=== block 1 ===
<file path="src/rtl/sbus_pkg.sv">
// Shared definitions for the SBUS frame decoder: FSM states, default framing
// bytes and the bit positions inside the flags byte.
package sbus_pkg;

    typedef enum logic [1:0] {
        HUNT    = 2'd0,
        PAYLOAD = 2'd1,
        FLAGS   = 2'd2,
        FOOT    = 2'd3
    } sbus_state_e;

    localparam logic [7:0] SBUS_HEADER = 8'h0F;
    localparam logic [7:0] SBUS_FOOTER = 8'h00;

    localparam int FLAG_CH17     = 0;
    localparam int FLAG_CH18     = 1;
    localparam int FLAG_LOST     = 2;
    localparam int FLAG_FAILSAFE = 3;

endpackage

</file>
<file path="src/rtl/sbus_gap_timer.sv">
// Inter-byte idle counter; expire fires on the idle cycle that would bring the
// count up to GAP_CYCLES. A byte arriving in that same cycle wins over expiry.
module sbus_gap_timer #(
    parameter int GAP_CYCLES = 1000
) (
    input  logic clk,
    input  logic reset_n,
    input  logic clear,
    input  logic enable,
    output logic expire
);

    localparam int CNT_W = $clog2(GAP_CYCLES + 1);

    logic [CNT_W-1:0] count_r;

    assign expire = enable && !clear && (count_r == CNT_W'(GAP_CYCLES - 1));

    // Idle cycle counter
    always_ff @(posedge clk) begin
        if (!reset_n) begin
            count_r <= '0;
        end else if (clear || expire) begin
            count_r <= '0;
        end else if (enable) begin
            count_r <= count_r + CNT_W'(1);
        end else begin
            count_r <= count_r;
        end
    end

endmodule

</file>
<file path="src/rtl/sbus_frame_decoder.sv">
// SBUS frame decoder: hunts for the header, collects payload and flags into
// shadow registers and publishes them only when a correct footer arrives.
module sbus_frame_decoder
    import sbus_pkg::*;
#(
    parameter int         NUM_CH     = 16,
    parameter int         CH_BITS    = 11,
    parameter logic [7:0] HEADER     = SBUS_HEADER,
    parameter logic [7:0] FOOTER     = SBUS_FOOTER,
    parameter int         GAP_CYCLES = 1000
) (
    input  logic                      clk,
    input  logic                      reset_n,
    input  logic [7:0]                byte_in,
    input  logic                      byte_valid,
    output logic [NUM_CH*CH_BITS-1:0] channels,
    output logic                      ch17,
    output logic                      ch18,
    output logic                      frame_lost,
    output logic                      failsafe,
    output logic                      frame_valid,
    output logic                      frame_err,
    output logic [15:0]               frame_count
);

    localparam int FRAME_BITS    = NUM_CH * CH_BITS;
    localparam int PAYLOAD_BYTES = FRAME_BITS / 8;
    localparam int IDX_W         = (PAYLOAD_BYTES > 1) ? $clog2(PAYLOAD_BYTES) : 1;

    sbus_state_e             state_r, state_nx_s;
    logic [IDX_W-1:0]        idx_r;
    logic [FRAME_BITS-1:0]   shadow_r;
    logic [3:0]              shadow_flags_r;
    logic [FRAME_BITS-1:0]   channels_r;
    logic [3:0]              flags_r;
    logic                    frame_valid_r;
    logic                    frame_err_r;
    logic [15:0]             frame_count_r;

    logic load_payload_s, load_flags_s, commit_s, err_s, idx_clr_s;
    logic gap_clr_s, gap_en_s, gap_expire_s;

    assign gap_en_s  = (state_r != HUNT);
    assign gap_clr_s = byte_valid || !gap_en_s;

    sbus_gap_timer #(
        .GAP_CYCLES (GAP_CYCLES)
    ) u_gap_timer (
        .clk     (clk),
        .reset_n (reset_n),
        .clear   (gap_clr_s),
        .enable  (gap_en_s),
        .expire  (gap_expire_s)
    );

    // FSM state register
    always_ff @(posedge clk) begin
        if (!reset_n) begin
            state_r <= HUNT;
        end else begin
            state_r <= state_nx_s;
        end
    end

    // Next-state and datapath control
    always_comb begin
        state_nx_s     = state_r;
        load_payload_s = 1'b0;
        load_flags_s   = 1'b0;
        commit_s       = 1'b0;
        err_s          = 1'b0;
        idx_clr_s      = 1'b0;
        if (byte_valid) begin
            case (state_r)
                HUNT: begin
                    if (byte_in == HEADER) begin
                        idx_clr_s  = 1'b1;
                        state_nx_s = PAYLOAD;
                    end else begin
                        state_nx_s = HUNT;
                    end
                end
                PAYLOAD: begin
                    load_payload_s = 1'b1;
                    if (idx_r == IDX_W'(PAYLOAD_BYTES - 1)) begin
                        state_nx_s = FLAGS;
                    end else begin
                        state_nx_s = PAYLOAD;
                    end
                end
                FLAGS: begin
                    load_flags_s = 1'b1;
                    state_nx_s   = FOOT;
                end
                FOOT: begin
                    if (byte_in == FOOTER) begin
                        commit_s = 1'b1;
                    end else begin
                        err_s = 1'b1;
                    end
                    state_nx_s = HUNT;
                end
                default: begin
                    state_nx_s = HUNT;
                end
            endcase
        end else if (gap_expire_s) begin
            err_s      = 1'b1;
            state_nx_s = HUNT;
        end else begin
            state_nx_s = state_r;
        end
    end

    // Shadow capture of the frame in progress
    always_ff @(posedge clk) begin
        if (!reset_n) begin
            idx_r          <= '0;
            shadow_r       <= '0;
            shadow_flags_r <= 4'h0;
        end else begin
            if (idx_clr_s) begin
                idx_r <= '0;
            end else if (load_payload_s) begin
                shadow_r[{idx_r, 3'b000} +: 8] <= byte_in;
                idx_r                          <= idx_r + IDX_W'(1);
            end else begin
                idx_r <= idx_r;
            end
            if (load_flags_s) begin
                shadow_flags_r <= byte_in[3:0];
            end else begin
                shadow_flags_r <= shadow_flags_r;
            end
        end
    end

    // Published outputs change only on a committed frame
    always_ff @(posedge clk) begin
        if (!reset_n) begin
            channels_r    <= '0;
            flags_r       <= 4'h0;
            frame_valid_r <= 1'b0;
            frame_err_r   <= 1'b0;
            frame_count_r <= 16'h0000;
        end else begin
            frame_valid_r <= commit_s;
            frame_err_r   <= err_s;
            if (commit_s) begin
                channels_r    <= shadow_r;
                flags_r       <= shadow_flags_r;
                frame_count_r <= frame_count_r + 16'h0001;
            end else begin
                channels_r    <= channels_r;
                flags_r       <= flags_r;
                frame_count_r <= frame_count_r;
            end
        end
    end

    assign channels    = channels_r;
    assign ch17        = flags_r[FLAG_CH17];
    assign ch18        = flags_r[FLAG_CH18];
    assign frame_lost  = flags_r[FLAG_LOST];
    assign failsafe    = flags_r[FLAG_FAILSAFE];
    assign frame_valid = frame_valid_r;
    assign frame_err   = frame_err_r;
    assign frame_count = frame_count_r;

endmodule

</file>
<file path="config.mk">
export PLATFORM = sky130hd
export DESIGN_NAME = sbus_frame_decoder
export DESIGN_NICKNAME = d
export VERILOG_FILES = /design/src/rtl/sbus_pkg.sv /design/src/rtl/sbus_gap_timer.sv /design/src/rtl/sbus_frame_decoder.sv
export SDC_FILE = /design/constraint.sdc
export NUM_CORES = 1
export LEC_CHECK = 0
export CAP_MARGIN = 20
export CORE_ASPECT_RATIO = 0.5
export CORE_MARGIN = 8
export CORE_UTILIZATION = 30
export CTS_CLUSTER_DIAMETER = 200
export CTS_CLUSTER_SIZE = 24
export DETAILED_ROUTE_END_ITERATION = 12
export MAX_ROUTING_LAYER = met4
export REMOVE_ABC_BUFFERS = 1
export SKIP_CTS_REPAIR_TIMING = 1
export SLEW_MARGIN = 30
export SYNTH_ARGS = -nofsm -noshare
export SYNTH_HDL_FRONTEND = slang
export SYNTH_SLANG_ARGS = --single-unit
</file>
<file path="constraint.sdc">
create_clock -name clk -period 2.8 [get_ports clk]
set_input_delay 0.42 -clock clk [delete_from_list [all_inputs] [get_ports clk]]
set_output_delay 0.42 -clock clk [all_outputs]
set_load 0.01 [all_outputs]
</file>
==> metrics.cfg <==
[status]
status=finished, final reports clean

[placed_design]
dp_cells=2492
placed_area_mm2=0.01759
finalWeightedCongestion=0.8221

[worst_setup_path]
crit_family=simple AND/OR/NAND/NOR gates
cp-endpoint=frame_count[13]
crit_chain=clkdlybuf4s50_1 -> or4_4 -> or4_1 -> or4b_1 -> or3_1 -> a21oi_1
startpoint_type=input pin
cp.arrival_ps=3160
reg2reg_depth=7
reg2reg_to=shadow_r[127]
cp_max_fo=4

[yosys]
synth.top_cell.area_share_pct=54.36
yosysCellCount=1693
yosys_area_mm2=0.01455
ys_sh_mux_pct=9.427
synth-seq-cells=395
simple_gate_area_share_pct=21.10

[final_layout]
layout.nonclk_buf_share_pct=14.77
seq_area_mm2=0.007908
dominant-cell-class=registers
antenna_cells=2
mostFrequentLayoutCells=553 x nand2_1, 395 x dfxtp_1, 207 x clkdlybuf4s50_1, 188 x a21oi_1, 137 x mux2i_1
clock_buffer_count=21

[die]
tap-cell-count=649
die-area_mm2=0.05622
initial_utilization_pct=30.17

[cts]
clk_path_buf_depth=3
cts_buffers=20
cts_tree=yes
htree_levels=1

[final_timing]
min_period_ps=2680
fin_crit_sh_pct=95.70
tns_ps=0
worst_slew_pin_slew_ps=826.8
worst_slack_ps=120.4
rsz0062_at_grt=no

[min_path]
hp-class=input pin to register
hold_depth=3

[grt]
overflow=0
grt_usage_pct=14.43
antenna_found_initial=1

[detailed_routing]
met1Wirelength_um=17840
ant_nets=0
vias=11722

[power]
p_int_w=0.007006
p_sw_share_pct=21.58
ir_worst_vdd_mv=0.3076
power_combinational_w=0.000193
leakage_nw=6.160

[job]
drv_cap=0
warnings=30

Block 1, placement by cell class:
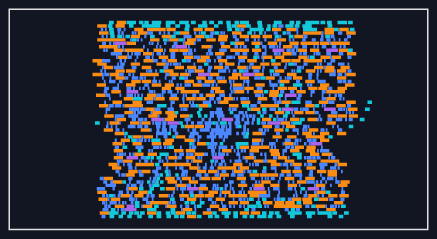
colour	class	cells	share of their area
orange	sequential cells	395	46%
blue	combinational and other logic	1,174	36%
purple	clock drivers and dummy loads	22	3.1%
cyan	remaining buffers and delay cells	274	15%
# rows: 57
Design Area, Final: 0.01813 mm²
CORE AREA: 0.04821 mm²
sequential share of cell area: 43.60%
fin util: 37.62%

Block 1, clock nets:
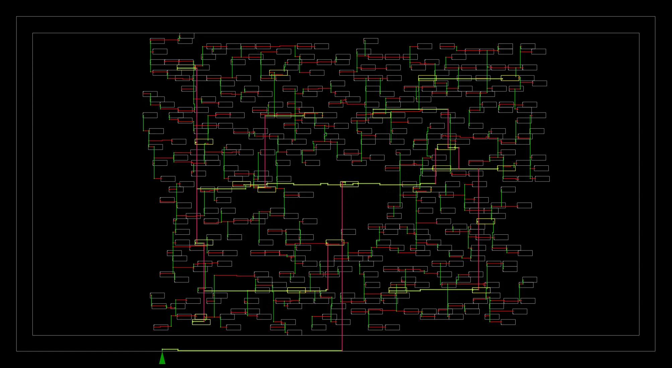
clk_skew: 13.22 ps
clock sink count: 395
flop count: 395

Block 1, routed clock nets over the placement:
The bar under the picture is 100 µm long.
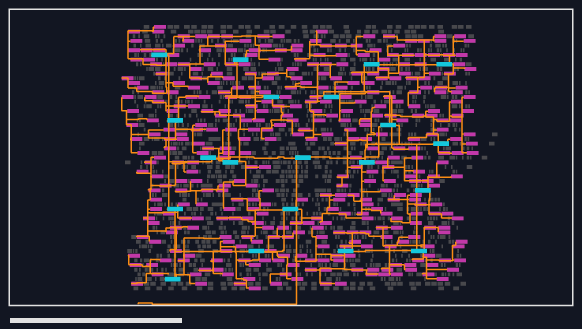
[magenta] flip-flops | count: 395
[cyan] clock drivers | count: 20
[orange] clock wires | length: 4,290 µm
routed clock nets	21
clk latency of the worst-skew pair: 540 ps
Clock group: 0.00313 W


=== block 2 ===
Block 2, signal metal coverage by tile:
The die is cut into 25 by 25 equal tiles; dark blue is low, red is high, scaled to the fullest tile. Values are wire area over tile area, all layers added.
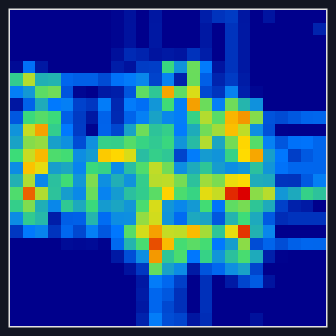
**config.mk**
```make
export PLATFORM = sky130hd
export DESIGN_NAME = sim_state_writer
export DESIGN_NICKNAME = d
export VERILOG_FILES = /design/src/rtl/sim_state_writer.sv
export SDC_FILE = /design/constraint.sdc
export NUM_CORES = 1
export LEC_CHECK = 0
export CAP_MARGIN = 30
export CORE_MARGIN = 2
export CORE_UTILIZATION = 29
export CTS_CLUSTER_DIAMETER = 80
export DETAILED_ROUTE_END_ITERATION = 10
export DONT_BUFFER_PORTS = 1
export SLEW_MARGIN = 20
export SYNTH_ARGS = -nofsm -noshare
export SYNTH_HDL_FRONTEND = slang
export SYNTH_SLANG_ARGS = --single-unit
```
**constraint.sdc**
```tcl
create_clock -name CLOCK_50 -period 2.2 [get_ports CLOCK_50]
set_clock_uncertainty 0.2 [all_clocks]
set_input_delay 0.55 -clock CLOCK_50 [delete_from_list [all_inputs] [get_ports CLOCK_50]]
set_output_delay 0.55 -clock CLOCK_50 [all_outputs]
set_load 0.01 [all_outputs]
```
**src/rtl/sim_state_writer.sv**
```systemverilog
`default_nettype none
// ============================================================================
// Module   : sim_state_writer
// Purpose  : Writes mass-spring state samples (x1, x2) into a ping-pong pair
//            of banks in the HPS-shared on-chip RAM, then commits each full
//            bank with a header word {bank, sequence}.
// Revision : 1.0 - initial release
// ============================================================================
module sim_state_writer #(
  parameter int ADDR_W    = 9,
  parameter int N_SAMPLES = 64,
  parameter int BASE_ADDR = 16
) (
  input  logic              CLOCK_50,
  input  logic              reset_n,
  input  logic              enable,
  input  logic              sample_valid,
  input  logic [9:0]        x1_in,
  input  logic [9:0]        x2_in,
  output logic              sample_ready,
  output logic [ADDR_W-1:0] ram_address,
  output logic [15:0]       ram_writedata,
  output logic              ram_write,
  output logic [1:0]        ram_byteenable,
  output logic              ram_clken,
  output logic              bank_done,
  output logic [15:0]       drop_count
);

  localparam int                c_idx_w     = $clog2(N_SAMPLES);
  localparam logic [ADDR_W-1:0] c_hdr_addr  = ADDR_W'(BASE_ADDR);
  localparam logic [ADDR_W-1:0] c_data_base = ADDR_W'(BASE_ADDR + 1);
  localparam logic [c_idx_w-1:0] c_last_idx = c_idx_w'(N_SAMPLES - 1);

  typedef enum logic [1:0] {
    S_IDLE   = 2'd0,
    S_WR_X1  = 2'd1,
    S_WR_X2  = 2'd2,
    S_WR_HDR = 2'd3
  } state_t;

  state_t              r_state;
  state_t              w_next_state;
  logic                r_bank;
  logic [c_idx_w-1:0]  r_idx;
  logic [14:0]         r_seq;
  logic [9:0]          r_x2;
  logic                r_write;
  logic [ADDR_W-1:0]   r_addr;
  logic [15:0]         r_data;
  logic                r_bank_done;
  logic [15:0]         r_drop_count;

  logic                w_accept;
  logic                w_last;
  logic [14:0]         w_seq_next;
  logic [ADDR_W-1:0]   w_x1_addr;
  logic [15:0]         w_x1_ext;
  logic [15:0]         w_x2_ext;

  assign sample_ready   = (r_state == S_IDLE) && enable;
  assign w_accept       = sample_valid && sample_ready;
  assign w_last         = (r_idx == c_last_idx);
  assign w_seq_next     = r_seq + 15'd1;
  // N_SAMPLES is a power of two, so bank*2N + 2*idx is just a bit concatenation
  assign w_x1_addr      = c_data_base + ADDR_W'({r_bank, r_idx, 1'b0});
  assign w_x1_ext       = {{6{x1_in[9]}}, x1_in};
  assign w_x2_ext       = {{6{r_x2[9]}}, r_x2};

  assign ram_address    = r_addr;
  assign ram_writedata  = r_data;
  assign ram_write      = r_write;
  assign ram_byteenable = 2'b11;
  assign ram_clken      = 1'b1;
  assign bank_done      = r_bank_done;
  assign drop_count     = r_drop_count;

  // State register
  always_ff @(posedge CLOCK_50 or negedge reset_n) begin
    if (!reset_n) begin
      r_state <= S_IDLE;
    end else begin
      r_state <= w_next_state;
    end
  end

  // Next-state: two data words per sample, header only after the last sample
  always_comb begin
    w_next_state = r_state;
    case (r_state)
      S_IDLE:   if (w_accept) w_next_state = S_WR_X1;
      S_WR_X1:  w_next_state = S_WR_X2;
      S_WR_X2:  w_next_state = w_last ? S_WR_HDR : S_IDLE;
      S_WR_HDR: w_next_state = S_IDLE;
      default:  w_next_state = S_IDLE;
    endcase
  end

  // Write port registers and bank bookkeeping; outputs are set up one edge
  // ahead so each word is presented in the cycle of its state.
  always_ff @(posedge CLOCK_50 or negedge reset_n) begin
    if (!reset_n) begin
      r_bank      <= 1'b0;
      r_idx       <= '0;
      r_seq       <= '0;
      r_x2        <= '0;
      r_write     <= 1'b0;
      r_addr      <= '0;
      r_data      <= '0;
      r_bank_done <= 1'b0;
    end else begin
      r_write     <= 1'b0;
      r_bank_done <= 1'b0;
      case (r_state)
        S_IDLE: begin
          if (w_accept) begin
            r_write <= 1'b1;
            r_addr  <= w_x1_addr;
            r_data  <= w_x1_ext;
            r_x2    <= x2_in;
          end
        end
        S_WR_X1: begin
          r_write <= 1'b1;
          r_addr  <= r_addr + ADDR_W'(1);
          r_data  <= w_x2_ext;
        end
        S_WR_X2: begin
          if (w_last) begin
            r_write     <= 1'b1;
            r_addr      <= c_hdr_addr;
            r_data      <= {r_bank, w_seq_next};
            r_bank_done <= 1'b1;
          end else begin
            r_idx <= r_idx + c_idx_w'(1);
          end
        end
        S_WR_HDR: begin
          // Header is out: this bank is committed, switch to the other one
          r_bank <= ~r_bank;
          r_idx  <= '0;
          r_seq  <= w_seq_next;
        end
        default: begin
          r_write <= 1'b0;
        end
      endcase
    end
  end

  // Saturating count of strobes that arrive while a sample is in flight
  always_ff @(posedge CLOCK_50 or negedge reset_n) begin
    if (!reset_n) begin
      r_drop_count <= '0;
    end else if (sample_valid && (r_state != S_IDLE) && (r_drop_count != 16'hFFFF)) begin
      r_drop_count <= r_drop_count + 16'd1;
    end
  end

endmodule
`default_nettype wire
```
==> metrics.cfg <==
[detailed_routing]
dr.max_layer_used=met5
viasPerCell=5.363
drc=0
drt_iter0_drc=271

[placed_design]
finalWeightedCongestion=0.8945
dp_cells=634
port_buffers=0

[final_layout]
mostFrequentLayoutCells=77 x dfrtp_1, 57 x nand2_1, 28 x buf_4, 25 x nand3_1, 25 x a21oi_1
fillers=1500
layout.nets=494
comb_cells=329
final_common_cell=dfrtp_1
layout.nonclk_buf_share_pct=4.347
layout.core_utilization_pct=33.27
clock_buffer_count=13
comb_area_share_pct=44.01
inv_count=16
seq_area_mm2=0.001927

[grt]
grt_pass1_wl_um=18980
antenna_found_initial=1
grt_use_met3_pct=6.967

[status]
violations=negative hold slack
status=finished, violations left

[worst_setup_path]
cp-startpoint=r_state[1]
required_ps=1450
crit_cells=3
worstSetupPathType=register to output pin
cp_max_fo=9
cp.arrival_ps=1330

[final_timing]
rsz0062_at_grt=no
hold_viol=77
min_period_ps=2075
hold_slack_ps=-298.3
fin_crit_sh_pct=94.32
slew_viol_final=0
worst_slack_ps=125.0

[cts]
clk_path_buf_depth=2
cts_tree=yes
insertion_delay_ps=340

[yosys]
most_common_cell=dfrtp_1
xor_share_pct=6.519
ys.warnings.count=0
synth-seq-cells=77
top_cells_by_area=dfrtp_1 45%, nand2_1 5.0%, xnor2_1 3.9%, a21oi_1 2.9%, nand3_1 2.9%
top_logic_kind=simple AND/OR/NAND/NOR gates
netlist_area_mm2=0.004299
synth.avg_cell_area_um2=9.575

[power]
p_int_w=0.003662
power_combinational_w=0.00224
ir_worst_vdd_mv=0.5676

[job]
warnings=31

[die]
die_x_um=125.8

Notes on 'signal metal coverage by tile' of block 2 above:
tiles over half the peak	16%
nearly empty tiles	35%
emptiest ninth of the die	bottom left
fullest tile	0.56
mean over tiles	0.12
final wirelength: 11,490 µm
WL per Instance: 17.68 µm
Total Routing Usage GR: 14.98%
via count: 3,486


=== block 3 ===
## config.mk

```make
export PLATFORM = sky130hd
export DESIGN_NAME = mult_div_unit
export DESIGN_NICKNAME = d
export VERILOG_FILES = /design/src/rtl/mult_div_pkg.sv /design/src/rtl/mult_div_datapath.sv /design/src/rtl/mult_div_unit.sv
export SDC_FILE = /design/constraint.sdc
export NUM_CORES = 1
export LEC_CHECK = 0
export ABC_AREA = 1
export CORE_ASPECT_RATIO = 1.4
export CORE_MARGIN = 8
export CORE_UTILIZATION = 65
export DETAILED_ROUTE_END_ITERATION = 7
export PLACE_DENSITY = 0.86
export SYNTH_ARGS = -nofsm -noshare
export SYNTH_HDL_FRONTEND = slang
export SYNTH_SLANG_ARGS = --single-unit
```

## constraint.sdc

```tcl
create_clock -name Clk -period 7.2 [get_ports Clk]
set_input_delay 1.44 -clock Clk [delete_from_list [all_inputs] [get_ports Clk]]
set_output_delay 1.44 -clock Clk [all_outputs]
set_load 0.01 [all_outputs]
```

## src/rtl/mult_div_pkg.sv

```systemverilog
`default_nettype none
// +--------------------------------------------------------------------+
// | mult_div_pkg : state encoding, opcodes and sign helpers            |
// | Rev 1.0                                                            |
// +--------------------------------------------------------------------+
package mult_div_pkg;

  // Helpers work at this width; callers extend into it and truncate back.
  localparam int MAX_WIDTH = 64;

  localparam logic OP_MULT = 1'b0;
  localparam logic OP_DIV  = 1'b1;

  typedef enum logic [2:0] {
    IDLE = 3'd0,
    MULT = 3'd1,
    DIV  = 3'd2,
    FIX  = 3'd3,
    DONE = 3'd4
  } mdState_t;

  function automatic logic [MAX_WIDTH-1:0] absVal(input logic [MAX_WIDTH-1:0] x);
    return x[MAX_WIDTH-1] ? (~x + MAX_WIDTH'(1)) : x;
  endfunction

  function automatic logic [MAX_WIDTH-1:0] condNeg(input logic neg,
                                                   input logic [MAX_WIDTH-1:0] x);
    return neg ? (~x + MAX_WIDTH'(1)) : x;
  endfunction

endpackage
`default_nettype wire

```

## src/rtl/mult_div_datapath.sv

```systemverilog
`default_nettype none
// +--------------------------------------------------------------------+
// | mult_div_datapath : Booth multiply / restoring divide step logic   |
// | Rev 1.0                                                            |
// +--------------------------------------------------------------------+
module mult_div_datapath
  import mult_div_pkg::*;
#(
  parameter int WIDTH = 32
) (
  input  logic             clk,
  input  logic             rstN,
  input  logic             load,
  input  logic             stepMult,
  input  logic             stepDiv,
  input  logic             fix,
  input  logic             op,
  input  logic [WIDTH-1:0] a,
  input  logic [WIDTH-1:0] b,
  output logic [WIDTH-1:0] hi,
  output logic [WIDTH-1:0] lo
);

  // rMcand holds the multiplicand for MULT and |divisor| for DIV;
  // rPHi/rPLo are the Booth product halves or remainder/quotient.
  logic [WIDTH-1:0] rMcand, rPHi, rPLo, rHi, rLo;
  logic             rQm1, rOp, rNegQ, rNegR;

  logic [MAX_WIDTH-1:0] wAExt, wBExt;
  logic [WIDTH-1:0]     wAbsA, wAbsB;
  logic [WIDTH:0]       wMcandX, wPHiX, wBoothSum;
  logic [WIDTH:0]       wShift, wTrial;
  logic                 wFits;

  assign wAExt = {{(MAX_WIDTH-WIDTH){a[WIDTH-1]}}, a};
  assign wBExt = {{(MAX_WIDTH-WIDTH){b[WIDTH-1]}}, b};
  assign wAbsA = WIDTH'(absVal(wAExt));
  assign wAbsB = WIDTH'(absVal(wBExt));

  assign wMcandX = {rMcand[WIDTH-1], rMcand};
  assign wPHiX   = {rPHi[WIDTH-1], rPHi};

  always_comb begin
    wBoothSum = wPHiX;
    case ({rPLo[0], rQm1})
      2'b01:   wBoothSum = wPHiX + wMcandX;
      2'b10:   wBoothSum = wPHiX - wMcandX;
      default: wBoothSum = wPHiX;
    endcase
  end

  // Remainder stays below the divisor (<= 2^(W-1)), so the shifted value
  // never reaches bit W and the borrow alone decides the quotient bit.
  assign wShift = {rPHi, rPLo[WIDTH-1]};
  assign wTrial = wShift - {1'b0, rMcand};
  assign wFits  = ~wTrial[WIDTH];

  always_ff @(posedge clk or negedge rstN) begin
    if (!rstN) begin
      rMcand <= '0;
      rPHi   <= '0;
      rPLo   <= '0;
      rQm1   <= 1'b0;
      rOp    <= OP_MULT;
      rNegQ  <= 1'b0;
      rNegR  <= 1'b0;
      rHi    <= '0;
      rLo    <= '0;
    end else begin
      if (load) begin
        rOp   <= op;
        rPHi  <= '0;
        rQm1  <= 1'b0;
        rNegQ <= a[WIDTH-1] ^ b[WIDTH-1];
        rNegR <= a[WIDTH-1];
        if (op == OP_DIV) begin
          rMcand <= wAbsB;
          rPLo   <= wAbsA;
        end else begin
          rMcand <= a;
          rPLo   <= b;
        end
      end else if (stepMult) begin
        rPHi <= wBoothSum[WIDTH:1];
        rPLo <= {wBoothSum[0], rPLo[WIDTH-1:1]};
        rQm1 <= rPLo[0];
      end else if (stepDiv) begin
        rPHi <= wFits ? wTrial[WIDTH-1:0] : wShift[WIDTH-1:0];
        rPLo <= {rPLo[WIDTH-2:0], wFits};
      end

      if (fix) begin
        if (rOp == OP_DIV) begin
          rHi <= WIDTH'(condNeg(rNegR, {{(MAX_WIDTH-WIDTH){1'b0}}, rPHi}));
          rLo <= WIDTH'(condNeg(rNegQ, {{(MAX_WIDTH-WIDTH){1'b0}}, rPLo}));
        end else begin
          rHi <= rPHi;
          rLo <= rPLo;
        end
      end
    end
  end

  assign hi = rHi;
  assign lo = rLo;

endmodule
`default_nettype wire

```

## src/rtl/mult_div_unit.sv

```systemverilog
`default_nettype none
// +--------------------------------------------------------------------+
// | mult_div_unit : iterative signed MULT/DIV engine with HI/LO        |
// | Rev 1.0                                                            |
// +--------------------------------------------------------------------+
module mult_div_unit
  import mult_div_pkg::*;
#(
  parameter int WIDTH = 32
) (
  input  logic             Clk,
  input  logic             Reset,
  input  logic             Start,
  input  logic             Op,
  input  logic [WIDTH-1:0] A,
  input  logic [WIDTH-1:0] B,
  output logic             Busy,
  output logic             Done,
  output logic             DivZero,
  output logic [WIDTH-1:0] Hi,
  output logic [WIDTH-1:0] Lo
);

  localparam int CNT_W = $clog2(WIDTH + 1);

  mdState_t         rState, wNext;
  logic [CNT_W-1:0] rCount;
  logic             rDivZero;
  logic             wDivByZero, wLoad, wStepMult, wStepDiv, wFix;

  assign wDivByZero = (Op == OP_DIV) && (B == '0);

  always_ff @(posedge Clk or negedge Reset) begin
    if (!Reset) rState <= IDLE;
    else        rState <= wNext;
  end

  always_ff @(posedge Clk or negedge Reset) begin
    if (!Reset) begin
      rCount   <= '0;
      rDivZero <= 1'b0;
    end else if (rState == IDLE && Start) begin
      rCount   <= CNT_W'(WIDTH);
      rDivZero <= wDivByZero;
    end else if (rState == MULT || rState == DIV) begin
      rCount   <= rCount - CNT_W'(1);
    end
  end

  always_comb begin
    wNext     = rState;
    Busy      = 1'b1;
    Done      = 1'b0;
    DivZero   = 1'b0;
    wLoad     = 1'b0;
    wStepMult = 1'b0;
    wStepDiv  = 1'b0;
    wFix      = 1'b0;
    unique case (rState)
      IDLE: begin
        Busy = 1'b0;
        if (Start) begin
          // Divide by zero skips the datapath so Hi/Lo keep their old values.
          if (wDivByZero) begin
            wNext = DONE;
          end else begin
            wLoad = 1'b1;
            wNext = (Op == OP_DIV) ? DIV : MULT;
          end
        end
      end
      MULT: begin
        wStepMult = 1'b1;
        if (rCount == CNT_W'(1)) wNext = FIX;
      end
      DIV: begin
        wStepDiv = 1'b1;
        if (rCount == CNT_W'(1)) wNext = FIX;
      end
      FIX: begin
        wFix  = 1'b1;
        wNext = DONE;
      end
      DONE: begin
        Done    = 1'b1;
        DivZero = rDivZero;
        wNext   = IDLE;
      end
      default: wNext = IDLE;
    endcase
  end

  mult_div_datapath #(
    .WIDTH(WIDTH)
  ) uDatapath (
    .clk     (Clk),
    .rstN    (Reset),
    .load    (wLoad),
    .stepMult(wStepMult),
    .stepDiv (wStepDiv),
    .fix     (wFix),
    .op      (Op),
    .a       (A),
    .b       (B),
    .hi      (Hi),
    .lo      (Lo)
  );

endmodule
`default_nettype wire

```

==> metrics.cfg <==
[die]
fp.dieH_um=211.6
io_pins=135
die-area_mm2=0.03295
die_x_um=155.7
core_mm2=0.02692

[detailed_routing]
drt-pass1-iter-count=8
met1Wirelength_um=23160
dr.max_layer_used=met4
viasPerCell=6.012
wl_per_cell_um=20.22
ant_nets=0

[final_layout]
layout.nonclk_buf_share_pct=7.271
seq_area_mm2=0.004354
fin_cells=3414
logic_area_mm2=0.01126
clock_area_share_pct=2.986
comb_area_share_pct=57.06
final_common_cell=nand2_1
seq_area_share_pct=22.06
area_growth_pct=11.13

[yosys]
ys.flop_type=dfrtp_1
top_cells_by_area=dfrtp_1 25%, nand2_1 19%, inv_1 9.0%, nand3_1 6.5%, nor2_1 6.2%
synth.top_cell.area_share_pct=24.51
ys_sh_aoi_pct=15.39
yosysCellCount=2963
edf_count=0
xor_share_pct=5.868
syn_inst=2963
synth.avg_cell_area_um2=5.995
ys_sh_mux_pct=0

[status]
status=finished, final reports clean

[worst_setup_path]
cp_max_fo=46
crit_chain=clkdlybuf4s50_1 -> inv_1 -> ha_1 -> nand3_1 -> nor2_1 -> nand2_1 -> nor2_2 -> nand2_1 -> nand3_2 -> nand2_2 -> clkinv_1 -> a21oi_1 -> a21oi_1
cp-endpoint=uDatapath.rPHi[18]
crit_family=simple AND/OR/NAND/NOR gates
reg2reg_depth=17
startpoint_type=input pin
cp_slowest_cell=clkinv_1

[final_timing]
rsz0062_at_grt=no
slew_headroom_pct=23.58
hold_slack_ps=486.3
min_period_ps=5385
worst_slack_ps=1815

[grt]
overflow=0
use_met1_pct=43.62
grt.busiest_layer=met2
grt_usage_pct=41.83

[placed_design]
finalWeightedCongestion=1.117
dp_hpwl_um=52910

[cts]
cts.sinks=174

[min_path]
worstHoldStart=uDatapath.hi[28]

Block 3, routed clock nets over the placement:
The bar under the picture is 50 µm long.
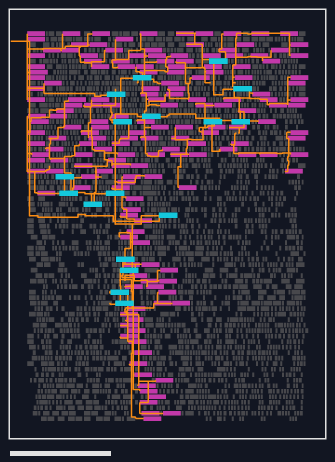
[cyan] clock drivers | count: 17
[magenta] flip-flops | count: 174
[orange] clock wires | length: 2,250 µm
routed clock nets	18
clk latency of the worst-skew pair: 450 ps

Block 3, metal 4:
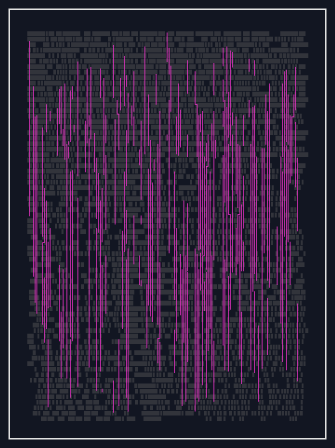
share of all routed wire	11%
wire length on this layer	7,630 µm
main direction	vertical
final wirelength: 69,040 µm
via count: 20,526

Block 3, clock nets:
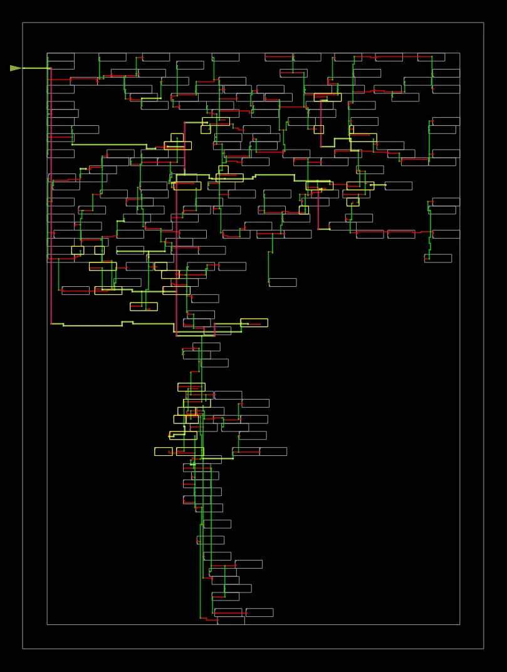
clk_skew: 17.56 ps
CLK BUF: 18
flop count: 174


=== block 4 ===
**src/rtl/serial_ripple_subtractor_if.sv**
```systemverilog
// Handshake and operand/result bundle for serial_ripple_subtractor.
//   start, a, b, bin : request and operands (master -> slave)
//   busy, done       : status; done is a one-cycle result-valid pulse
//   d, bout, ovf     : difference, borrow-out, signed overflow (slave -> master)
interface serial_ripple_subtractor_if #(
    parameter int unsigned WIDTH = 4
);
    logic             start;
    logic [WIDTH-1:0] a;
    logic [WIDTH-1:0] b;
    logic             bin;
    logic             busy;
    logic             done;
    logic [WIDTH-1:0] d;
    logic             bout;
    logic             ovf;

    modport master (
        output start, a, b, bin,
        input  busy, done, d, bout, ovf
    );

    modport slave (
        input  start, a, b, bin,
        output busy, done, d, bout, ovf
    );
endinterface

```
**src/rtl/serial_ripple_subtractor.sv**
```systemverilog
// Bit-serial subtractor: D = A - B - bin, one bit per clock, LSB first,
// using one full-subtractor cell and a borrow flop.
//   clk : system clock, rising edge
//   rst : synchronous active-high reset
//   bus : slave side of serial_ripple_subtractor_if
//         (start/a/b/bin in, busy/done/d/bout/ovf out)
module serial_ripple_subtractor #(
    parameter int unsigned WIDTH = 4
) (
    input logic                    clk,
    input logic                    rst,
    serial_ripple_subtractor_if.slave bus
);
    localparam int unsigned CW = $clog2(WIDTH + 1);
    localparam logic [CW-1:0] LAST = CW'(WIDTH - 1);

    typedef enum logic [1:0] {
        IDLE = 2'd0,
        RUN  = 2'd1,
        DONE = 2'd2
    } state_t;

    state_t state, state_next;

    logic [WIDTH-1:0] sa;
    logic [WIDTH-1:0] sb;
    logic             br;
    logic [CW-1:0]    cnt;
    logic [WIDTH-1:0] res;
    logic             a_msb;
    logic             b_msb;
    logic [WIDTH-1:0] d_q;
    logic             bout_q;
    logic             ovf_q;

    logic diff;
    logic br_next;
    logic last;
    logic busy_c;
    logic done_c;

    // Full-subtractor cell on the current LSBs
    always_comb begin
        diff    = sa[0] ^ sb[0] ^ br;
        br_next = (~sa[0] & sb[0]) | (~(sa[0] ^ sb[0]) & br);
        last    = (cnt == LAST);
    end

    always_ff @(posedge clk) begin
        if (rst) begin
            state <= IDLE;
        end else begin
            state <= state_next;
        end
    end

    always_comb begin
        state_next = state;
        busy_c     = 1'b0;
        done_c     = 1'b0;
        case (state)
            IDLE: begin
                if (bus.start) begin
                    state_next = RUN;
                end
            end
            RUN: begin
                busy_c = 1'b1;
                if (last) begin
                    state_next = DONE;
                end
            end
            DONE: begin
                done_c     = 1'b1;
                state_next = IDLE;
            end
            default: begin
                state_next = IDLE;
            end
        endcase
    end

    always_ff @(posedge clk) begin
        if (rst) begin
            sa     <= '0;
            sb     <= '0;
            br     <= 1'b0;
            cnt    <= '0;
            res    <= '0;
            a_msb  <= 1'b0;
            b_msb  <= 1'b0;
            d_q    <= '0;
            bout_q <= 1'b0;
            ovf_q  <= 1'b0;
        end else begin
            case (state)
                IDLE: begin
                    if (bus.start) begin
                        sa    <= bus.a;
                        sb    <= bus.b;
                        br    <= bus.bin;
                        cnt   <= '0;
                        res   <= '0;
                        // Operand MSBs are kept because SA/SB are shifted away
                        a_msb <= bus.a[WIDTH-1];
                        b_msb <= bus.b[WIDTH-1];
                    end
                end
                RUN: begin
                    sa  <= sa >> 1;
                    sb  <= sb >> 1;
                    br  <= br_next;
                    res <= {diff, res[WIDTH-1:1]};
                    cnt <= cnt + 1'b1;
                    if (last) begin
                        // Final bit: publish the result; diff is the result MSB
                        d_q    <= {diff, res[WIDTH-1:1]};
                        bout_q <= br_next;
                        ovf_q  <= (a_msb != b_msb) && (diff != a_msb);
                    end
                end
                default: begin
                end
            endcase
        end
    end

    assign bus.busy = busy_c;
    assign bus.done = done_c;
    assign bus.d    = d_q;
    assign bus.bout = bout_q;
    assign bus.ovf  = ovf_q;
endmodule

```
**src/flat_wrapper.sv**
```systemverilog
// flat-port wrapper written by rule: the top's interface ports become plain ports
module serial_ripple_subtractor_flat 
#(
    parameter int unsigned WIDTH = 4
)
  (clk, rst, bus_start, bus_a, bus_b, bus_bin, bus_busy, bus_done, bus_d, bus_bout, bus_ovf);
  serial_ripple_subtractor_if #(.WIDTH(WIDTH)) bus_i ();
  input logic clk;
  input logic rst;
  input wire logic [$bits(bus_i.start)-1:0] bus_start;
  input wire logic [$bits(bus_i.a)-1:0] bus_a;
  input wire logic [$bits(bus_i.b)-1:0] bus_b;
  input wire logic [$bits(bus_i.bin)-1:0] bus_bin;
  output wire logic [$bits(bus_i.busy)-1:0] bus_busy;
  output wire logic [$bits(bus_i.done)-1:0] bus_done;
  output wire logic [$bits(bus_i.d)-1:0] bus_d;
  output wire logic [$bits(bus_i.bout)-1:0] bus_bout;
  output wire logic [$bits(bus_i.ovf)-1:0] bus_ovf;
  assign bus_i.start = bus_start;
  assign bus_i.a = bus_a;
  assign bus_i.b = bus_b;
  assign bus_i.bin = bus_bin;
  assign bus_busy = bus_i.busy;
  assign bus_done = bus_i.done;
  assign bus_d = bus_i.d;
  assign bus_bout = bus_i.bout;
  assign bus_ovf = bus_i.ovf;
  serial_ripple_subtractor #(.WIDTH(WIDTH)) u_core (.clk(clk), .rst(rst), .bus(bus_i));
endmodule
```
**config.mk**
```make
export PLATFORM = sky130hd
export DESIGN_NAME = serial_ripple_subtractor_flat
export DESIGN_NICKNAME = d
export VERILOG_FILES = /design/src/rtl/serial_ripple_subtractor_if.sv /design/src/rtl/serial_ripple_subtractor.sv /design/src/flat_wrapper.sv
export SDC_FILE = /design/constraint.sdc
export NUM_CORES = 1
export LEC_CHECK = 0
export ABC_AREA = 1
export ABC_CLOCK_PERIOD_IN_PS = 1700
export CAP_MARGIN = 40
export CORE_AREA = 8 8 59 61
export CTS_CLUSTER_DIAMETER = 30
export DETAILED_ROUTE_END_ITERATION = 7
export DIE_AREA = 0 0 67 69
export PLACE_DENSITY = 0.68
export SKIP_LAST_GASP = 1
export SLEW_MARGIN = 10
export SYNTH_ARGS = -nofsm -noshare
export SYNTH_HDL_FRONTEND = slang
export SYNTH_SLANG_ARGS = --single-unit
export TNS_END_PERCENT = 5
```
**constraint.sdc**
```tcl
create_clock -name clk -period 1.7 [get_ports clk]
set_input_delay 0.34 -clock clk [delete_from_list [all_inputs] [get_ports clk]]
set_output_delay 0.34 -clock clk [all_outputs]
set_load 0.05 [all_outputs]
```
Block 4, routed clock nets over the placement:
The bar under the picture is 20 µm long.
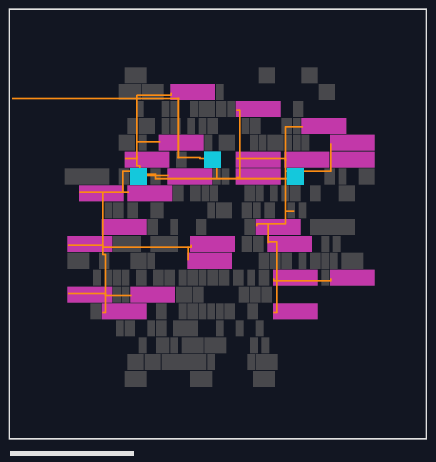
[cyan] clock drivers | count: 3
[magenta] flip-flops | count: 25
[orange] clock wires | length: 252 µm
routed clock nets	4
Clock group: 0.000254 W
clk_skew: 3.606 ps
clk latency of the worst-skew pair: 310 ps
Clk pwr share: 23.6%

Block 4, clock nets:
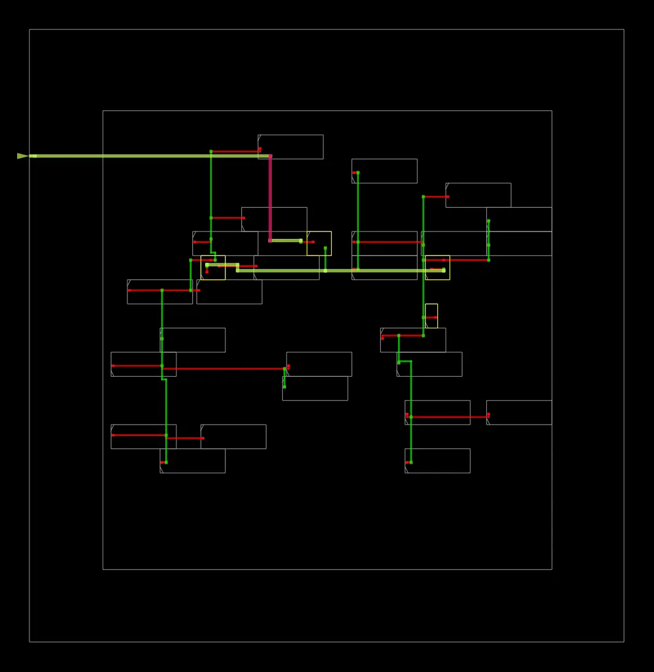
clock sink count: 25
CLK BUF: 4
Num CTS Buffers: 3

Block 4, sequential cells grouped by signal name:
Other sequential cells in the stronger grey, the rest of the logic in the fainter grey.
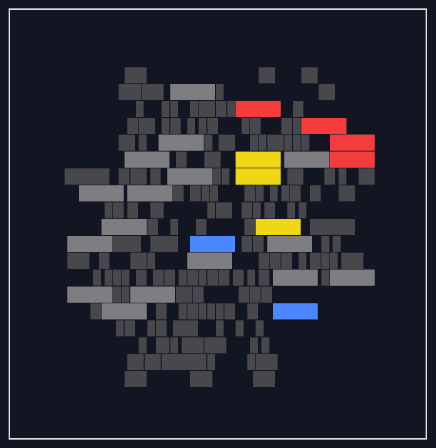
colour	signal	placed flops
red	u_core.bus.d	4
blue	u_core.state	2
yellow	u_core.res	3
sequential power: 0.000633 W
Flop area: 500.5 µm²

==> metrics.cfg <==
[yosys]
syn_inst=150
synthArstFlopShare_pct=0
simple_gate_area_share_pct=29.83
yosysCellCount=150
ys_seq_share_pct=45.20

[detailed_routing]
dr.max_layer_used=met4
wl_met3_um=111

[grt]
grt_usage_pct=11.02
grt_pass1_wl_um=4215
antenna_found_initial=0
grt_use_met3_pct=4.200

[status]
status=finished, final reports clean

[final_layout]
logic_area_um2=475.5
fin_cells=205
layout-drive-gt1-share_pct=12.07

[die]
initial_utilization_pct=42.34
fp.dieH_um=69
io_pins=20

[cts]
cts-hold-fix-buffers=0
post_cts_resized=0
path_clk_slew_ps=120

[worst_setup_path]
cp_max_fo=7
r2r-start=u_core.br
max_stage_delay_ps=360
reg2reg_to=u_core.bus.ovf
crit_buf_inv=3
crit_cells=4
cp_slowest_cell=dfxtp_1
cp-endpoint=bus_busy

[power]
p_int_w=0.0007921
power_combinational_w=0.000190
top_power_group=registers
ir_worst_vdd_mv=0.8706

[placed_design]
finalWeightedCongestion=0.8221
dp_cells=200

[final_timing]
slew_headroom_pct=81.91


=== block 5 ===
[src/rtl/seq_divider.sv]
//==============================================================================
// Module   : seq_divider
// Brief    : Iterative non-restoring divider, one quotient bit per clock,
//            unsigned or two's-complement operands, with divide-by-zero flag.
// Revision : 1.0
//==============================================================================
`default_nettype none

module seq_divider #(
  parameter int WIDTH = 32,
  parameter int CNT_W = $clog2(WIDTH + 1)
) (
  input  logic             clk,
  input  logic             rst_n,
  input  logic             start,
  input  logic             signed_mode,
  input  logic [WIDTH-1:0] dividend,
  input  logic [WIDTH-1:0] divisor,
  output logic             busy,
  output logic             done,
  output logic [WIDTH-1:0] quotient,
  output logic [WIDTH-1:0] remainder,
  output logic             div_by_zero
);

  typedef enum logic [1:0] {
    S_IDLE = 2'd0,
    S_CALC = 2'd1,
    S_CORR = 2'd2,
    S_DONE = 2'd3
  } state_t;

  state_t           r_state;
  state_t           w_next;

  logic [CNT_W-1:0] r_cnt;
  logic [WIDTH:0]   r_p;        // partial remainder, MSB is its sign
  logic [WIDTH-1:0] r_q;        // quotient shift register (raw dividend on /0)
  logic [WIDTH-1:0] r_d;        // divisor magnitude
  logic             r_q_neg;
  logic             r_r_neg;
  logic             r_dbz_pend;

  logic [WIDTH-1:0] r_quot;
  logic [WIDTH-1:0] r_rem;
  logic             r_done;
  logic             r_dbz;

  logic             w_accept;
  logic             w_a_neg;
  logic             w_b_neg;
  logic [WIDTH-1:0] w_a_mag;
  logic [WIDTH-1:0] w_b_mag;
  logic             w_div_zero;
  logic [WIDTH:0]   w_shift;
  logic [WIDTH:0]   w_dext;
  logic [WIDTH:0]   w_p_step;
  logic [WIDTH:0]   w_p_fix;
  logic [WIDTH-1:0] w_rem_mag;

  // A start coinciding with the done pulse is deliberately dropped.
  assign w_accept   = (r_state == S_IDLE) && start && !r_done;
  assign w_a_neg    = signed_mode & dividend[WIDTH-1];
  assign w_b_neg    = signed_mode & divisor[WIDTH-1];
  assign w_a_mag    = w_a_neg ? -dividend : dividend;
  assign w_b_mag    = w_b_neg ? -divisor  : divisor;
  assign w_div_zero = (divisor == '0);

  assign w_shift    = {r_p[WIDTH-1:0], r_q[WIDTH-1]};
  assign w_dext     = {1'b0, r_d};
  assign w_p_step   = r_p[WIDTH] ? (w_shift + w_dext) : (w_shift - w_dext);
  assign w_p_fix    = r_p[WIDTH] ? (r_p + w_dext) : r_p;
  assign w_rem_mag  = w_p_fix[WIDTH-1:0];

  always_ff @(posedge clk or negedge rst_n) begin
    if (!rst_n) begin
      r_state <= S_IDLE;
    end else begin
      r_state <= w_next;
    end
  end

  always_comb begin
    w_next = r_state;
    case (r_state)
      S_IDLE: if (w_accept) w_next = w_div_zero ? S_DONE : S_CALC;
      S_CALC: if (r_cnt == CNT_W'(1)) w_next = S_CORR;
      S_CORR: w_next = S_DONE;
      S_DONE: w_next = S_IDLE;
      default: w_next = S_IDLE;
    endcase
  end

  always_ff @(posedge clk or negedge rst_n) begin
    if (!rst_n) begin
      r_cnt      <= '0;
      r_p        <= '0;
      r_q        <= '0;
      r_d        <= '0;
      r_q_neg    <= 1'b0;
      r_r_neg    <= 1'b0;
      r_dbz_pend <= 1'b0;
    end else begin
      case (r_state)
        S_IDLE: begin
          if (w_accept) begin
            r_q_neg    <= w_a_neg ^ w_b_neg;
            r_r_neg    <= w_a_neg;
            r_d        <= w_b_mag;
            r_p        <= '0;
            r_cnt      <= w_div_zero ? '0 : CNT_W'(WIDTH);
            r_dbz_pend <= w_div_zero;
            r_q        <= w_div_zero ? dividend : w_a_mag;
          end
        end
        S_CALC: begin
          r_p   <= w_p_step;
          r_q   <= {r_q[WIDTH-2:0], ~w_p_step[WIDTH]};
          r_cnt <= r_cnt - CNT_W'(1);
        end
        S_CORR: begin
          r_p <= {1'b0, (r_r_neg ? -w_rem_mag : w_rem_mag)};
          r_q <= r_q_neg ? -r_q : r_q;
        end
        default: begin
        end
      endcase
    end
  end

  always_ff @(posedge clk or negedge rst_n) begin
    if (!rst_n) begin
      r_quot <= '0;
      r_rem  <= '0;
      r_dbz  <= 1'b0;
      r_done <= 1'b0;
    end else begin
      r_done <= (r_state == S_DONE);
      if (r_state == S_DONE) begin
        r_quot <= r_dbz_pend ? '1  : r_q;
        r_rem  <= r_dbz_pend ? r_q : r_p[WIDTH-1:0];
        r_dbz  <= r_dbz_pend;
      end
    end
  end

  assign busy        = (r_state != S_IDLE);
  assign done        = r_done;
  assign quotient    = r_quot;
  assign remainder   = r_rem;
  assign div_by_zero = r_dbz;

endmodule

`default_nettype wire

[config.mk]
export PLATFORM = sky130hd
export DESIGN_NAME = seq_divider
export DESIGN_NICKNAME = d
export VERILOG_FILES = /design/src/rtl/seq_divider.sv
export SDC_FILE = /design/constraint.sdc
export NUM_CORES = 1
export LEC_CHECK = 0
export ABC_AREA = 1
export CAP_MARGIN = 0
export CORE_MARGIN = 4
export CORE_UTILIZATION = 35
export CTS_CLUSTER_DIAMETER = 60
export DETAILED_ROUTE_END_ITERATION = 7
export PLACE_DENSITY = 0.51
export SYNTH_ARGS = -nofsm -noshare
export SYNTH_HDL_FRONTEND = slang
export SYNTH_SLANG_ARGS = --single-unit
[constraint.sdc]
create_clock -name clk -period 4.5 [get_ports clk]
set_input_delay 0.45 -clock clk [delete_from_list [all_inputs] [get_ports clk]]
set_output_delay 0.45 -clock clk [all_outputs]
set_load 0.05 [all_outputs]
Block 5, routed clock nets over the placement:
The bar under the picture is 50 µm long.
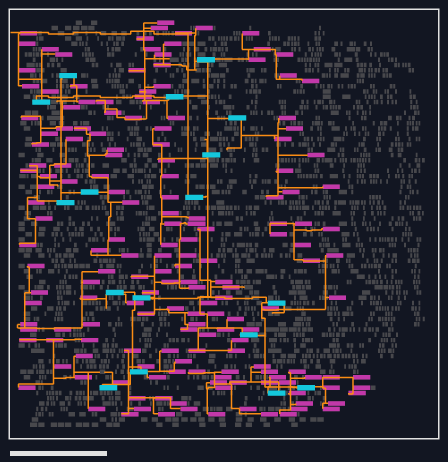
[cyan] clock drivers | count: 17
[magenta] flip-flops | count: 174
[orange] clock wires | length: 2,880 µm
routed clock nets	18
clk latency of the worst-skew pair: 470 ps
Clk pwr share: 9.6%
Clock group: 0.00150 W

==> metrics.cfg <==
[yosys]
xor_share_pct=5.064
synthArstFlopShare_pct=100.0
ys_sh_mux_pct=0
synth.avg_cell_area_um2=6.253
syn_inst=2517
yosysCellCount=2517
synth.distinct_cells=54
ys.warnings.count=0

[placed_design]
placed_area_mm2=0.01773

[worst_setup_path]
crit_cells=23
crit_chain=inv_1 -> ha_1 -> nand2_1 -> nor3_2 -> nand4_1 -> nor3_2 -> nand2_1 -> nor3_2 -> nand2_1 -> nand2_1 -> o21ai_0 -> nor2_1 -> xor2_1 -> ha_1 -> inv_1 -> nor3_1 -> inv_1 -> o21ai_0 -> a21oi_1 -> nand3b_1 -> nand2_1 -> nand3_1 -> o21ai_0
cp_max_fo=5
required_ps=4890
crit_top_cell=nand2_1
reg2reg_to=r_p[32]
reg2reg_depth=23
startpoint_type=register
worstSetupPathType=register to register
cp-endpoint=r_p[32]
cp.arrival_ps=4430

[grt]
grt_use_met3_pct=3.778
grt_usage_pct=25.66
grt.busiest_layer=met2
use_met1_pct=36.21

[power]
p_int_w=0.006564
seqPwrFrac_pct=21.3
top_power_group=combinational logic
p_sw_w=0.009053
power_combinational_w=0.0108
p_sw_share_pct=57.97
pwr-share-comb_pct=69.0

[die]
initial_utilization_pct=35.51
die-area_mm2=0.04842
io_pins=135
tap-cell-count=592

[final_layout]
layout.nets=2760
clock_buffer_count=20
dominant-cell-class=multi-input combinational cells
area_growth_pct=16.58
largest_reg_flops=33
seq_area_share_pct=23.74
final_common_cell=nand2_1

[detailed_routing]
drt-pass1-iter-count=7
ant_nets=0
wl_met3_um=2917
dr.max_layer_used=met5

[min_path]
hold_depth=2
hp-class=register to register

[final_timing]
min_period_ps=4043
worst_slew_pin_slew_ps=1132
hold_viol=0

[job]
drv_cap=0

[status]
status=finished, final reports clean

[cts]
postCtsSetupBuffers=0


=== block 6 ===
File: config.mk
export PLATFORM = sky130hd
export DESIGN_NAME = seq_divider_8
export DESIGN_NICKNAME = d
export VERILOG_FILES = /design/src/rtl/seq_divider_8.sv
export SDC_FILE = /design/constraint.sdc
export NUM_CORES = 1
export LEC_CHECK = 0
export CAP_MARGIN = 20
export CORE_ASPECT_RATIO = 1.25
export CORE_MARGIN = 4
export CORE_UTILIZATION = 25
export CTS_BUF_LIST = sky130_fd_sc_hd__clkbuf_8
export DETAILED_ROUTE_END_ITERATION = 10
export SLEW_MARGIN = 0
export SYNTH_ARGS = -nofsm -noshare
export SYNTH_HDL_FRONTEND = slang
export SYNTH_SLANG_ARGS = --single-unit
File: constraint.sdc
create_clock -name clk -period 2.3 [get_ports clk]
set_input_delay 0.46 -clock clk [delete_from_list [all_inputs] [get_ports clk]]
set_output_delay 0.46 -clock clk [all_outputs]
set_load 0.03 [all_outputs]
File: src/rtl/seq_divider_8.sv
// Restoring unsigned sequential divider: one quotient bit per clock, MSB first.
// Define DIV_ZERO_DETECT_EN to add the dbz port and a two-edge early exit on a zero divisor.
module seq_divider_8 #(
    parameter int WIDTH = 8
) (
    input  logic             clk,
    input  logic             rst_n,
    input  logic             start,
    input  logic [WIDTH-1:0] a,
    input  logic [WIDTH-1:0] b,
    output logic [WIDTH-1:0] q,
    output logic [WIDTH-1:0] r,
    output logic             busy,
    output logic             done
`ifdef DIV_ZERO_DETECT_EN
    ,
    output logic             dbz
`endif
);

    localparam int               CNT_W    = $clog2(WIDTH + 1);
    localparam logic [CNT_W-1:0] LAST_CNT = CNT_W'(WIDTH - 1);

    typedef enum logic [1:0] {
        IDLE = 2'd0,
        RUN  = 2'd1,
        DONE = 2'd2
    } state_t;

    state_t           state;
    state_t           state_nxt;
    logic [CNT_W-1:0] cnt;
    logic [WIDTH-1:0] dvd;
    logic [WIDTH-1:0] dvs;
    logic [WIDTH-1:0] rem;
    logic [WIDTH-1:0] rem_step;
    logic [WIDTH-1:0] dvd_step;
    logic             accept;
    logic             last;
    logic             zero_exit;
    logic             finish;

    // The partial remainder stays below the divisor, so the (WIDTH+1)-bit
    // difference never overflows and its MSB is an exact borrow flag.
    function automatic logic [2*WIDTH-1:0] div_step(
        input logic [WIDTH-1:0] rem_in,
        input logic [WIDTH-1:0] dvd_in,
        input logic [WIDTH-1:0] dvs_in
    );
        logic [WIDTH:0]   trial;
        logic [WIDTH:0]   diff;
        logic [WIDTH-1:0] rem_out;
        logic             qbit;
        trial   = {rem_in, dvd_in[WIDTH-1]};
        diff    = trial - {1'b0, dvs_in};
        qbit    = ~diff[WIDTH];
        rem_out = qbit ? diff[WIDTH-1:0] : trial[WIDTH-1:0];
        return {rem_out, dvd_in[WIDTH-2:0], qbit};
    endfunction

    assign {rem_step, dvd_step} = div_step(rem, dvd, dvs);

    assign accept = start && ((state == IDLE) || (state == DONE));
    assign last   = (state == RUN) && (cnt == LAST_CNT);

`ifdef DIV_ZERO_DETECT_EN
    assign zero_exit = (state == RUN) && (dvs == '0);
`else
    assign zero_exit = 1'b0;
`endif

    assign finish = last || zero_exit;

    always_ff @(posedge clk or negedge rst_n) begin
        if (!rst_n) begin
            state <= IDLE;
        end else begin
            state <= state_nxt;
        end
    end

    always_comb begin
        state_nxt = state;
        case (state)
            IDLE:    if (accept) state_nxt = RUN;
            RUN:     if (finish) state_nxt = DONE;
            DONE:    state_nxt = accept ? RUN : IDLE;
            default: state_nxt = IDLE;
        endcase
    end

    // dvd doubles as the quotient shift register: dividend bits leave at the
    // top while quotient bits enter at the bottom.
    always_ff @(posedge clk or negedge rst_n) begin
        if (!rst_n) begin
            cnt  <= '0;
            dvd  <= '0;
            dvs  <= '0;
            rem  <= '0;
            q    <= '0;
            r    <= '0;
            busy <= 1'b0;
            done <= 1'b0;
`ifdef DIV_ZERO_DETECT_EN
            dbz  <= 1'b0;
`endif
        end else begin
            done <= 1'b0;
`ifdef DIV_ZERO_DETECT_EN
            dbz  <= 1'b0;
`endif
            if (accept) begin
                dvd  <= a;
                dvs  <= b;
                rem  <= '0;
                cnt  <= '0;
                busy <= 1'b1;
            end else if (state == RUN) begin
                rem <= rem_step;
                dvd <= dvd_step;
                cnt <= cnt + CNT_W'(1);
                if (finish) begin
                    busy <= 1'b0;
                    done <= 1'b1;
                    if (zero_exit) begin
                        q <= '1;
                        r <= dvd;
`ifdef DIV_ZERO_DETECT_EN
                        dbz <= 1'b1;
`endif
                    end else begin
                        q <= dvd_step;
                        r <= rem_step;
                    end
                end
            end
        end
    end

endmodule

Block 6, sequential cells grouped by signal name:
Other sequential cells in the stronger grey, the rest of the logic in the fainter grey.
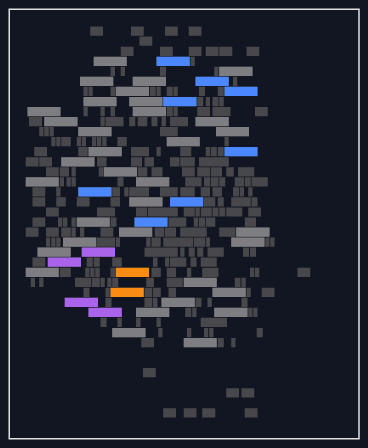
colour	signal	placed flops
blue	r	8
orange	state	2
purple	cnt	4
not coloured	34
Flop area: 0.001201 mm²
fin util: 33.32%
sequential share of cell area: 39.51%

Block 6, placement by cell class:
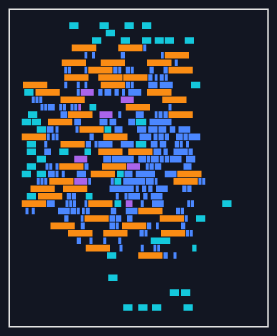
colour	class	cells	share of their area
cyan	remaining buffers and delay cells	46	16%
purple	clock drivers and dummy loads	8	3.3%
blue	combinational and other logic	183	40%
orange	sequential cells	48	42%
# rows: 39
CORE AREA: 0.009125 mm²
Design Area, Final: 0.003040 mm²

Block 6, clock nets:
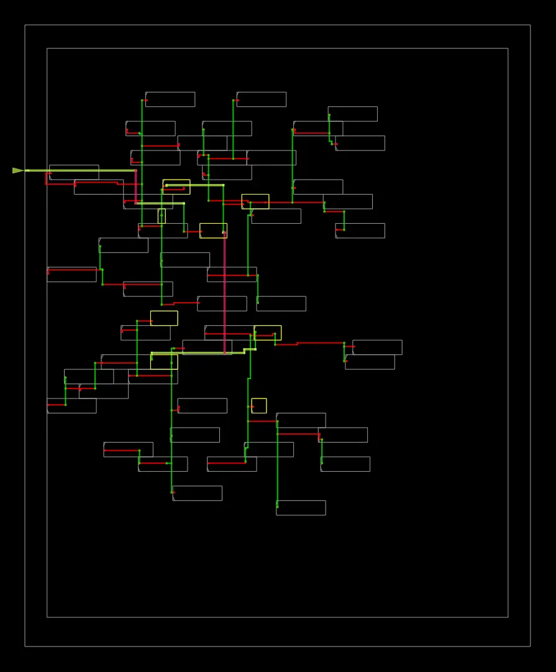
flop count: 48
Num CTS Buffers: 5
clk latency of the worst-skew pair: 300 ps
CLK BUF: 6

==> metrics.cfg <==
[yosys]
yosys.area.top_type=dfrtp_1
synth.avg_cell_area_um2=9.622
yosys_area_mm2=0.002328
top_cells_by_area=dfrtp_1 52%, nand2_1 10%, o21ai_0 6.2%, ha_1 4.8%, mux2i_1 3.0%
ys.warnings.count=0
ys_seq_share_pct=51.59
synth.distinct_cells=39
syn_inst=242

[status]
violations=negative setup slack
status=finished, violations left

[worst_setup_path]
reg2reg_to=rem[2]
startpoint_type=register
r2r-start=dvd[7]
cp-startpoint=dvd[7]

[final_timing]
slew_viol_final=0
hold_slack_ps=137.7
worst_slack_ps=-9.890
worst_slew_pin_slew_ps=673.6
fin_crit_sh_pct=100.4
setup_violations=3

[detailed_routing]
viasPerCell=4.591
ant_nets=0

[placed_design]
finalWeightedCongestion=0.8227

[cts]
htree_levels=2
cts_root_buf=clkbuf_8

[grt]
first_global_vias=2000
use_met1_pct=12.59

[final_layout]
num-nonclk-buffers=46
dominant-cell-class=registers

[die]
die_x_um=94.32


=== block 7 ===
Block 7, clock nets:
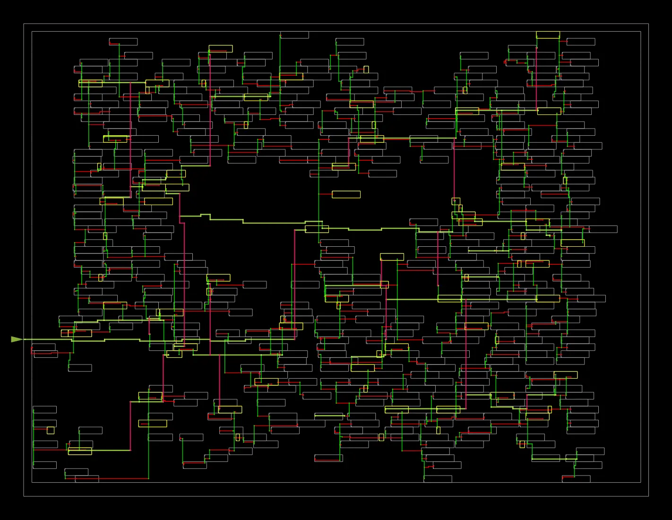
`src/rtl/mgs_result_reader.sv`:
```
// mgs_result_reader
//   Streams a run of 96-bit words out of one of three result BRAMs (Q, R, U)
//   onto a valid/ready stream. Reads are issued one per cycle into a 4-entry
//   skid FIFO, throttled so the FIFO can always absorb every word in flight.
//
// Ports
//   clk, rst_n               clock, async active-low reset
//   start_rd, sel, base, len readout request (latched in IDLE)
//   q/r/u_addr, q/r/u_rdata  BRAM read ports (RD_LAT-cycle latency)
//   m_data/m_valid/m_ready/m_last  output stream
//   busy, done_rd, err       status; err pulses with done_rd on reject
module mgs_result_reader #(
    parameter int RD_LAT = 1
) (
    input  logic        clk,
    input  logic        rst_n,
    input  logic        start_rd,
    input  logic [1:0]  sel,
    input  logic [6:0]  base,
    input  logic [7:0]  len,
    output logic [6:0]  q_addr,
    input  logic [95:0] q_rdata,
    output logic [2:0]  r_addr,
    input  logic [95:0] r_rdata,
    output logic [5:0]  u_addr,
    input  logic [95:0] u_rdata,
    output logic [95:0] m_data,
    output logic        m_valid,
    input  logic        m_ready,
    output logic        m_last,
    output logic        busy,
    output logic        done_rd,
    output logic        err
);

    typedef enum logic [2:0] {S_IDLE, S_CHECK, S_READ, S_DRAIN, S_DONE} state_t;

    state_t            r_state, w_next;
    logic [1:0]        r_sel;
    logic [6:0]        r_base;
    logic [7:0]        r_len;
    logic              r_err;
    logic [7:0]        r_issued;
    logic [7:0]        r_popped;
    logic [RD_LAT-1:0] r_vld_pipe;   // one bit per read in flight
    logic [95:0]       r_mem [4];
    logic [1:0]        r_wp, r_rp;
    logic [2:0]        r_cnt;

    logic [7:0]  w_sum;
    logic        w_reject;
    logic [2:0]  w_inflight;
    logic [2:0]  w_occ;
    logic        w_issue;
    logic        w_push;
    logic        w_pop;
    logic [6:0]  w_rd_addr;
    logic [95:0] w_rdata;

    assign w_sum    = {1'b0, r_base} + r_len;
    assign w_reject = (r_sel == 2'b11) ||
                      (r_sel == 2'b00 && w_sum > 8'd128) ||
                      (r_sel == 2'b01 && w_sum > 8'd8) ||
                      (r_sel == 2'b10 && w_sum > 8'd64);

    always_comb begin
        w_inflight = '0;
        for (int i = 0; i < RD_LAT; i++)
            w_inflight = w_inflight + {2'b00, r_vld_pipe[i]};
    end

    // Words in flight are counted against FIFO space, so a capture never
    // finds the FIFO full even if the consumer stalls indefinitely.
    assign w_occ     = r_cnt + w_inflight;
    assign w_issue   = (r_state == S_READ) && (r_issued != r_len) && (w_occ < 3'd4);
    assign w_push    = r_vld_pipe[RD_LAT-1];
    assign w_pop     = m_valid && m_ready;
    assign w_rd_addr = r_base + r_issued[6:0];

    always_comb begin
        case (r_sel)
            2'b00:   w_rdata = q_rdata;
            2'b01:   w_rdata = r_rdata;
            default: w_rdata = u_rdata;
        endcase
    end

    assign q_addr = (w_issue && r_sel == 2'b00) ? w_rd_addr      : '0;
    assign r_addr = (w_issue && r_sel == 2'b01) ? w_rd_addr[2:0] : '0;
    assign u_addr = (w_issue && r_sel == 2'b10) ? w_rd_addr[5:0] : '0;

    assign m_valid = (r_cnt != 3'd0);
    assign m_data  = m_valid ? r_mem[r_rp] : '0;
    // Pop count only moves on acceptance, so m_last is stable under stall.
    assign m_last  = m_valid && (r_popped == r_len - 8'd1);
    assign busy    = (r_state != S_IDLE);
    assign done_rd = (r_state == S_DONE);
    assign err     = (r_state == S_DONE) && r_err;

    always_comb begin
        w_next = r_state;
        case (r_state)
            S_IDLE:  if (start_rd) w_next = S_CHECK;
            S_CHECK: w_next = (w_reject || r_len == 8'd0) ? S_DONE : S_READ;
            S_READ:  if (w_issue && r_issued == r_len - 8'd1) w_next = S_DRAIN;
            S_DRAIN: if (w_pop && m_last) w_next = S_DONE;
            S_DONE:  w_next = S_IDLE;
            default: w_next = S_IDLE;
        endcase
    end

    always_ff @(posedge clk or negedge rst_n) begin
        if (!rst_n) begin
            r_state    <= S_IDLE;
            r_sel      <= '0;
            r_base     <= '0;
            r_len      <= '0;
            r_err      <= 1'b0;
            r_issued   <= '0;
            r_popped   <= '0;
            r_vld_pipe <= '0;
            r_wp       <= '0;
            r_rp       <= '0;
            r_cnt      <= '0;
        end else begin
            r_state <= w_next;
            if (r_state == S_IDLE && start_rd) begin
                r_sel    <= sel;
                r_base   <= base;
                r_len    <= len;
                r_err    <= 1'b0;
                r_issued <= '0;
                r_popped <= '0;
            end
            if (r_state == S_CHECK) r_err <= w_reject;
            if (w_issue) r_issued <= r_issued + 8'd1;
            if (w_pop)   r_popped <= r_popped + 8'd1;

            r_vld_pipe[0] <= w_issue;
            for (int i = 1; i < RD_LAT; i++)
                r_vld_pipe[i] <= r_vld_pipe[i-1];

            if (w_push) r_wp <= r_wp + 2'd1;
            if (w_pop)  r_rp <= r_rp + 2'd1;
            case ({w_push, w_pop})
                2'b10:   r_cnt <= r_cnt + 3'd1;
                2'b01:   r_cnt <= r_cnt - 3'd1;
                default: r_cnt <= r_cnt;
            endcase
        end
    end

    // Payload storage needs no reset: m_data is gated by m_valid.
    always_ff @(posedge clk) begin
        if (w_push) r_mem[r_wp] <= w_rdata;
    end

endmodule
```
`config.mk`:
```
export PLATFORM = sky130hd
export DESIGN_NAME = mgs_result_reader
export DESIGN_NICKNAME = d
export VERILOG_FILES = /design/src/rtl/mgs_result_reader.sv
export SDC_FILE = /design/constraint.sdc
export NUM_CORES = 1
export LEC_CHECK = 0
export CAP_MARGIN = 10
export CORE_ASPECT_RATIO = 0.75
export CORE_MARGIN = 3
export CORE_UTILIZATION = 46
export DETAILED_ROUTE_END_ITERATION = 8
export GPL_TIMING_DRIVEN = 0
export PLACE_DENSITY = 0.76
export SLEW_MARGIN = 20
export SYNTH_ARGS = -nofsm -noshare
export SYNTH_HDL_FRONTEND = slang
export SYNTH_SLANG_ARGS = --single-unit
export TNS_END_PERCENT = 5
```
`constraint.sdc`:
```
create_clock -name clk -period 3.2 [get_ports clk]
set_clock_uncertainty 0.2 [all_clocks]
set_input_delay 0.32 -clock clk [delete_from_list [all_inputs] [get_ports clk]]
set_output_delay 0.32 -clock clk [all_outputs]
set_load 0.05 [all_outputs]
```
==> metrics.cfg <==
[yosys]
syn-num-nets=1662
most_common_cell=edfxtp_1
simple_gate_area_share_pct=8.917
xor_share_pct=1.714

[grt]
first_global_vias=13528

[final_timing]
slew_headroom_pct=30.02
fmax_mhz=312.4
setup_violations=1
worst_slack_ps=-1.436

[power]
p_sw_w=0.01128

[detailed_routing]
routed_wl_um=56710

[status]
status=finished, violations left
violations=negative setup slack

[die]
tap-cell-count=569

[worst_setup_path]
r2r-start=r_sel[0]
reg2reg_slack_ps=60

[placed_design]
port_buffers=425

[final_layout]
layout.core_utilization_pct=62.24

[cts]
cts_tree=yes

## Picture notes: 'clock nets' of block 7
Num CTS Buffers: 44
Clock group: 0.00490 W
flop count: 429
clock sink count: 429


=== block 8 ===
--- src/rtl/inst_bundle_splitter.sv ---
// -----------------------------------------------------------------------------
// inst_bundle_splitter
//
// Purpose:
//    Takes one fetch bundle of N_SLOTS instruction words with a per-slot valid
//    mask, holds it, and presents the valid slots one per cycle, lowest slot
//    first, to a downstream instruction FIFO. Each presented word carries its
//    own PC, which is the bundle PC plus 4 bytes per slot.
//
// Ports:
//    clk        in   sole clock, rising edge
//    rst_aL     in   asynchronous active-low reset
//    flush      in   synchronous discard of held slots and of any offered bundle
//    valid_in   in   upstream bundle valid
//    ready_in   out  splitter accepts a bundle this cycle
//    bundle_in  in   N_SLOTS*INST_WIDTH bundle, slot i at [i*INST_WIDTH +: INST_WIDTH]
//    mask_in    in   per-slot valid mask
//    pc_in      in   PC of slot 0
//    valid_out  out  instruction presented downstream
//    ready_out  in   downstream can enqueue
//    inst_out   out  presented instruction
//    pc_out     out  PC of presented instruction
//    stall_cnt  out  16-bit saturating stall counter (optional)
//
// Configuration:
//    INST_BUNDLE_SPLITTER_STALL_CTR_EN -- when defined, adds stall_cnt, which
//    counts cycles with valid_out && !ready_out, saturates at 16'hFFFF, is
//    cleared only by reset (not by flush).
// -----------------------------------------------------------------------------
module inst_bundle_splitter #(
   parameter int INST_WIDTH = 32,
   parameter int N_SLOTS    = 2,
   parameter int PC_WIDTH   = 32
) (
   input  logic                          clk,
   input  logic                          rst_aL,
   input  logic                          flush,
   input  logic                          valid_in,
   output logic                          ready_in,
   input  logic [N_SLOTS*INST_WIDTH-1:0] bundle_in,
   input  logic [N_SLOTS-1:0]            mask_in,
   input  logic [PC_WIDTH-1:0]           pc_in,
   output logic                          valid_out,
   input  logic                          ready_out,
   output logic [INST_WIDTH-1:0]         inst_out,
   output logic [PC_WIDTH-1:0]           pc_out
`ifdef INST_BUNDLE_SPLITTER_STALL_CTR_EN
   ,
   output logic [15:0]                   stall_cnt
`endif
);

   localparam int SLOT_W = (N_SLOTS > 1) ? $clog2(N_SLOTS) : 1;

   // Holding register: remaining-slot mask, bundle and bundle PC
   logic [N_SLOTS-1:0]            rem_q, rem_d;
   logic [N_SLOTS*INST_WIDTH-1:0] bundle_q, bundle_d;
   logic [PC_WIDTH-1:0]           pc_q, pc_d;

   logic [SLOT_W-1:0]             slot_s;
   logic                          rem_busy_s;
   logic                          one_left_s;
   logic                          accept_s;
   logic                          pop_s;
   logic [N_SLOTS-1:0]            slot_bit_s;

   // Lowest set bit of rem selects the presented slot; scanning downward lets
   // the lowest index overwrite any higher one
   always_comb begin
      slot_s = {SLOT_W{1'b0}};
      for (int i = N_SLOTS - 1; i >= 0; i--) begin
         if (rem_q[i]) begin
            slot_s = SLOT_W'(i);
         end else begin
            slot_s = slot_s;
         end
      end
   end

   assign rem_busy_s = (rem_q != {N_SLOTS{1'b0}});
   // Exactly one bit set: non-zero and clearing the lowest bit leaves zero
   assign one_left_s = rem_busy_s &&
                       ((rem_q & (rem_q - {{(N_SLOTS-1){1'b0}}, 1'b1})) == {N_SLOTS{1'b0}});
   assign slot_bit_s = {{(N_SLOTS-1){1'b0}}, 1'b1} << slot_s;

   // Handshake outputs are combinational: a flush must suppress them the same cycle
   assign ready_in  = !flush && (!rem_busy_s || (one_left_s && ready_out));
   assign valid_out = rem_busy_s && !flush;
   assign accept_s  = valid_in && ready_in;
   assign pop_s     = valid_out && ready_out;

   // Presented word and its PC (PC wraps naturally by truncation)
   assign inst_out = bundle_q[slot_s*INST_WIDTH +: INST_WIDTH];
   assign pc_out   = pc_q + (PC_WIDTH'(slot_s) << 2);

   // Next-state for the holding register; flush has priority, and an accept
   // on the last-slot pop replaces the bundle with no bubble
   always_comb begin
      rem_d    = rem_q;
      bundle_d = bundle_q;
      pc_d     = pc_q;
      if (flush) begin
         rem_d = {N_SLOTS{1'b0}};
      end else if (accept_s) begin
         rem_d    = mask_in;
         bundle_d = bundle_in;
         pc_d     = pc_in;
      end else if (pop_s) begin
         rem_d = rem_q & ~slot_bit_s;
      end else begin
         rem_d = rem_q;
      end
   end

   // Holding register state; reset discards remaining slots immediately
   always_ff @(posedge clk or negedge rst_aL) begin
      if (!rst_aL) begin
         rem_q    <= {N_SLOTS{1'b0}};
         bundle_q <= {(N_SLOTS*INST_WIDTH){1'b0}};
         pc_q     <= {PC_WIDTH{1'b0}};
      end else begin
         rem_q    <= rem_d;
         bundle_q <= bundle_d;
         pc_q     <= pc_d;
      end
   end

`ifdef INST_BUNDLE_SPLITTER_STALL_CTR_EN
   logic [15:0] stall_cnt_q, stall_cnt_d;

   // Stall count saturates rather than wrapping
   always_comb begin
      stall_cnt_d = stall_cnt_q;
      if (valid_out && !ready_out && (stall_cnt_q != 16'hFFFF)) begin
         stall_cnt_d = stall_cnt_q + 16'd1;
      end else begin
         stall_cnt_d = stall_cnt_q;
      end
   end

   // Stall counter register; flush intentionally does not clear it
   always_ff @(posedge clk or negedge rst_aL) begin
      if (!rst_aL) begin
         stall_cnt_q <= 16'd0;
      end else begin
         stall_cnt_q <= stall_cnt_d;
      end
   end

   assign stall_cnt = stall_cnt_q;
`endif

endmodule

--- config.mk ---
export PLATFORM = sky130hd
export DESIGN_NAME = inst_bundle_splitter
export DESIGN_NICKNAME = d
export VERILOG_FILES = /design/src/rtl/inst_bundle_splitter.sv
export SDC_FILE = /design/constraint.sdc
export NUM_CORES = 1
export LEC_CHECK = 0
export CORE_MARGIN = 10
export CORE_UTILIZATION = 41
export DETAILED_ROUTE_END_ITERATION = 16
export PLACE_DENSITY = 0.77
export SYNTH_ARGS = -nofsm -noshare
export SYNTH_HDL_FRONTEND = slang
export SYNTH_SLANG_ARGS = --single-unit
--- constraint.sdc ---
create_clock -name clk -period 2.27 [get_ports clk]
set_input_delay 0.5675 -clock clk [delete_from_list [all_inputs] [get_ports clk]]
set_output_delay 0.5675 -clock clk [all_outputs]
set_load 0.01 [all_outputs]
Block 8, signal metal coverage by tile:
The die is cut into 25 by 25 equal tiles; dark blue is low, red is high, scaled to the fullest tile. Values are wire area over tile area, all layers added.
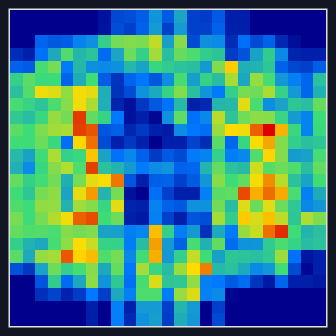
tiles over half the peak	30%
mean over tiles	0.15
nearly empty tiles	13%
Total Routing Usage GR: 17.24%
final wirelength: 14,540 µm
WL per Instance: 19.46 µm
via count: 3,747

==> metrics.cfg <==
[die]
core_mm2=0.01132
tap-cell-count=143
initial_utilization_pct=41.67

[worst_setup_path]
cp-endpoint=pc_out[17]
crit_cells=9
r2r-start=rem_q[1]
cp-startpoint=rem_q[0]
max_stage_delay_ps=380
cp_slowest_cell=dfrtp_1
cp_max_fo=3
crit_family=buffers and inverters

[cts]
clk_path_buf_depth=2
post_cts_resized=303
cts-hold-fix-buffers=0
cts_buffers=9

[yosys]
ys.flop_type=dfrtp_1
top_logic_kind=multiplexers
netlist_area_mm2=0.004717
ys_sh_adder_pct=1.592
most_common_cell=mux2_2
top_cells_by_area=dfrtp_1 52%, mux2_2 31%, xnor2_1 4.1%, nand4_1 1.7%, ha_1 1.6%
synthArstFlopShare_pct=100.0
ys_sh_aoi_pct=0.3183
yosys.area.top_type=dfrtp_1

[job]
warnings=31
drv_cap=0

[final_layout]
clock_buffer_count=11
reg.largest.list=bundle_q x64, pc_q x32, rem_q x2
comb_cells=227
design_area_mm2=0.007880
layout.nonclk_buf_share_pct=31.47
mostFrequentLayoutCells=103 x clkdlybuf4s50_1, 98 x dfrtp_1, 96 x mux2_2, 60 x buf_4, 52 x buf_6
antenna_cells=0
comb_area_share_pct=31.60

[detailed_routing]
ant_nets=0
met1Wirelength_um=6004
drt-pass1-iter-count=4

[grt]
overflow=0
grt_start_max_net_pins=55
grt_use_met3_pct=8.478

[power]
seqPwrFrac_pct=40.1
pwr-share-comb_pct=35.7
clkPwrFrac_pct=24.1

[final_timing]
worst_slack_ps=-388.7
fmax_mhz=376.1
hold_slack_ps=153.4
slew_viol_final=0
setup_violations=57
tns_ps=-10840

[status]
violations=negative setup slack
status=finished, violations left

[placed_design]
placed_area_mm2=0.006980


=== block 9 ===
Block 9, placement by cell class:
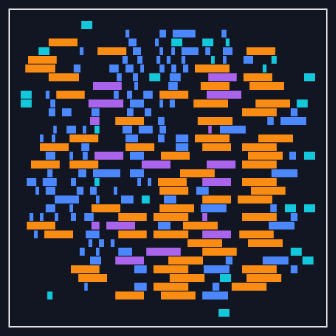
File: src/rtl/uart_rx.sv
// 8N1 UART receiver: two-flop input synchronizer, mid-bit sampling FSM and a
// first-word-fall-through receive FIFO with sticky framing/overrun flags.
module uart_rx #(
   parameter int CLKS_PER_BIT = 16,
   parameter int FIFO_DEPTH   = 4
) (
   input  logic                          clk,
   input  logic                          rst_n,
   input  logic                          rx,
   input  logic                          rd_en,
   output logic [7:0]                    rd_data,
   output logic                          rx_valid,
   output logic [$clog2(FIFO_DEPTH):0]   fifo_count,
   output logic                          frame_err,
   output logic                          overrun,
   input  logic                          err_clr
);
   localparam int CW  = $clog2(CLKS_PER_BIT);
   localparam int PW  = $clog2(FIFO_DEPTH);
   localparam int CTW = PW + 1;
   localparam logic [CW-1:0]  HALF_M1 = CW'(CLKS_PER_BIT / 2 - 1);
   localparam logic [CW-1:0]  FULL_M1 = CW'(CLKS_PER_BIT - 1);
   localparam logic [CTW-1:0] DEPTH_C = CTW'(FIFO_DEPTH);

   typedef enum logic [2:0] {IDLE, START, DATA, STOP, WAIT_IDLE} state_t;

   logic          sync1_q, rx_s_q;
   state_t        state_q, state_d;
   logic [CW-1:0] cnt_q, cnt_d;
   logic [2:0]    bit_q, bit_d;
   logic [7:0]    shift_q, shift_d;
   logic          push, frame_evt;

   logic [7:0]     mem_q [FIFO_DEPTH];
   logic [PW-1:0]  wr_ptr_q, rd_ptr_q;
   logic [CTW-1:0] count_q, count_d;
   logic           pop, push_ok, drop;
   logic           frame_err_q, overrun_q;

   // Synchronizer presets high so reset release never looks like a start bit.
   always_ff @(posedge clk or negedge rst_n) begin
      if (!rst_n) begin
         sync1_q <= 1'b1;
         rx_s_q  <= 1'b1;
      end else begin
         sync1_q <= rx;
         rx_s_q  <= sync1_q;
      end
   end

   always_ff @(posedge clk or negedge rst_n) begin
      if (!rst_n) begin
         state_q <= IDLE;
         cnt_q   <= '0;
         bit_q   <= '0;
         shift_q <= '0;
      end else begin
         state_q <= state_d;
         cnt_q   <= cnt_d;
         bit_q   <= bit_d;
         shift_q <= shift_d;
      end
   end

   always_comb begin
      state_d   = state_q;
      cnt_d     = cnt_q + CW'(1);
      bit_d     = bit_q;
      shift_d   = shift_q;
      push      = 1'b0;
      frame_evt = 1'b0;
      case (state_q)
         IDLE: begin
            cnt_d = '0;
            bit_d = '0;
            if (!rx_s_q) state_d = START;
         end
         START: begin
            if (cnt_q == HALF_M1) begin
               cnt_d   = '0;
               state_d = rx_s_q ? IDLE : DATA;
            end
         end
         DATA: begin
            if (cnt_q == FULL_M1) begin
               cnt_d   = '0;
               shift_d = {rx_s_q, shift_q[7:1]};
               bit_d   = bit_q + 3'd1;
               if (bit_q == 3'd7) state_d = STOP;
            end
         end
         STOP: begin
            if (cnt_q == FULL_M1) begin
               cnt_d = '0;
               if (rx_s_q) begin
                  push    = 1'b1;
                  state_d = IDLE;
               end else begin
                  frame_evt = 1'b1;
                  state_d   = WAIT_IDLE;
               end
            end
         end
         WAIT_IDLE: begin
            cnt_d = '0;
            if (rx_s_q) state_d = IDLE;
         end
         default: state_d = IDLE;
      endcase
   end

   // A pop frees a slot in the same cycle, so a full FIFO still accepts the push.
   assign pop     = rd_en && (count_q != '0);
   assign push_ok = push && ((count_q != DEPTH_C) || pop);
   assign drop    = push && (count_q == DEPTH_C) && !pop;

   always_comb begin
      count_d = count_q;
      case ({push_ok, pop})
         2'b10:   count_d = count_q + CTW'(1);
         2'b01:   count_d = count_q - CTW'(1);
         default: count_d = count_q;
      endcase
   end

   always_ff @(posedge clk) begin
      if (push_ok) mem_q[wr_ptr_q] <= shift_q;
   end

   always_ff @(posedge clk or negedge rst_n) begin
      if (!rst_n) begin
         wr_ptr_q    <= '0;
         rd_ptr_q    <= '0;
         count_q     <= '0;
         frame_err_q <= 1'b0;
         overrun_q   <= 1'b0;
      end else begin
         if (push_ok) wr_ptr_q <= wr_ptr_q + PW'(1);
         if (pop)     rd_ptr_q <= rd_ptr_q + PW'(1);
         count_q     <= count_d;
         frame_err_q <= (frame_err_q && !err_clr) || frame_evt;
         overrun_q   <= (overrun_q && !err_clr) || drop;
      end
   end

   // Storage is not reset, so the head is masked to zero while empty.
   assign rd_data    = (count_q != '0) ? mem_q[rd_ptr_q] : 8'h00;
   assign rx_valid   = (count_q != '0);
   assign fifo_count = count_q;
   assign frame_err  = frame_err_q;
   assign overrun    = overrun_q;
endmodule

File: config.mk
export PLATFORM = sky130hd
export DESIGN_NAME = uart_rx
export DESIGN_NICKNAME = d
export VERILOG_FILES = /design/src/rtl/uart_rx.sv
export SDC_FILE = /design/constraint.sdc
export NUM_CORES = 1
export LEC_CHECK = 0
export CAP_MARGIN = 20
export CELL_PAD_IN_SITES_DETAIL_PLACEMENT = 2
export CELL_PAD_IN_SITES_GLOBAL_PLACEMENT = 2
export CORE_MARGIN = 2
export CORE_UTILIZATION = 30
export CTS_BUF_LIST = sky130_fd_sc_hd__clkbuf_16
export CTS_CLUSTER_SIZE = 16
export DETAILED_ROUTE_END_ITERATION = 7
export GPL_TIMING_DRIVEN = 0
export HOLD_SLACK_MARGIN = 0.02
export PLACE_DENSITY = 0.56
export SLEW_MARGIN = 20
export SYNTH_ARGS = -nofsm -noshare
export SYNTH_HDL_FRONTEND = slang
export SYNTH_SLANG_ARGS = --single-unit
File: constraint.sdc
create_clock -name clk -period 4.3 [get_ports clk]
set_input_delay 0.645 -clock clk [delete_from_list [all_inputs] [get_ports clk]]
set_output_delay 0.645 -clock clk [all_outputs]
set_load 0.05 [all_outputs]
==> metrics.cfg <==
[final_timing]
hold_viol=0
fin_crit_sh_pct=70.10
fmax_mhz=331.8
slew_headroom_pct=52.97
worst_slew_pin_slew_ps=705.4
fin_worst_skew_ps=4.347

[worst_setup_path]
reg2reg_depth=7
max_stage_delay_ps=700
crit_family=buffers and inverters
required_ps=3650
startpoint_type=register
r2r-start=fifo_count[2]
cp_slowest_cell=clkdlybuf4s50_1
cp-endpoint=rd_data[2]
worstSetupPathType=register to output pin
cp_max_fo=10

[final_layout]
antenna_cells=0
final_common_cell=edfxtp_1
logic_area_um2=918.4
largest_reg_flops=32
clock_area_share_pct=10.25
reg.largest.list=mem_q x32, shift_q x8, cnt_q x4
layout.nonclk_buf_share_pct=5.993
comb_cells=108
area_growth_pct=23.91
layout.nets=227
seq_area_share_pct=50.89

[status]
status=finished, final reports clean

[yosys]
ys.flop_type=edfxtp_1
syn_inst=186
synth.avg_cell_area_um2=14.40
most_common_cell=edfxtp_1
synth-seq-cells=61
netlist_area_mm2=0.002679
ys.warnings.count=0
top_logic_kind=simple AND/OR/NAND/NOR gates

[placed_design]
port_buffers=17
place_ws_ps=1558
placed_area_mm2=0.002979
dp_hpwl_um=3948

[die]
die_x_um=98.50
tap-cell-count=108

[power]
clk-power_w=0.000805
p_sw_share_pct=35.59
ir_worst_vdd_mv=0.2147
leakage_nw=1.245
pwr-share-comb_pct=37.5
clkPwrFrac_pct=32.3
powerDensity_mw_per_mm2=750.4

[grt]
overflow=0
grt_start_max_net_pins=30
antenna_found_initial=0

[detailed_routing]
vias=1582
drt_iter0_drc=53
wl_met3_um=112
dr.max_layer_used=met4
routed_wl_um=5569
met1Wirelength_um=2407
drc=0

[min_path]
worstHoldStart=sync1_q
hold_path_end=rx_s_q

[cts]
clk_path_buf_depth=2
cts_tree=yes
cts-hold-fix-buffers=0
cts_root_buf=clkbuf_16
postCtsSetupBuffers=0
cts.sinks=61
insertion_delay_ps=320

About 'placement by cell class' of block 9:
colour	class	cells	share of their area
blue	combinational and other logic	118	30%
orange	sequential cells	61	53%
purple	clock drivers and dummy loads	16	11%
cyan	remaining buffers and delay cells	24	6.2%
Design Area, Final: 0.003319 mm²
# rows: 34


=== block 10 ===
===== config.mk =====
export PLATFORM = sky130hd
export DESIGN_NAME = cn_serial
export DESIGN_NICKNAME = d
export VERILOG_FILES = /design/src/rtl/cn_serial.sv
export SDC_FILE = /design/constraint.sdc
export NUM_CORES = 1
export LEC_CHECK = 0
export ABC_CLOCK_PERIOD_IN_PS = 11200
export CORE_MARGIN = 5
export CORE_UTILIZATION = 42
export DETAILED_ROUTE_END_ITERATION = 8
export DONT_BUFFER_PORTS = 1
export PLACE_DENSITY_LB_ADDON = 0.08
export SLEW_MARGIN = 20
export SYNTH_ARGS = -nofsm -noshare
export SYNTH_HDL_FRONTEND = slang
export SYNTH_SLANG_ARGS = --single-unit

===== constraint.sdc =====
create_clock -name i_clk -period 11.2 [get_ports i_clk]
set_clock_uncertainty 0.15 [all_clocks]
set_input_delay 1.68 -clock i_clk [delete_from_list [all_inputs] [get_ports i_clk]]
set_output_delay 1.68 -clock i_clk [all_outputs]
set_load 0.01 [all_outputs]

===== src/rtl/cn_serial.sv =====
// Serial offset-min-sum check-node unit: collects one row of sign-magnitude V2C
// messages, then emits the two's-complement C2V messages and the row syndrome.
module cn_serial #(
  parameter int MSG_WIDTH  = 6,
  parameter int ROW_WEIGHT = 32,
  parameter int OFFSET     = 1
) (
  input  logic                 i_clk,
  input  logic                 i_rst,
  input  logic                 i_v2c_valid,
  output logic                 o_v2c_ready,
  input  logic [MSG_WIDTH-1:0] i_v2c,
  output logic                 o_c2v_valid,
  input  logic                 i_c2v_ready,
  output logic [MSG_WIDTH-1:0] o_c2v,
  output logic                 o_c2v_last,
  output logic                 o_syn
);

  localparam int                 MAG_W   = MSG_WIDTH - 1;
  localparam int                 IDX_W   = $clog2(ROW_WEIGHT);
  localparam logic [MAG_W-1:0]   POS_MAX = '1;
  localparam logic [MAG_W-1:0]   OFF     = MAG_W'(OFFSET);
  localparam logic [IDX_W-1:0]   LAST    = IDX_W'(ROW_WEIGHT - 1);

  typedef enum logic {COLLECT, EMIT} state_t;

  state_t                 state;
  logic [IDX_W-1:0]       k;
  logic [MAG_W-1:0]       min1, min2;
  logic [IDX_W-1:0]       idx;
  logic                   sign_acc;
  logic [ROW_WEIGHT-1:0]  signs;

  // Offset, floor at zero, then sign-apply; negating zero yields zero, so no -0.
  function automatic logic [MSG_WIDTH-1:0] c2v_of(input logic [MAG_W-1:0] mag,
                                                  input logic neg);
    logic [MAG_W-1:0]     m;
    logic [MSG_WIDTH-1:0] r;
    m = (mag > OFF) ? mag - OFF : '0;
    r = {1'b0, m};
    if (neg) r = -r;
    return r;
  endfunction

  // Row state as it would look after accepting the current input.
  logic                  s_in;
  logic [MAG_W-1:0]      m_in;
  logic [MAG_W-1:0]      min1_n, min2_n;
  logic [IDX_W-1:0]      idx_n;
  logic                  sign_acc_n;
  logic [ROW_WEIGHT-1:0] signs_n;
  logic [IDX_W-1:0]      j_n;
  logic [MSG_WIDTH-1:0]  first_c2v, next_c2v;

  // NOTE: every variable assigned here gets a default first so no latch is inferred.
  always_comb begin
    s_in       = i_v2c[MSG_WIDTH-1];
    m_in       = i_v2c[MAG_W-1:0];
    min1_n     = min1;
    min2_n     = min2;
    idx_n      = idx;
    signs_n    = signs;
    signs_n[k] = s_in;
    sign_acc_n = sign_acc ^ s_in;
    if (m_in < min1) begin
      min2_n = min1;
      min1_n = m_in;
      idx_n  = k;
    end else if (m_in < min2) begin
      min2_n = m_in;
    end
    first_c2v = c2v_of((idx_n == '0) ? min2_n : min1_n, sign_acc_n ^ signs_n[0]);
    j_n       = k + IDX_W'(1);
    next_c2v  = c2v_of((j_n == idx) ? min2 : min1, sign_acc ^ signs[j_n]);
  end

  // NOTE: sequential state uses non-blocking assignments only, so every register
  // samples pre-edge values regardless of statement order.
  always_ff @(posedge i_clk) begin
    if (i_rst) begin
      // NOTE: the sign store is small flops, not RAM, so it is reset along with the rest.
      state       <= COLLECT;
      k           <= '0;
      min1        <= POS_MAX;
      min2        <= POS_MAX;
      idx         <= '0;
      sign_acc    <= 1'b0;
      signs       <= '0;
      o_v2c_ready <= 1'b1;
      o_c2v_valid <= 1'b0;
      o_c2v       <= '0;
      o_c2v_last  <= 1'b0;
      o_syn       <= 1'b0;
    end else begin
      case (state)
        COLLECT: begin
          if (i_v2c_valid && o_v2c_ready) begin
            min1     <= min1_n;
            min2     <= min2_n;
            idx      <= idx_n;
            sign_acc <= sign_acc_n;
            signs    <= signs_n;
            if (k == LAST) begin
              // First output is computed from the post-update row state.
              state       <= EMIT;
              k           <= '0;
              o_v2c_ready <= 1'b0;
              o_c2v_valid <= 1'b1;
              o_c2v       <= first_c2v;
              o_c2v_last  <= 1'b0;
              o_syn       <= sign_acc_n;
            end else begin
              k <= j_n;
            end
          end
        end
        EMIT: begin
          if (i_c2v_ready) begin
            if (k == LAST) begin
              state       <= COLLECT;
              k           <= '0;
              min1        <= POS_MAX;
              min2        <= POS_MAX;
              idx         <= '0;
              sign_acc    <= 1'b0;
              o_v2c_ready <= 1'b1;
              o_c2v_valid <= 1'b0;
              o_c2v       <= '0;
              o_c2v_last  <= 1'b0;
              o_syn       <= 1'b0;
            end else begin
              k          <= j_n;
              o_c2v      <= next_c2v;
              o_c2v_last <= (j_n == LAST);
            end
          end
        end
        default: state <= COLLECT;
      endcase
    end
  end

endmodule

Block 10, signal metal coverage by tile:
The die is cut into 22 by 22 equal tiles; dark blue is low, red is high, scaled to the fullest tile. Values are wire area over tile area, all layers added.
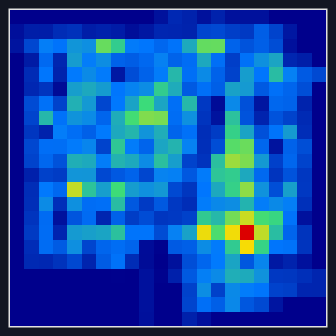
tiles over half the peak	4.5%
mean over tiles	0.14
emptiest ninth of the die	bottom left
fullest tile	0.77
nearly empty tiles	21%
WL per Instance: 16.73 µm
via count: 3,840
final wirelength: 11,210 µm
Total Routing Usage GR: 18.46%

Block 10, clock nets:
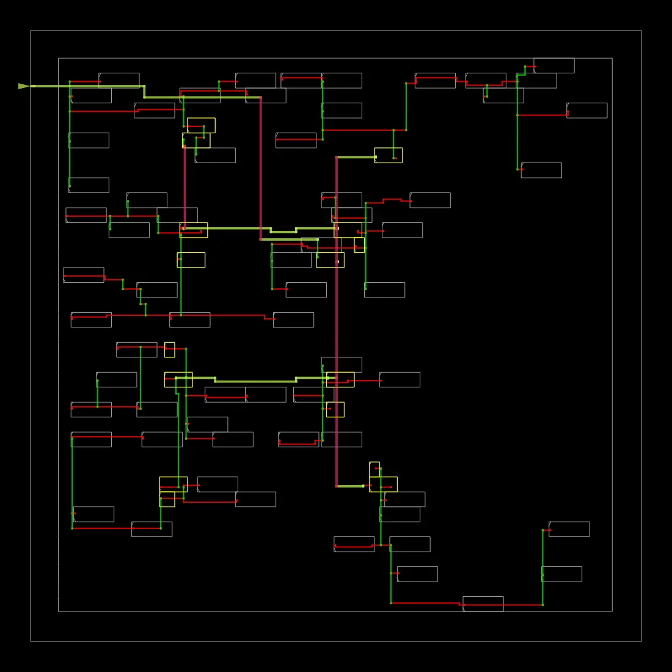
Num CTS Buffers: 9
flop count: 64
clock sink count: 64

==> metrics.cfg <==
[worst_setup_path]
max_stage_delay_ps=660
reg2reg_depth=15
crit_buf_inv=0

[power]
top_power_group=registers
powerDensity_mw_per_mm2=120.7
clk-power_w=0.000183
clkPwrFrac_pct=33.5

[yosys]
yosys_area_mm2=0.004293
ys.warnings.count=0
edf_count=0
synth-seq-cells=64
synth.avg_cell_area_um2=7.834

[final_timing]
rsz0062_at_grt=no
tns_ps=0
slew_headroom_pct=37.76
hold_viol=0

[detailed_routing]
drt_iter0_drc=307
drt-pass1-iter-count=4
dr.max_layer_used=met4
viasPerCell=5.731

[final_layout]
layout.nets=558
top_register=signs
antenna_cells=0
logic_area_mm2=0.002830
layout.nonclk_buf_share_pct=0
largest_reg_flops=32
seq_area_mm2=0.001281

[placed_design]
dp_hpwl_um=7903
placed_area_mm2=0.004338
place_ws_ps=5359

[die]
io_pins=20

[status]
status=finished, final reports clean

[min_path]
hold_path_end=signs[8]
hp-class=register to register

[cts]
htree_levels=3

[job]
warnings=31

[grt]
antenna_found_initial=0

Block 10, placement by cell class:
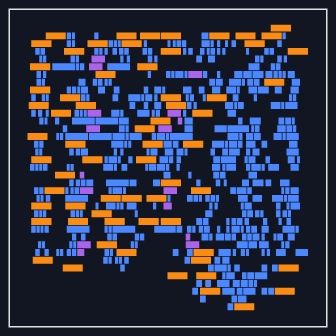
colour	class	cells	share of their area
purple	clock drivers and dummy loads	16	4.2%
blue	combinational and other logic	454	66%
orange	sequential cells	64	29%
Design Area, Final: 0.004521 mm²
CORE AREA: 0.01014 mm²
# rows: 37
sequential share of cell area: 28.34%
fin util: 44.59%


=== block 11 ===
Block 11, metal 4:
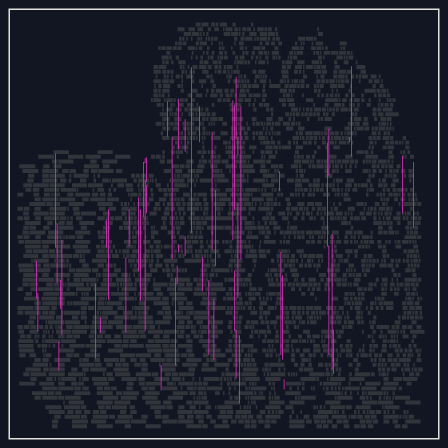
Block 11, clock nets:
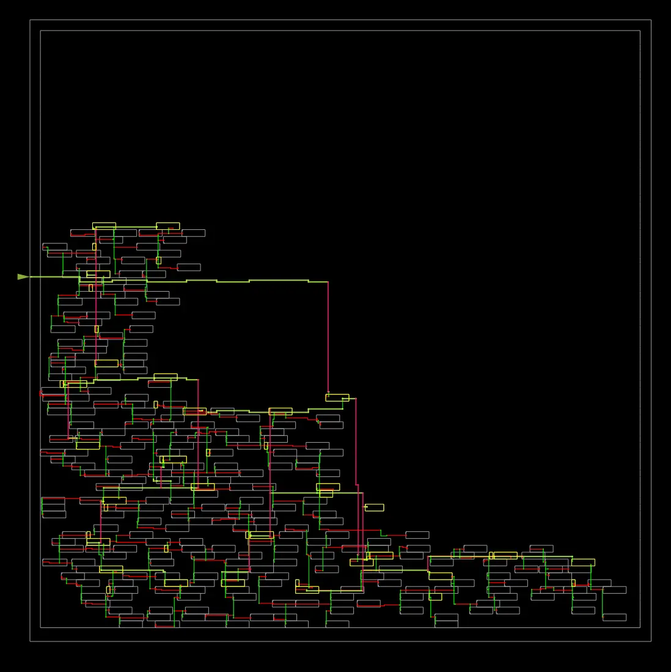
### src/rtl/fuzzifier_t_seq_if.sv
// Handshake and config bus for fuzzifier_t_seq.
// Groups: sample in (in_valid/in_ready/x), mu out
// (out_valid/out_ready/mu_*), config (cfg_* write/commit/status).
// slave = the fuzzifier, master = sample source / consumer / host.
interface fuzzifier_t_seq_if;
    logic              in_valid;
    logic              in_ready;
    logic signed [7:0] x;
    logic              out_valid;
    logic              out_ready;
    logic [15:0]       mu_neg;
    logic [15:0]       mu_zero;
    logic [15:0]       mu_pos;
    logic              cfg_we;
    logic [3:0]        cfg_addr;
    logic signed [7:0] cfg_wdata;
    logic              cfg_commit;
    logic              cfg_pending;
    logic              cfg_err;

    modport slave (
        input  in_valid, x, out_ready,
        input  cfg_we, cfg_addr, cfg_wdata, cfg_commit,
        output in_ready, out_valid,
        output mu_neg, mu_zero, mu_pos,
        output cfg_pending, cfg_err
    );

    modport master (
        output in_valid, x, out_ready,
        output cfg_we, cfg_addr, cfg_wdata, cfg_commit,
        input  in_ready, out_valid,
        input  mu_neg, mu_zero, mu_pos,
        input  cfg_pending, cfg_err
    );
endinterface

### src/rtl/fuzzifier_t_seq.sv
// Sequenced T-input fuzzifier: one shared trapezoid evaluated over
// neg/zero/pos parameter sets held in shadow/active register banks.
// Ports: clk, rst_n (async active-low), bus (fuzzifier_t_seq_if.slave):
//   x in (valid/ready), mu_neg/mu_zero/mu_pos Q1.15 out (valid/ready),
//   cfg_we/cfg_addr/cfg_wdata shadow write, cfg_commit, cfg_pending, cfg_err.
// Param SKIP_IDLE: 1 lets DONE accept the next x directly.
// Macro FUZZ_T_SEQ_CFG_CHECK_EN: reject commits with a set not a<=b<=c<=d.
module fuzzifier_t_seq #(
    parameter bit SKIP_IDLE = 1'b1
) (
    input logic              clk,
    input logic              rst_n,
    fuzzifier_t_seq_if.slave bus
);

    typedef enum logic [2:0] {
        S_IDLE,
        S_NEG,
        S_ZERO,
        S_POS,
        S_DONE
    } state_t;

    localparam logic signed [7:0] DFLT [12] = '{
        8'sh80, 8'sh80, 8'shC0, 8'sh00,
        8'shC0, 8'sh00, 8'sh00, 8'sh40,
        8'sh00, 8'sh40, 8'sh7F, 8'sh7F
    };

    state_t            r_state;
    state_t            w_state_nxt;
    logic signed [7:0] r_x;
    logic [15:0]       r_mu_neg;
    logic [15:0]       r_mu_zero;
    logic [15:0]       r_mu_pos;
    logic signed [7:0] r_shd [12];
    logic signed [7:0] r_act [12];
    logic              r_pending;
    logic              r_err;

    logic              w_in_ready;
    logic              w_in_fire;
    logic              w_out_fire;
    logic              w_apply;
    logic              w_cfg_ok;
    logic              w_bad_addr;
    logic signed [7:0] w_shd_nxt [12];
    logic signed [7:0] w_a;
    logic signed [7:0] w_b;
    logic signed [7:0] w_c;
    logic signed [7:0] w_d;
    logic [8:0]        w_xa;
    logic [8:0]        w_ba;
    logic [8:0]        w_dx;
    logic [8:0]        w_dc;
    logic [8:0]        w_num;
    logic [8:0]        w_den;
    logic [23:0]       w_prod;
    logic [15:0]       w_mu;

    // Pending commit blocks new samples so the copy lands in IDLE.
    assign w_in_ready = rst_n && !r_pending &&
                        ((r_state == S_IDLE) ||
                         (SKIP_IDLE && (r_state == S_DONE) &&
                          bus.out_ready));
    assign w_in_fire  = bus.in_valid && w_in_ready;
    assign w_out_fire = (r_state == S_DONE) && bus.out_ready;
    assign w_apply    = (r_state == S_IDLE) && r_pending;
    assign w_bad_addr = bus.cfg_we && (bus.cfg_addr >= 4'd12);

    always_comb begin
        w_state_nxt = r_state;
        unique case (r_state)
            S_IDLE: if (w_in_fire) w_state_nxt = S_NEG;
            S_NEG:  w_state_nxt = S_ZERO;
            S_ZERO: w_state_nxt = S_POS;
            S_POS:  w_state_nxt = S_DONE;
            S_DONE: begin
                if (w_out_fire)
                    w_state_nxt = w_in_fire ? S_NEG : S_IDLE;
            end
            default: w_state_nxt = S_IDLE;
        endcase
    end

    // Same-cycle write is forwarded so a commit always sees it.
    always_comb begin
        for (int i = 0; i < 12; i++) begin
            w_shd_nxt[i] = r_shd[i];
            if (bus.cfg_we && (bus.cfg_addr == 4'(i)))
                w_shd_nxt[i] = bus.cfg_wdata;
        end
    end

`ifdef FUZZ_T_SEQ_CFG_CHECK_EN
    always_comb begin
        w_cfg_ok = 1'b1;
        for (int s = 0; s < 3; s++) begin
            if ((w_shd_nxt[4*s]   > w_shd_nxt[4*s+1]) ||
                (w_shd_nxt[4*s+1] > w_shd_nxt[4*s+2]) ||
                (w_shd_nxt[4*s+2] > w_shd_nxt[4*s+3]))
                w_cfg_ok = 1'b0;
        end
    end
`else
    assign w_cfg_ok = 1'b1;
`endif

    always_comb begin
        w_a = r_act[0];
        w_b = r_act[1];
        w_c = r_act[2];
        w_d = r_act[3];
        unique case (r_state)
            S_ZERO: begin
                w_a = r_act[4];
                w_b = r_act[5];
                w_c = r_act[6];
                w_d = r_act[7];
            end
            S_POS: begin
                w_a = r_act[8];
                w_b = r_act[9];
                w_c = r_act[10];
                w_d = r_act[11];
            end
            default: ;
        endcase
    end

    // 9-bit differences; only read where they are known positive.
    assign w_xa = {r_x[7], r_x} - {w_a[7], w_a};
    assign w_ba = {w_b[7], w_b} - {w_a[7], w_a};
    assign w_dx = {w_d[7], w_d} - {r_x[7], r_x};
    assign w_dc = {w_d[7], w_d} - {w_c[7], w_c};

    // Trapezoid: plateau checked before the ramps so a==b or c==d
    // at the edge still gives full membership.
    always_comb begin
        w_mu   = 16'h0000;
        w_num  = 9'd0;
        w_den  = 9'd0;
        w_prod = 24'd0;
        if ((r_x < w_a) || (r_x > w_d)) begin
            w_mu = 16'h0000;
        end else if ((r_x >= w_b) && (r_x <= w_c)) begin
            w_mu = 16'h7FFF;
        end else begin
            if (r_x < w_b) begin
                w_num = w_xa;
                w_den = w_ba;
            end else begin
                w_num = w_dx;
                w_den = w_dc;
            end
            w_prod = 24'(w_num) * 24'd32767;
            if (w_den != 9'd0)
                w_mu = 16'(w_prod / 24'(w_den));
        end
    end

    always_ff @(posedge clk or negedge rst_n) begin
        if (!rst_n) r_state <= S_IDLE;
        else        r_state <= w_state_nxt;
    end

    always_ff @(posedge clk or negedge rst_n) begin
        if (!rst_n) begin
            r_x       <= 8'sh00;
            r_mu_neg  <= 16'h0000;
            r_mu_zero <= 16'h0000;
            r_mu_pos  <= 16'h0000;
        end else begin
            if (w_in_fire)          r_x       <= bus.x;
            if (r_state == S_NEG)   r_mu_neg  <= w_mu;
            if (r_state == S_ZERO)  r_mu_zero <= w_mu;
            if (r_state == S_POS)   r_mu_pos  <= w_mu;
        end
    end

    always_ff @(posedge clk or negedge rst_n) begin
        if (!rst_n) begin
            for (int i = 0; i < 12; i++) begin
                r_shd[i] <= DFLT[i];
                r_act[i] <= DFLT[i];
            end
        end else begin
            for (int i = 0; i < 12; i++) begin
                r_shd[i] <= w_shd_nxt[i];
                if (w_apply && w_cfg_ok)
                    r_act[i] <= w_shd_nxt[i];
            end
        end
    end

    always_ff @(posedge clk or negedge rst_n) begin
        if (!rst_n) begin
            r_pending <= 1'b0;
            r_err     <= 1'b0;
        end else begin
            if (w_apply)              r_pending <= 1'b0;
            else if (bus.cfg_commit)  r_pending <= 1'b1;
            if (w_bad_addr)                r_err <= 1'b1;
            if (w_apply && !w_cfg_ok)      r_err <= 1'b1;
        end
    end

    assign bus.in_ready    = w_in_ready;
    assign bus.out_valid   = (r_state == S_DONE);
    assign bus.mu_neg      = r_mu_neg;
    assign bus.mu_zero     = r_mu_zero;
    assign bus.mu_pos      = r_mu_pos;
    assign bus.cfg_pending = r_pending;
    assign bus.cfg_err     = r_err;

endmodule
### src/flat_wrapper.sv
// flat-port wrapper written by rule: the top's interface ports become plain ports
module fuzzifier_t_seq_flat 
#(
    parameter bit SKIP_IDLE = 1'b1
)
  (clk, rst_n, bus_in_valid, bus_x, bus_out_ready, bus_cfg_we, bus_cfg_addr, bus_cfg_wdata, bus_cfg_commit, bus_in_ready, bus_out_valid, bus_mu_neg, bus_mu_zero, bus_mu_pos, bus_cfg_pending, bus_cfg_err);
  fuzzifier_t_seq_if bus_i ();
  input logic clk;
  input logic rst_n;
  input wire logic [$bits(bus_i.in_valid)-1:0] bus_in_valid;
  input wire logic [$bits(bus_i.x)-1:0] bus_x;
  input wire logic [$bits(bus_i.out_ready)-1:0] bus_out_ready;
  input wire logic [$bits(bus_i.cfg_we)-1:0] bus_cfg_we;
  input wire logic [$bits(bus_i.cfg_addr)-1:0] bus_cfg_addr;
  input wire logic [$bits(bus_i.cfg_wdata)-1:0] bus_cfg_wdata;
  input wire logic [$bits(bus_i.cfg_commit)-1:0] bus_cfg_commit;
  output wire logic [$bits(bus_i.in_ready)-1:0] bus_in_ready;
  output wire logic [$bits(bus_i.out_valid)-1:0] bus_out_valid;
  output wire logic [$bits(bus_i.mu_neg)-1:0] bus_mu_neg;
  output wire logic [$bits(bus_i.mu_zero)-1:0] bus_mu_zero;
  output wire logic [$bits(bus_i.mu_pos)-1:0] bus_mu_pos;
  output wire logic [$bits(bus_i.cfg_pending)-1:0] bus_cfg_pending;
  output wire logic [$bits(bus_i.cfg_err)-1:0] bus_cfg_err;
  assign bus_i.in_valid = bus_in_valid;
  assign bus_i.x = bus_x;
  assign bus_i.out_ready = bus_out_ready;
  assign bus_i.cfg_we = bus_cfg_we;
  assign bus_i.cfg_addr = bus_cfg_addr;
  assign bus_i.cfg_wdata = bus_cfg_wdata;
  assign bus_i.cfg_commit = bus_cfg_commit;
  assign bus_in_ready = bus_i.in_ready;
  assign bus_out_valid = bus_i.out_valid;
  assign bus_mu_neg = bus_i.mu_neg;
  assign bus_mu_zero = bus_i.mu_zero;
  assign bus_mu_pos = bus_i.mu_pos;
  assign bus_cfg_pending = bus_i.cfg_pending;
  assign bus_cfg_err = bus_i.cfg_err;
  fuzzifier_t_seq #(.SKIP_IDLE(SKIP_IDLE)) u_core (.clk(clk), .rst_n(rst_n), .bus(bus_i));
endmodule
### config.mk
export PLATFORM = sky130hd
export DESIGN_NAME = fuzzifier_t_seq_flat
export DESIGN_NICKNAME = d
export VERILOG_FILES = /design/src/rtl/fuzzifier_t_seq_if.sv /design/src/rtl/fuzzifier_t_seq.sv /design/src/flat_wrapper.sv
export SDC_FILE = /design/constraint.sdc
export NUM_CORES = 1
export LEC_CHECK = 0
export CORE_MARGIN = 4
export CORE_UTILIZATION = 46
export CTS_CLUSTER_SIZE = 12
export DETAILED_ROUTE_END_ITERATION = 16
export GPL_ROUTABILITY_DRIVEN = 0
export GPL_TIMING_DRIVEN = 0
export PLACE_DENSITY = 0.64
export SLEW_MARGIN = 20
export SYNTH_ARGS = -nofsm -noshare
export SYNTH_HDL_FRONTEND = slang
export SYNTH_SLANG_ARGS = --single-unit
### constraint.sdc
create_clock -name clk -period 133 [get_ports clk]
set_input_delay 33.25 -clock clk [delete_from_list [all_inputs] [get_ports clk]]
set_output_delay 33.25 -clock clk [all_outputs]
set_load 0.05 [all_outputs]
==> metrics.cfg <==
[status]
status=finished, final reports clean

[min_path]
worstHoldStart=u_core.bus.cfg_err
hold_path_end=u_core.bus.cfg_err

[final_layout]
layout-drive-gt1-share_pct=15.20
fin_cells=3836
design_area_mm2=0.02881

[yosys]
ys.warnings.count=0
yosys.area.top_type=dfrtp_1
synth.distinct_cells=134

[worst_setup_path]
startpoint_type=register

[detailed_routing]
viasPerCell=5.992

[die]
fp.dieH_um=246.4

[placed_design]
placed_area_mm2=0.02807

[final_timing]
slew_viol_final=0

[grt]
first_global_vias=23090

Notes on 'metal 4' of block 11 above:
nets with wire on the layer	48
main direction	vertical
longest straight run	95.2 µm
via count: 22,987
final wirelength: 72,480 µm

Notes on 'clock nets' of block 11 above:
clock sink count: 253
flop count: 253
Num CTS Buffers: 25
CLK BUF: 44
clk_skew: 8.724 ps


=== block 12 ===
Block 12, placement density heat map:
The bar under the picture is 20 µm long. The die is cut into 8 by 8 equal tiles; dark blue is low, red is high, 0 to 100% covered.
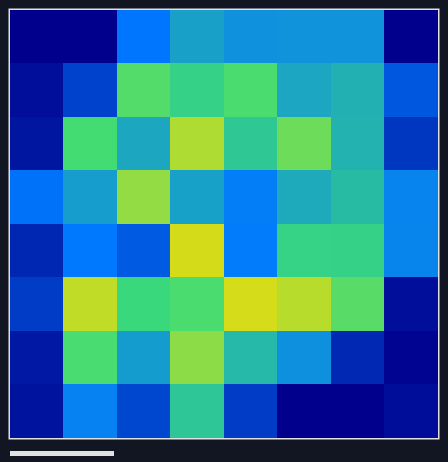
Block 12, clock nets:
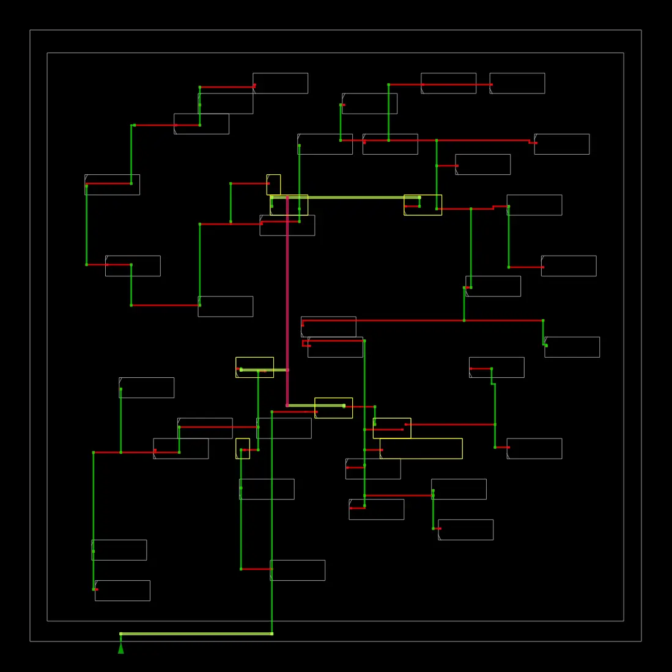
### config.mk
export PLATFORM = sky130hd
export DESIGN_NAME = cmp_window_monitor
export DESIGN_NICKNAME = d
export VERILOG_FILES = /design/src/rtl/cmp_window_monitor_pkg.sv /design/src/rtl/cmp_window_monitor_streak_fsm.sv /design/src/rtl/cmp_window_monitor.sv
export SDC_FILE = /design/constraint.sdc
export NUM_CORES = 1
export LEC_CHECK = 0
export CORE_MARGIN = 2
export CORE_UTILIZATION = 30
export CTS_BUF_LIST = sky130_fd_sc_hd__clkbuf_4 sky130_fd_sc_hd__clkbuf_8
export CTS_CLUSTER_DIAMETER = 50
export DETAILED_ROUTE_END_ITERATION = 16
export PLACE_DENSITY = 0.47
export SETUP_SLACK_MARGIN = 0.15
export SLEW_MARGIN = 5
export SYNTH_ARGS = -nofsm -noshare
export SYNTH_HDL_FRONTEND = slang
export SYNTH_SLANG_ARGS = --single-unit
### constraint.sdc
create_clock -name clk -period 4 [get_ports clk]
set_input_delay 0.8 -clock clk [delete_from_list [all_inputs] [get_ports clk]]
set_output_delay 0.8 -clock clk [all_outputs]
set_load 0.01 [all_outputs]
### src/rtl/cmp_window_monitor_pkg.sv
// Shared types and helpers for the comparator window monitor.
// The package name is cmp_mon_pkg.
// Optional feature macro: CMP_MON_ONEHOT_CHECK_EN (one-hot flag checking).
package cmp_mon_pkg;

  typedef enum logic [1:0] {S_IDLE, S_GT, S_LT, S_EQ} streak_state_t;
  typedef enum logic [1:0] {CLS_NONE, CLS_GT, CLS_LT, CLS_EQ} cmp_cls_t;

  // Priority classification: gt beats lt beats et; an all-zero triple is EQ.
  function automatic cmp_cls_t classify(input logic gt, input logic lt, input logic et);
    if (gt)      return CLS_GT;
    else if (lt) return CLS_LT;
    else if (et) return CLS_EQ;
    else         return CLS_EQ;
  endfunction

  // True when exactly one of the three flags is set.
  function automatic logic is_onehot(input logic gt, input logic lt, input logic et);
    return ({gt, lt, et} == 3'b100) || ({gt, lt, et} == 3'b010) ||
           ({gt, lt, et} == 3'b001);
  endfunction

  // Maps a result class onto the streak state that tracks it.
  function automatic streak_state_t cls_to_state(input cmp_cls_t c);
    case (c)
      CLS_GT:  return S_GT;
      CLS_LT:  return S_LT;
      CLS_EQ:  return S_EQ;
      default: return S_IDLE;
    endcase
  endfunction

endpackage

### src/rtl/cmp_window_monitor_streak_fsm.sv
// Streak tracker: follows the class of the current run of identical results
// and pulses streak_hit once when a run reaches STREAK_LEN samples.
// The state register is exported directly as streak_cls, so the state
// encoding (S_GT=1, S_LT=2, S_EQ=3) doubles as the visible class code.
module cmp_streak_fsm
  import cmp_mon_pkg::*;
#(
  parameter int STREAK_LEN = 3
) (
  input  logic       clk,
  input  logic       rst,
  input  logic       acc,
  input  cmp_cls_t   cls,
  output logic       streak_hit,
  output logic [1:0] streak_cls
);

  localparam int RUN_W = $clog2(STREAK_LEN + 1);
  localparam logic [RUN_W-1:0] RUN_MAX = RUN_W'(STREAK_LEN);
  localparam logic [RUN_W-1:0] RUN_ONE = RUN_W'(1);

  streak_state_t    state;
  streak_state_t    cls_state;
  logic [RUN_W-1:0] run;

  assign cls_state  = cls_to_state(cls);
  assign streak_cls = state;

  // Run tracking: same class extends the run (saturating), a new class restarts it.
  always_ff @(posedge clk) begin
    if (rst) begin
      state      <= S_IDLE;
      run        <= '0;
      streak_hit <= 1'b0;
    end else begin
      streak_hit <= 1'b0;
      if (acc) begin
        if (state == cls_state) begin
          if (run != RUN_MAX) begin
            run        <= run + RUN_ONE;
            streak_hit <= (run == RUN_MAX - RUN_ONE);
          end
        end else begin
          state <= cls_state;
          run   <= RUN_ONE;
        end
      end
    end
  end

endmodule

### src/rtl/cmp_window_monitor.sv
// Window monitor for comparator gt/lt/et flags: tallies WINDOW accepted
// samples and presents the three counts as one summary, plus a streak pulse.
// Optional macro CMP_MON_ONEHOT_CHECK_EN rejects triples that are not one-hot
// (accepted but not counted) and pulses flag_err for them.
//
// Handshakes: a transfer happens on a rising edge where valid && ready are
// both high; valid, once raised, holds (with its data stable) until that
// edge. Here in_ready = !out_valid, so input stalls while a summary waits.
module cmp_window_monitor
  import cmp_mon_pkg::*;
#(
  parameter int WINDOW     = 8,
  parameter int STREAK_LEN = 3,
  parameter int CNT_W      = $clog2(WINDOW + 1)
) (
  input  logic             clk,
  input  logic             rst,
  input  logic             in_valid,
  output logic             in_ready,
  input  logic             gt,
  input  logic             lt,
  input  logic             et,
  output logic             out_valid,
  input  logic             out_ready,
  output logic [CNT_W-1:0] gt_cnt,
  output logic [CNT_W-1:0] lt_cnt,
  output logic [CNT_W-1:0] eq_cnt,
  output logic             streak_hit,
  output logic [1:0]       streak_cls,
  output logic             flag_err
);

  localparam logic [CNT_W-1:0] LAST = CNT_W'(WINDOW - 1);
  localparam logic [CNT_W-1:0] ONE  = CNT_W'(1);

  logic             acc;
  logic             legal;
  logic             cnt_acc;
  cmp_cls_t         cls;
  logic [CNT_W-1:0] smp;
  logic [CNT_W-1:0] gt_acc, lt_acc, eq_acc;
  logic [CNT_W-1:0] gt_nxt, lt_nxt, eq_nxt;

  assign in_ready = !out_valid;
  assign acc      = in_valid && in_ready;
  assign cls      = classify(gt, lt, et);

`ifdef CMP_MON_ONEHOT_CHECK_EN
  assign legal = is_onehot(gt, lt, et);

  // Registered pulse for a handshake that carried an illegal triple.
  always_ff @(posedge clk) begin
    if (rst) flag_err <= 1'b0;
    else     flag_err <= acc && !legal;
  end
`else
  assign legal    = 1'b1;
  assign flag_err = 1'b0;
`endif

  assign cnt_acc = acc && legal;

  // Tallies including the sample being accepted this cycle.
  always_comb begin
    gt_nxt = gt_acc;
    lt_nxt = lt_acc;
    eq_nxt = eq_acc;
    case (cls)
      CLS_GT:  gt_nxt = gt_acc + ONE;
      CLS_LT:  lt_nxt = lt_acc + ONE;
      CLS_EQ:  eq_nxt = eq_acc + ONE;
      default: ;
    endcase
  end

  // Window accumulation, summary load on the last sample, output handshake.
  always_ff @(posedge clk) begin
    if (rst) begin
      out_valid <= 1'b0;
      smp       <= '0;
      gt_acc    <= '0;
      lt_acc    <= '0;
      eq_acc    <= '0;
      gt_cnt    <= '0;
      lt_cnt    <= '0;
      eq_cnt    <= '0;
    end else begin
      if (out_valid && out_ready) out_valid <= 1'b0;
      if (cnt_acc) begin
        if (smp == LAST) begin
          gt_cnt    <= gt_nxt;
          lt_cnt    <= lt_nxt;
          eq_cnt    <= eq_nxt;
          out_valid <= 1'b1;
          smp       <= '0;
          gt_acc    <= '0;
          lt_acc    <= '0;
          eq_acc    <= '0;
        end else begin
          smp    <= smp + ONE;
          gt_acc <= gt_nxt;
          lt_acc <= lt_nxt;
          eq_acc <= eq_nxt;
        end
      end
    end
  end

  cmp_streak_fsm #(
    .STREAK_LEN(STREAK_LEN)
  ) u_streak (
    .clk       (clk),
    .rst       (rst),
    .acc       (cnt_acc),
    .cls       (cls),
    .streak_hit(streak_hit),
    .streak_cls(streak_cls)
  );

endmodule

==> metrics.cfg <==
[status]
status=finished, final reports clean

[power]
p_sw_share_pct=26.27
ir_worst_vdd_mv=0.1613
p_int_w=0.0005732
leakage_nw=0.7712

[grt]
first_global_vias=1559
use_met2_pct=23.41
grt_pass1_wl_um=7659
overflow=0
antenna_found_initial=0

[yosys]
synth.avg_cell_area_um2=8.559
yosysCellCount=213
synth.distinct_cells=48
common_cells=34 x dfxtp_1, 17 x a21oi_1, 16 x nand3_1
synth-seq-cells=34
xor_share_pct=3.844
yosys_area_mm2=0.001823
syn_inst=213
ys_sh_aoi_pct=18.53

[final_layout]
mostFrequentLayoutCells=34 x dfxtp_1, 22 x clkdlybuf4s50_1, 17 x a21oi_1, 16 x nand3_1
layout.nonclk_buf_share_pct=12.14
design_area_mm2=0.002186
comb_cells=155
logic_area_mm2=0.001026
num-nonclk-buffers=28
inv_count=3

[worst_setup_path]
cp-end-kind=register
reg2reg_slack_ps=2000
max_stage_delay_ps=910
crit_chain=clkdlybuf4s50_1 -> inv_1 -> o211a_1 -> a211o_1
crit_family=buffers and inverters
cp_max_fo=18

[min_path]
worstHoldStart=smp[1]

[detailed_routing]
dr.max_layer_used=met4
wl_met3_um=107

[placed_design]
port_buffers=22
finalWeightedCongestion=0.7310
dp_cells=295
dp_hpwl_um=2839

[final_timing]
setup_violations=0
worst_slew_pin_slew_ps=816.7
rsz0062_at_grt=no

[cts]
htree_levels=2
clk_path_buf_depth=2
path_clk_slew_ps=70

[die]
io_pins=25
fp.dieH_um=81.95
tap-cell-count=75

About 'placement density heat map' of block 12:
nearly empty tiles	9.4%
mean over tiles	31%
fullest tile	70%
emptiest ninth of the die	bottom right
fin util: 37.14%
fp_density: 30.97%
CORE AREA: 0.005886 mm²

About 'clock nets' of block 12:
flop count: 34
clk_skew: 11.55 ps
clk latency of the worst-skew pair: 290 ps
Clock group: 0.000322 W
CLK BUF: 5



==> gallery <==
Routed clock nets over the placement.
Plate I
The bar under the picture is 50 µm long.
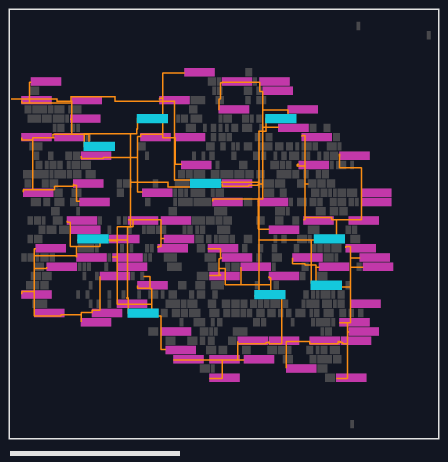
Plate II
The bar under the picture is 50 µm long.
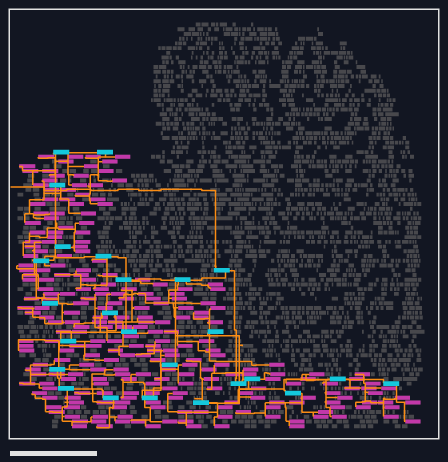
Plate III
The bar under the picture is 20 µm long.
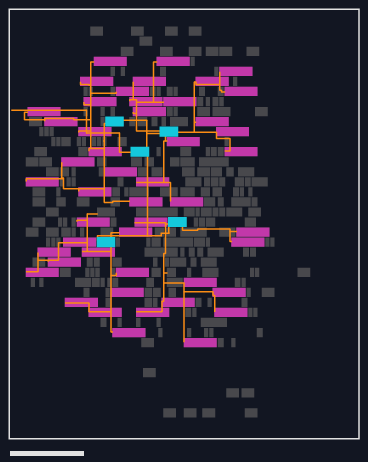
Plate IV
The bar under the picture is 20 µm long.
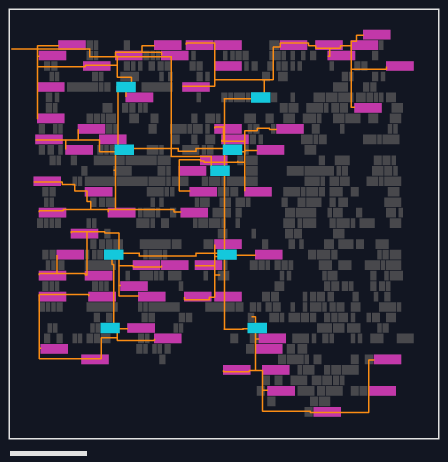
Plate V
The bar under the picture is 20 µm long.
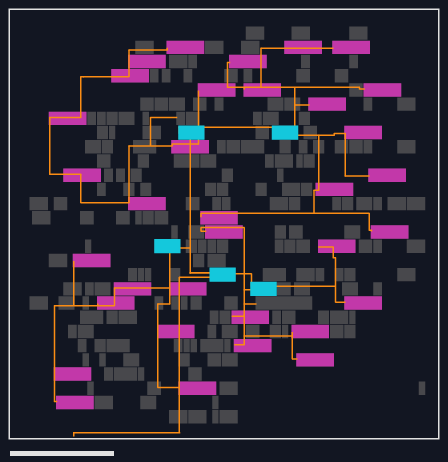
Plate VI
The bar under the picture is 20 µm long.
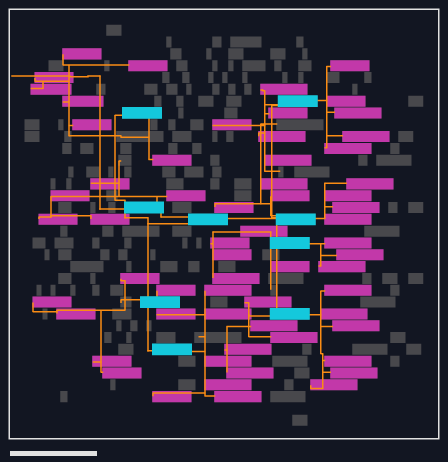
block 11 -> Plate II
block 6 -> Plate III
block 12 -> Plate V
block 9 -> Plate VI
block 2 -> Plate I
block 10 -> Plate IV
The one with the largest die is Plate II.
The one with the most sequential cells is Plate II.


## Gallery

Clock nets.
picture 1
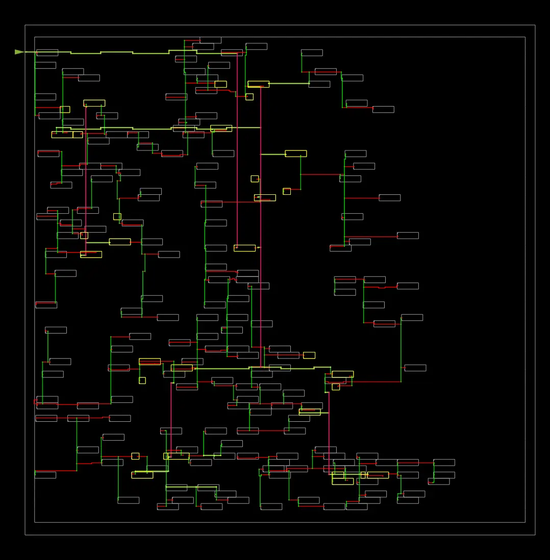
picture 2
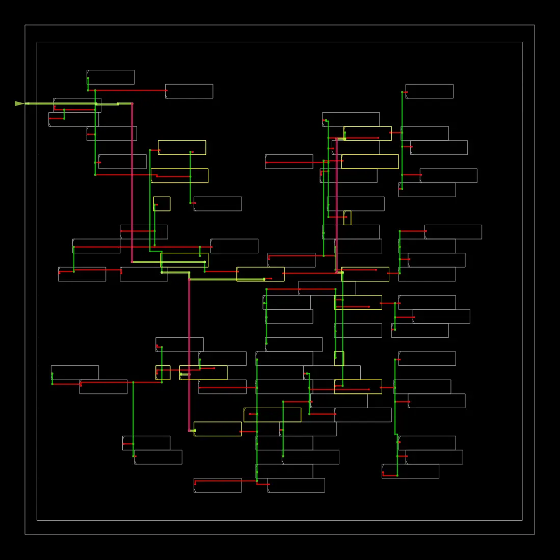
picture 3
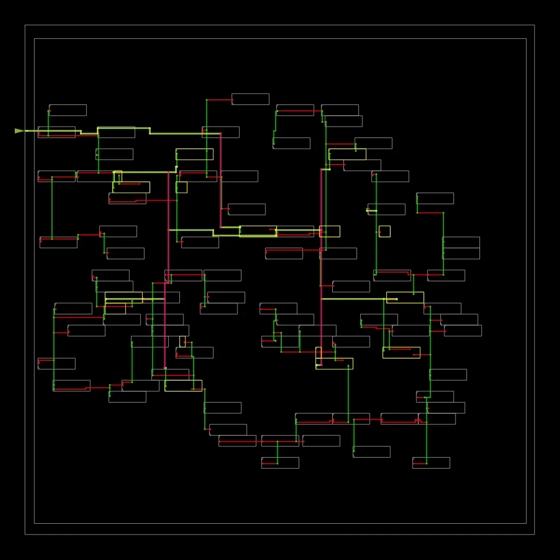
picture 4
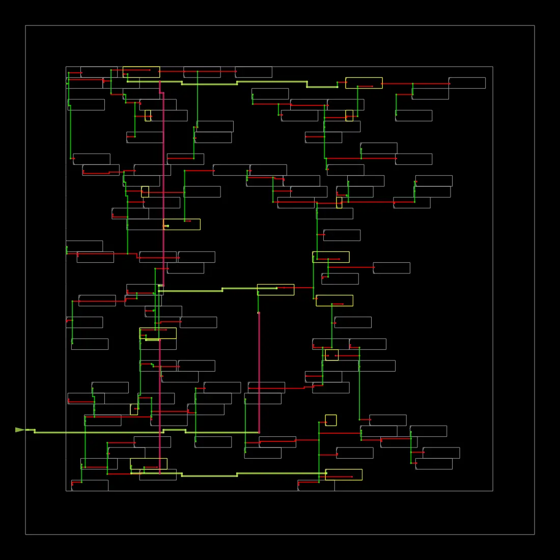
picture 3: block 2
picture 4: block 8
picture 2: block 9
picture 1: block 5
- most clock buffers: picture 1
- most sequential cells: picture 1

Power is estimated from default activity; no workload was simulated.
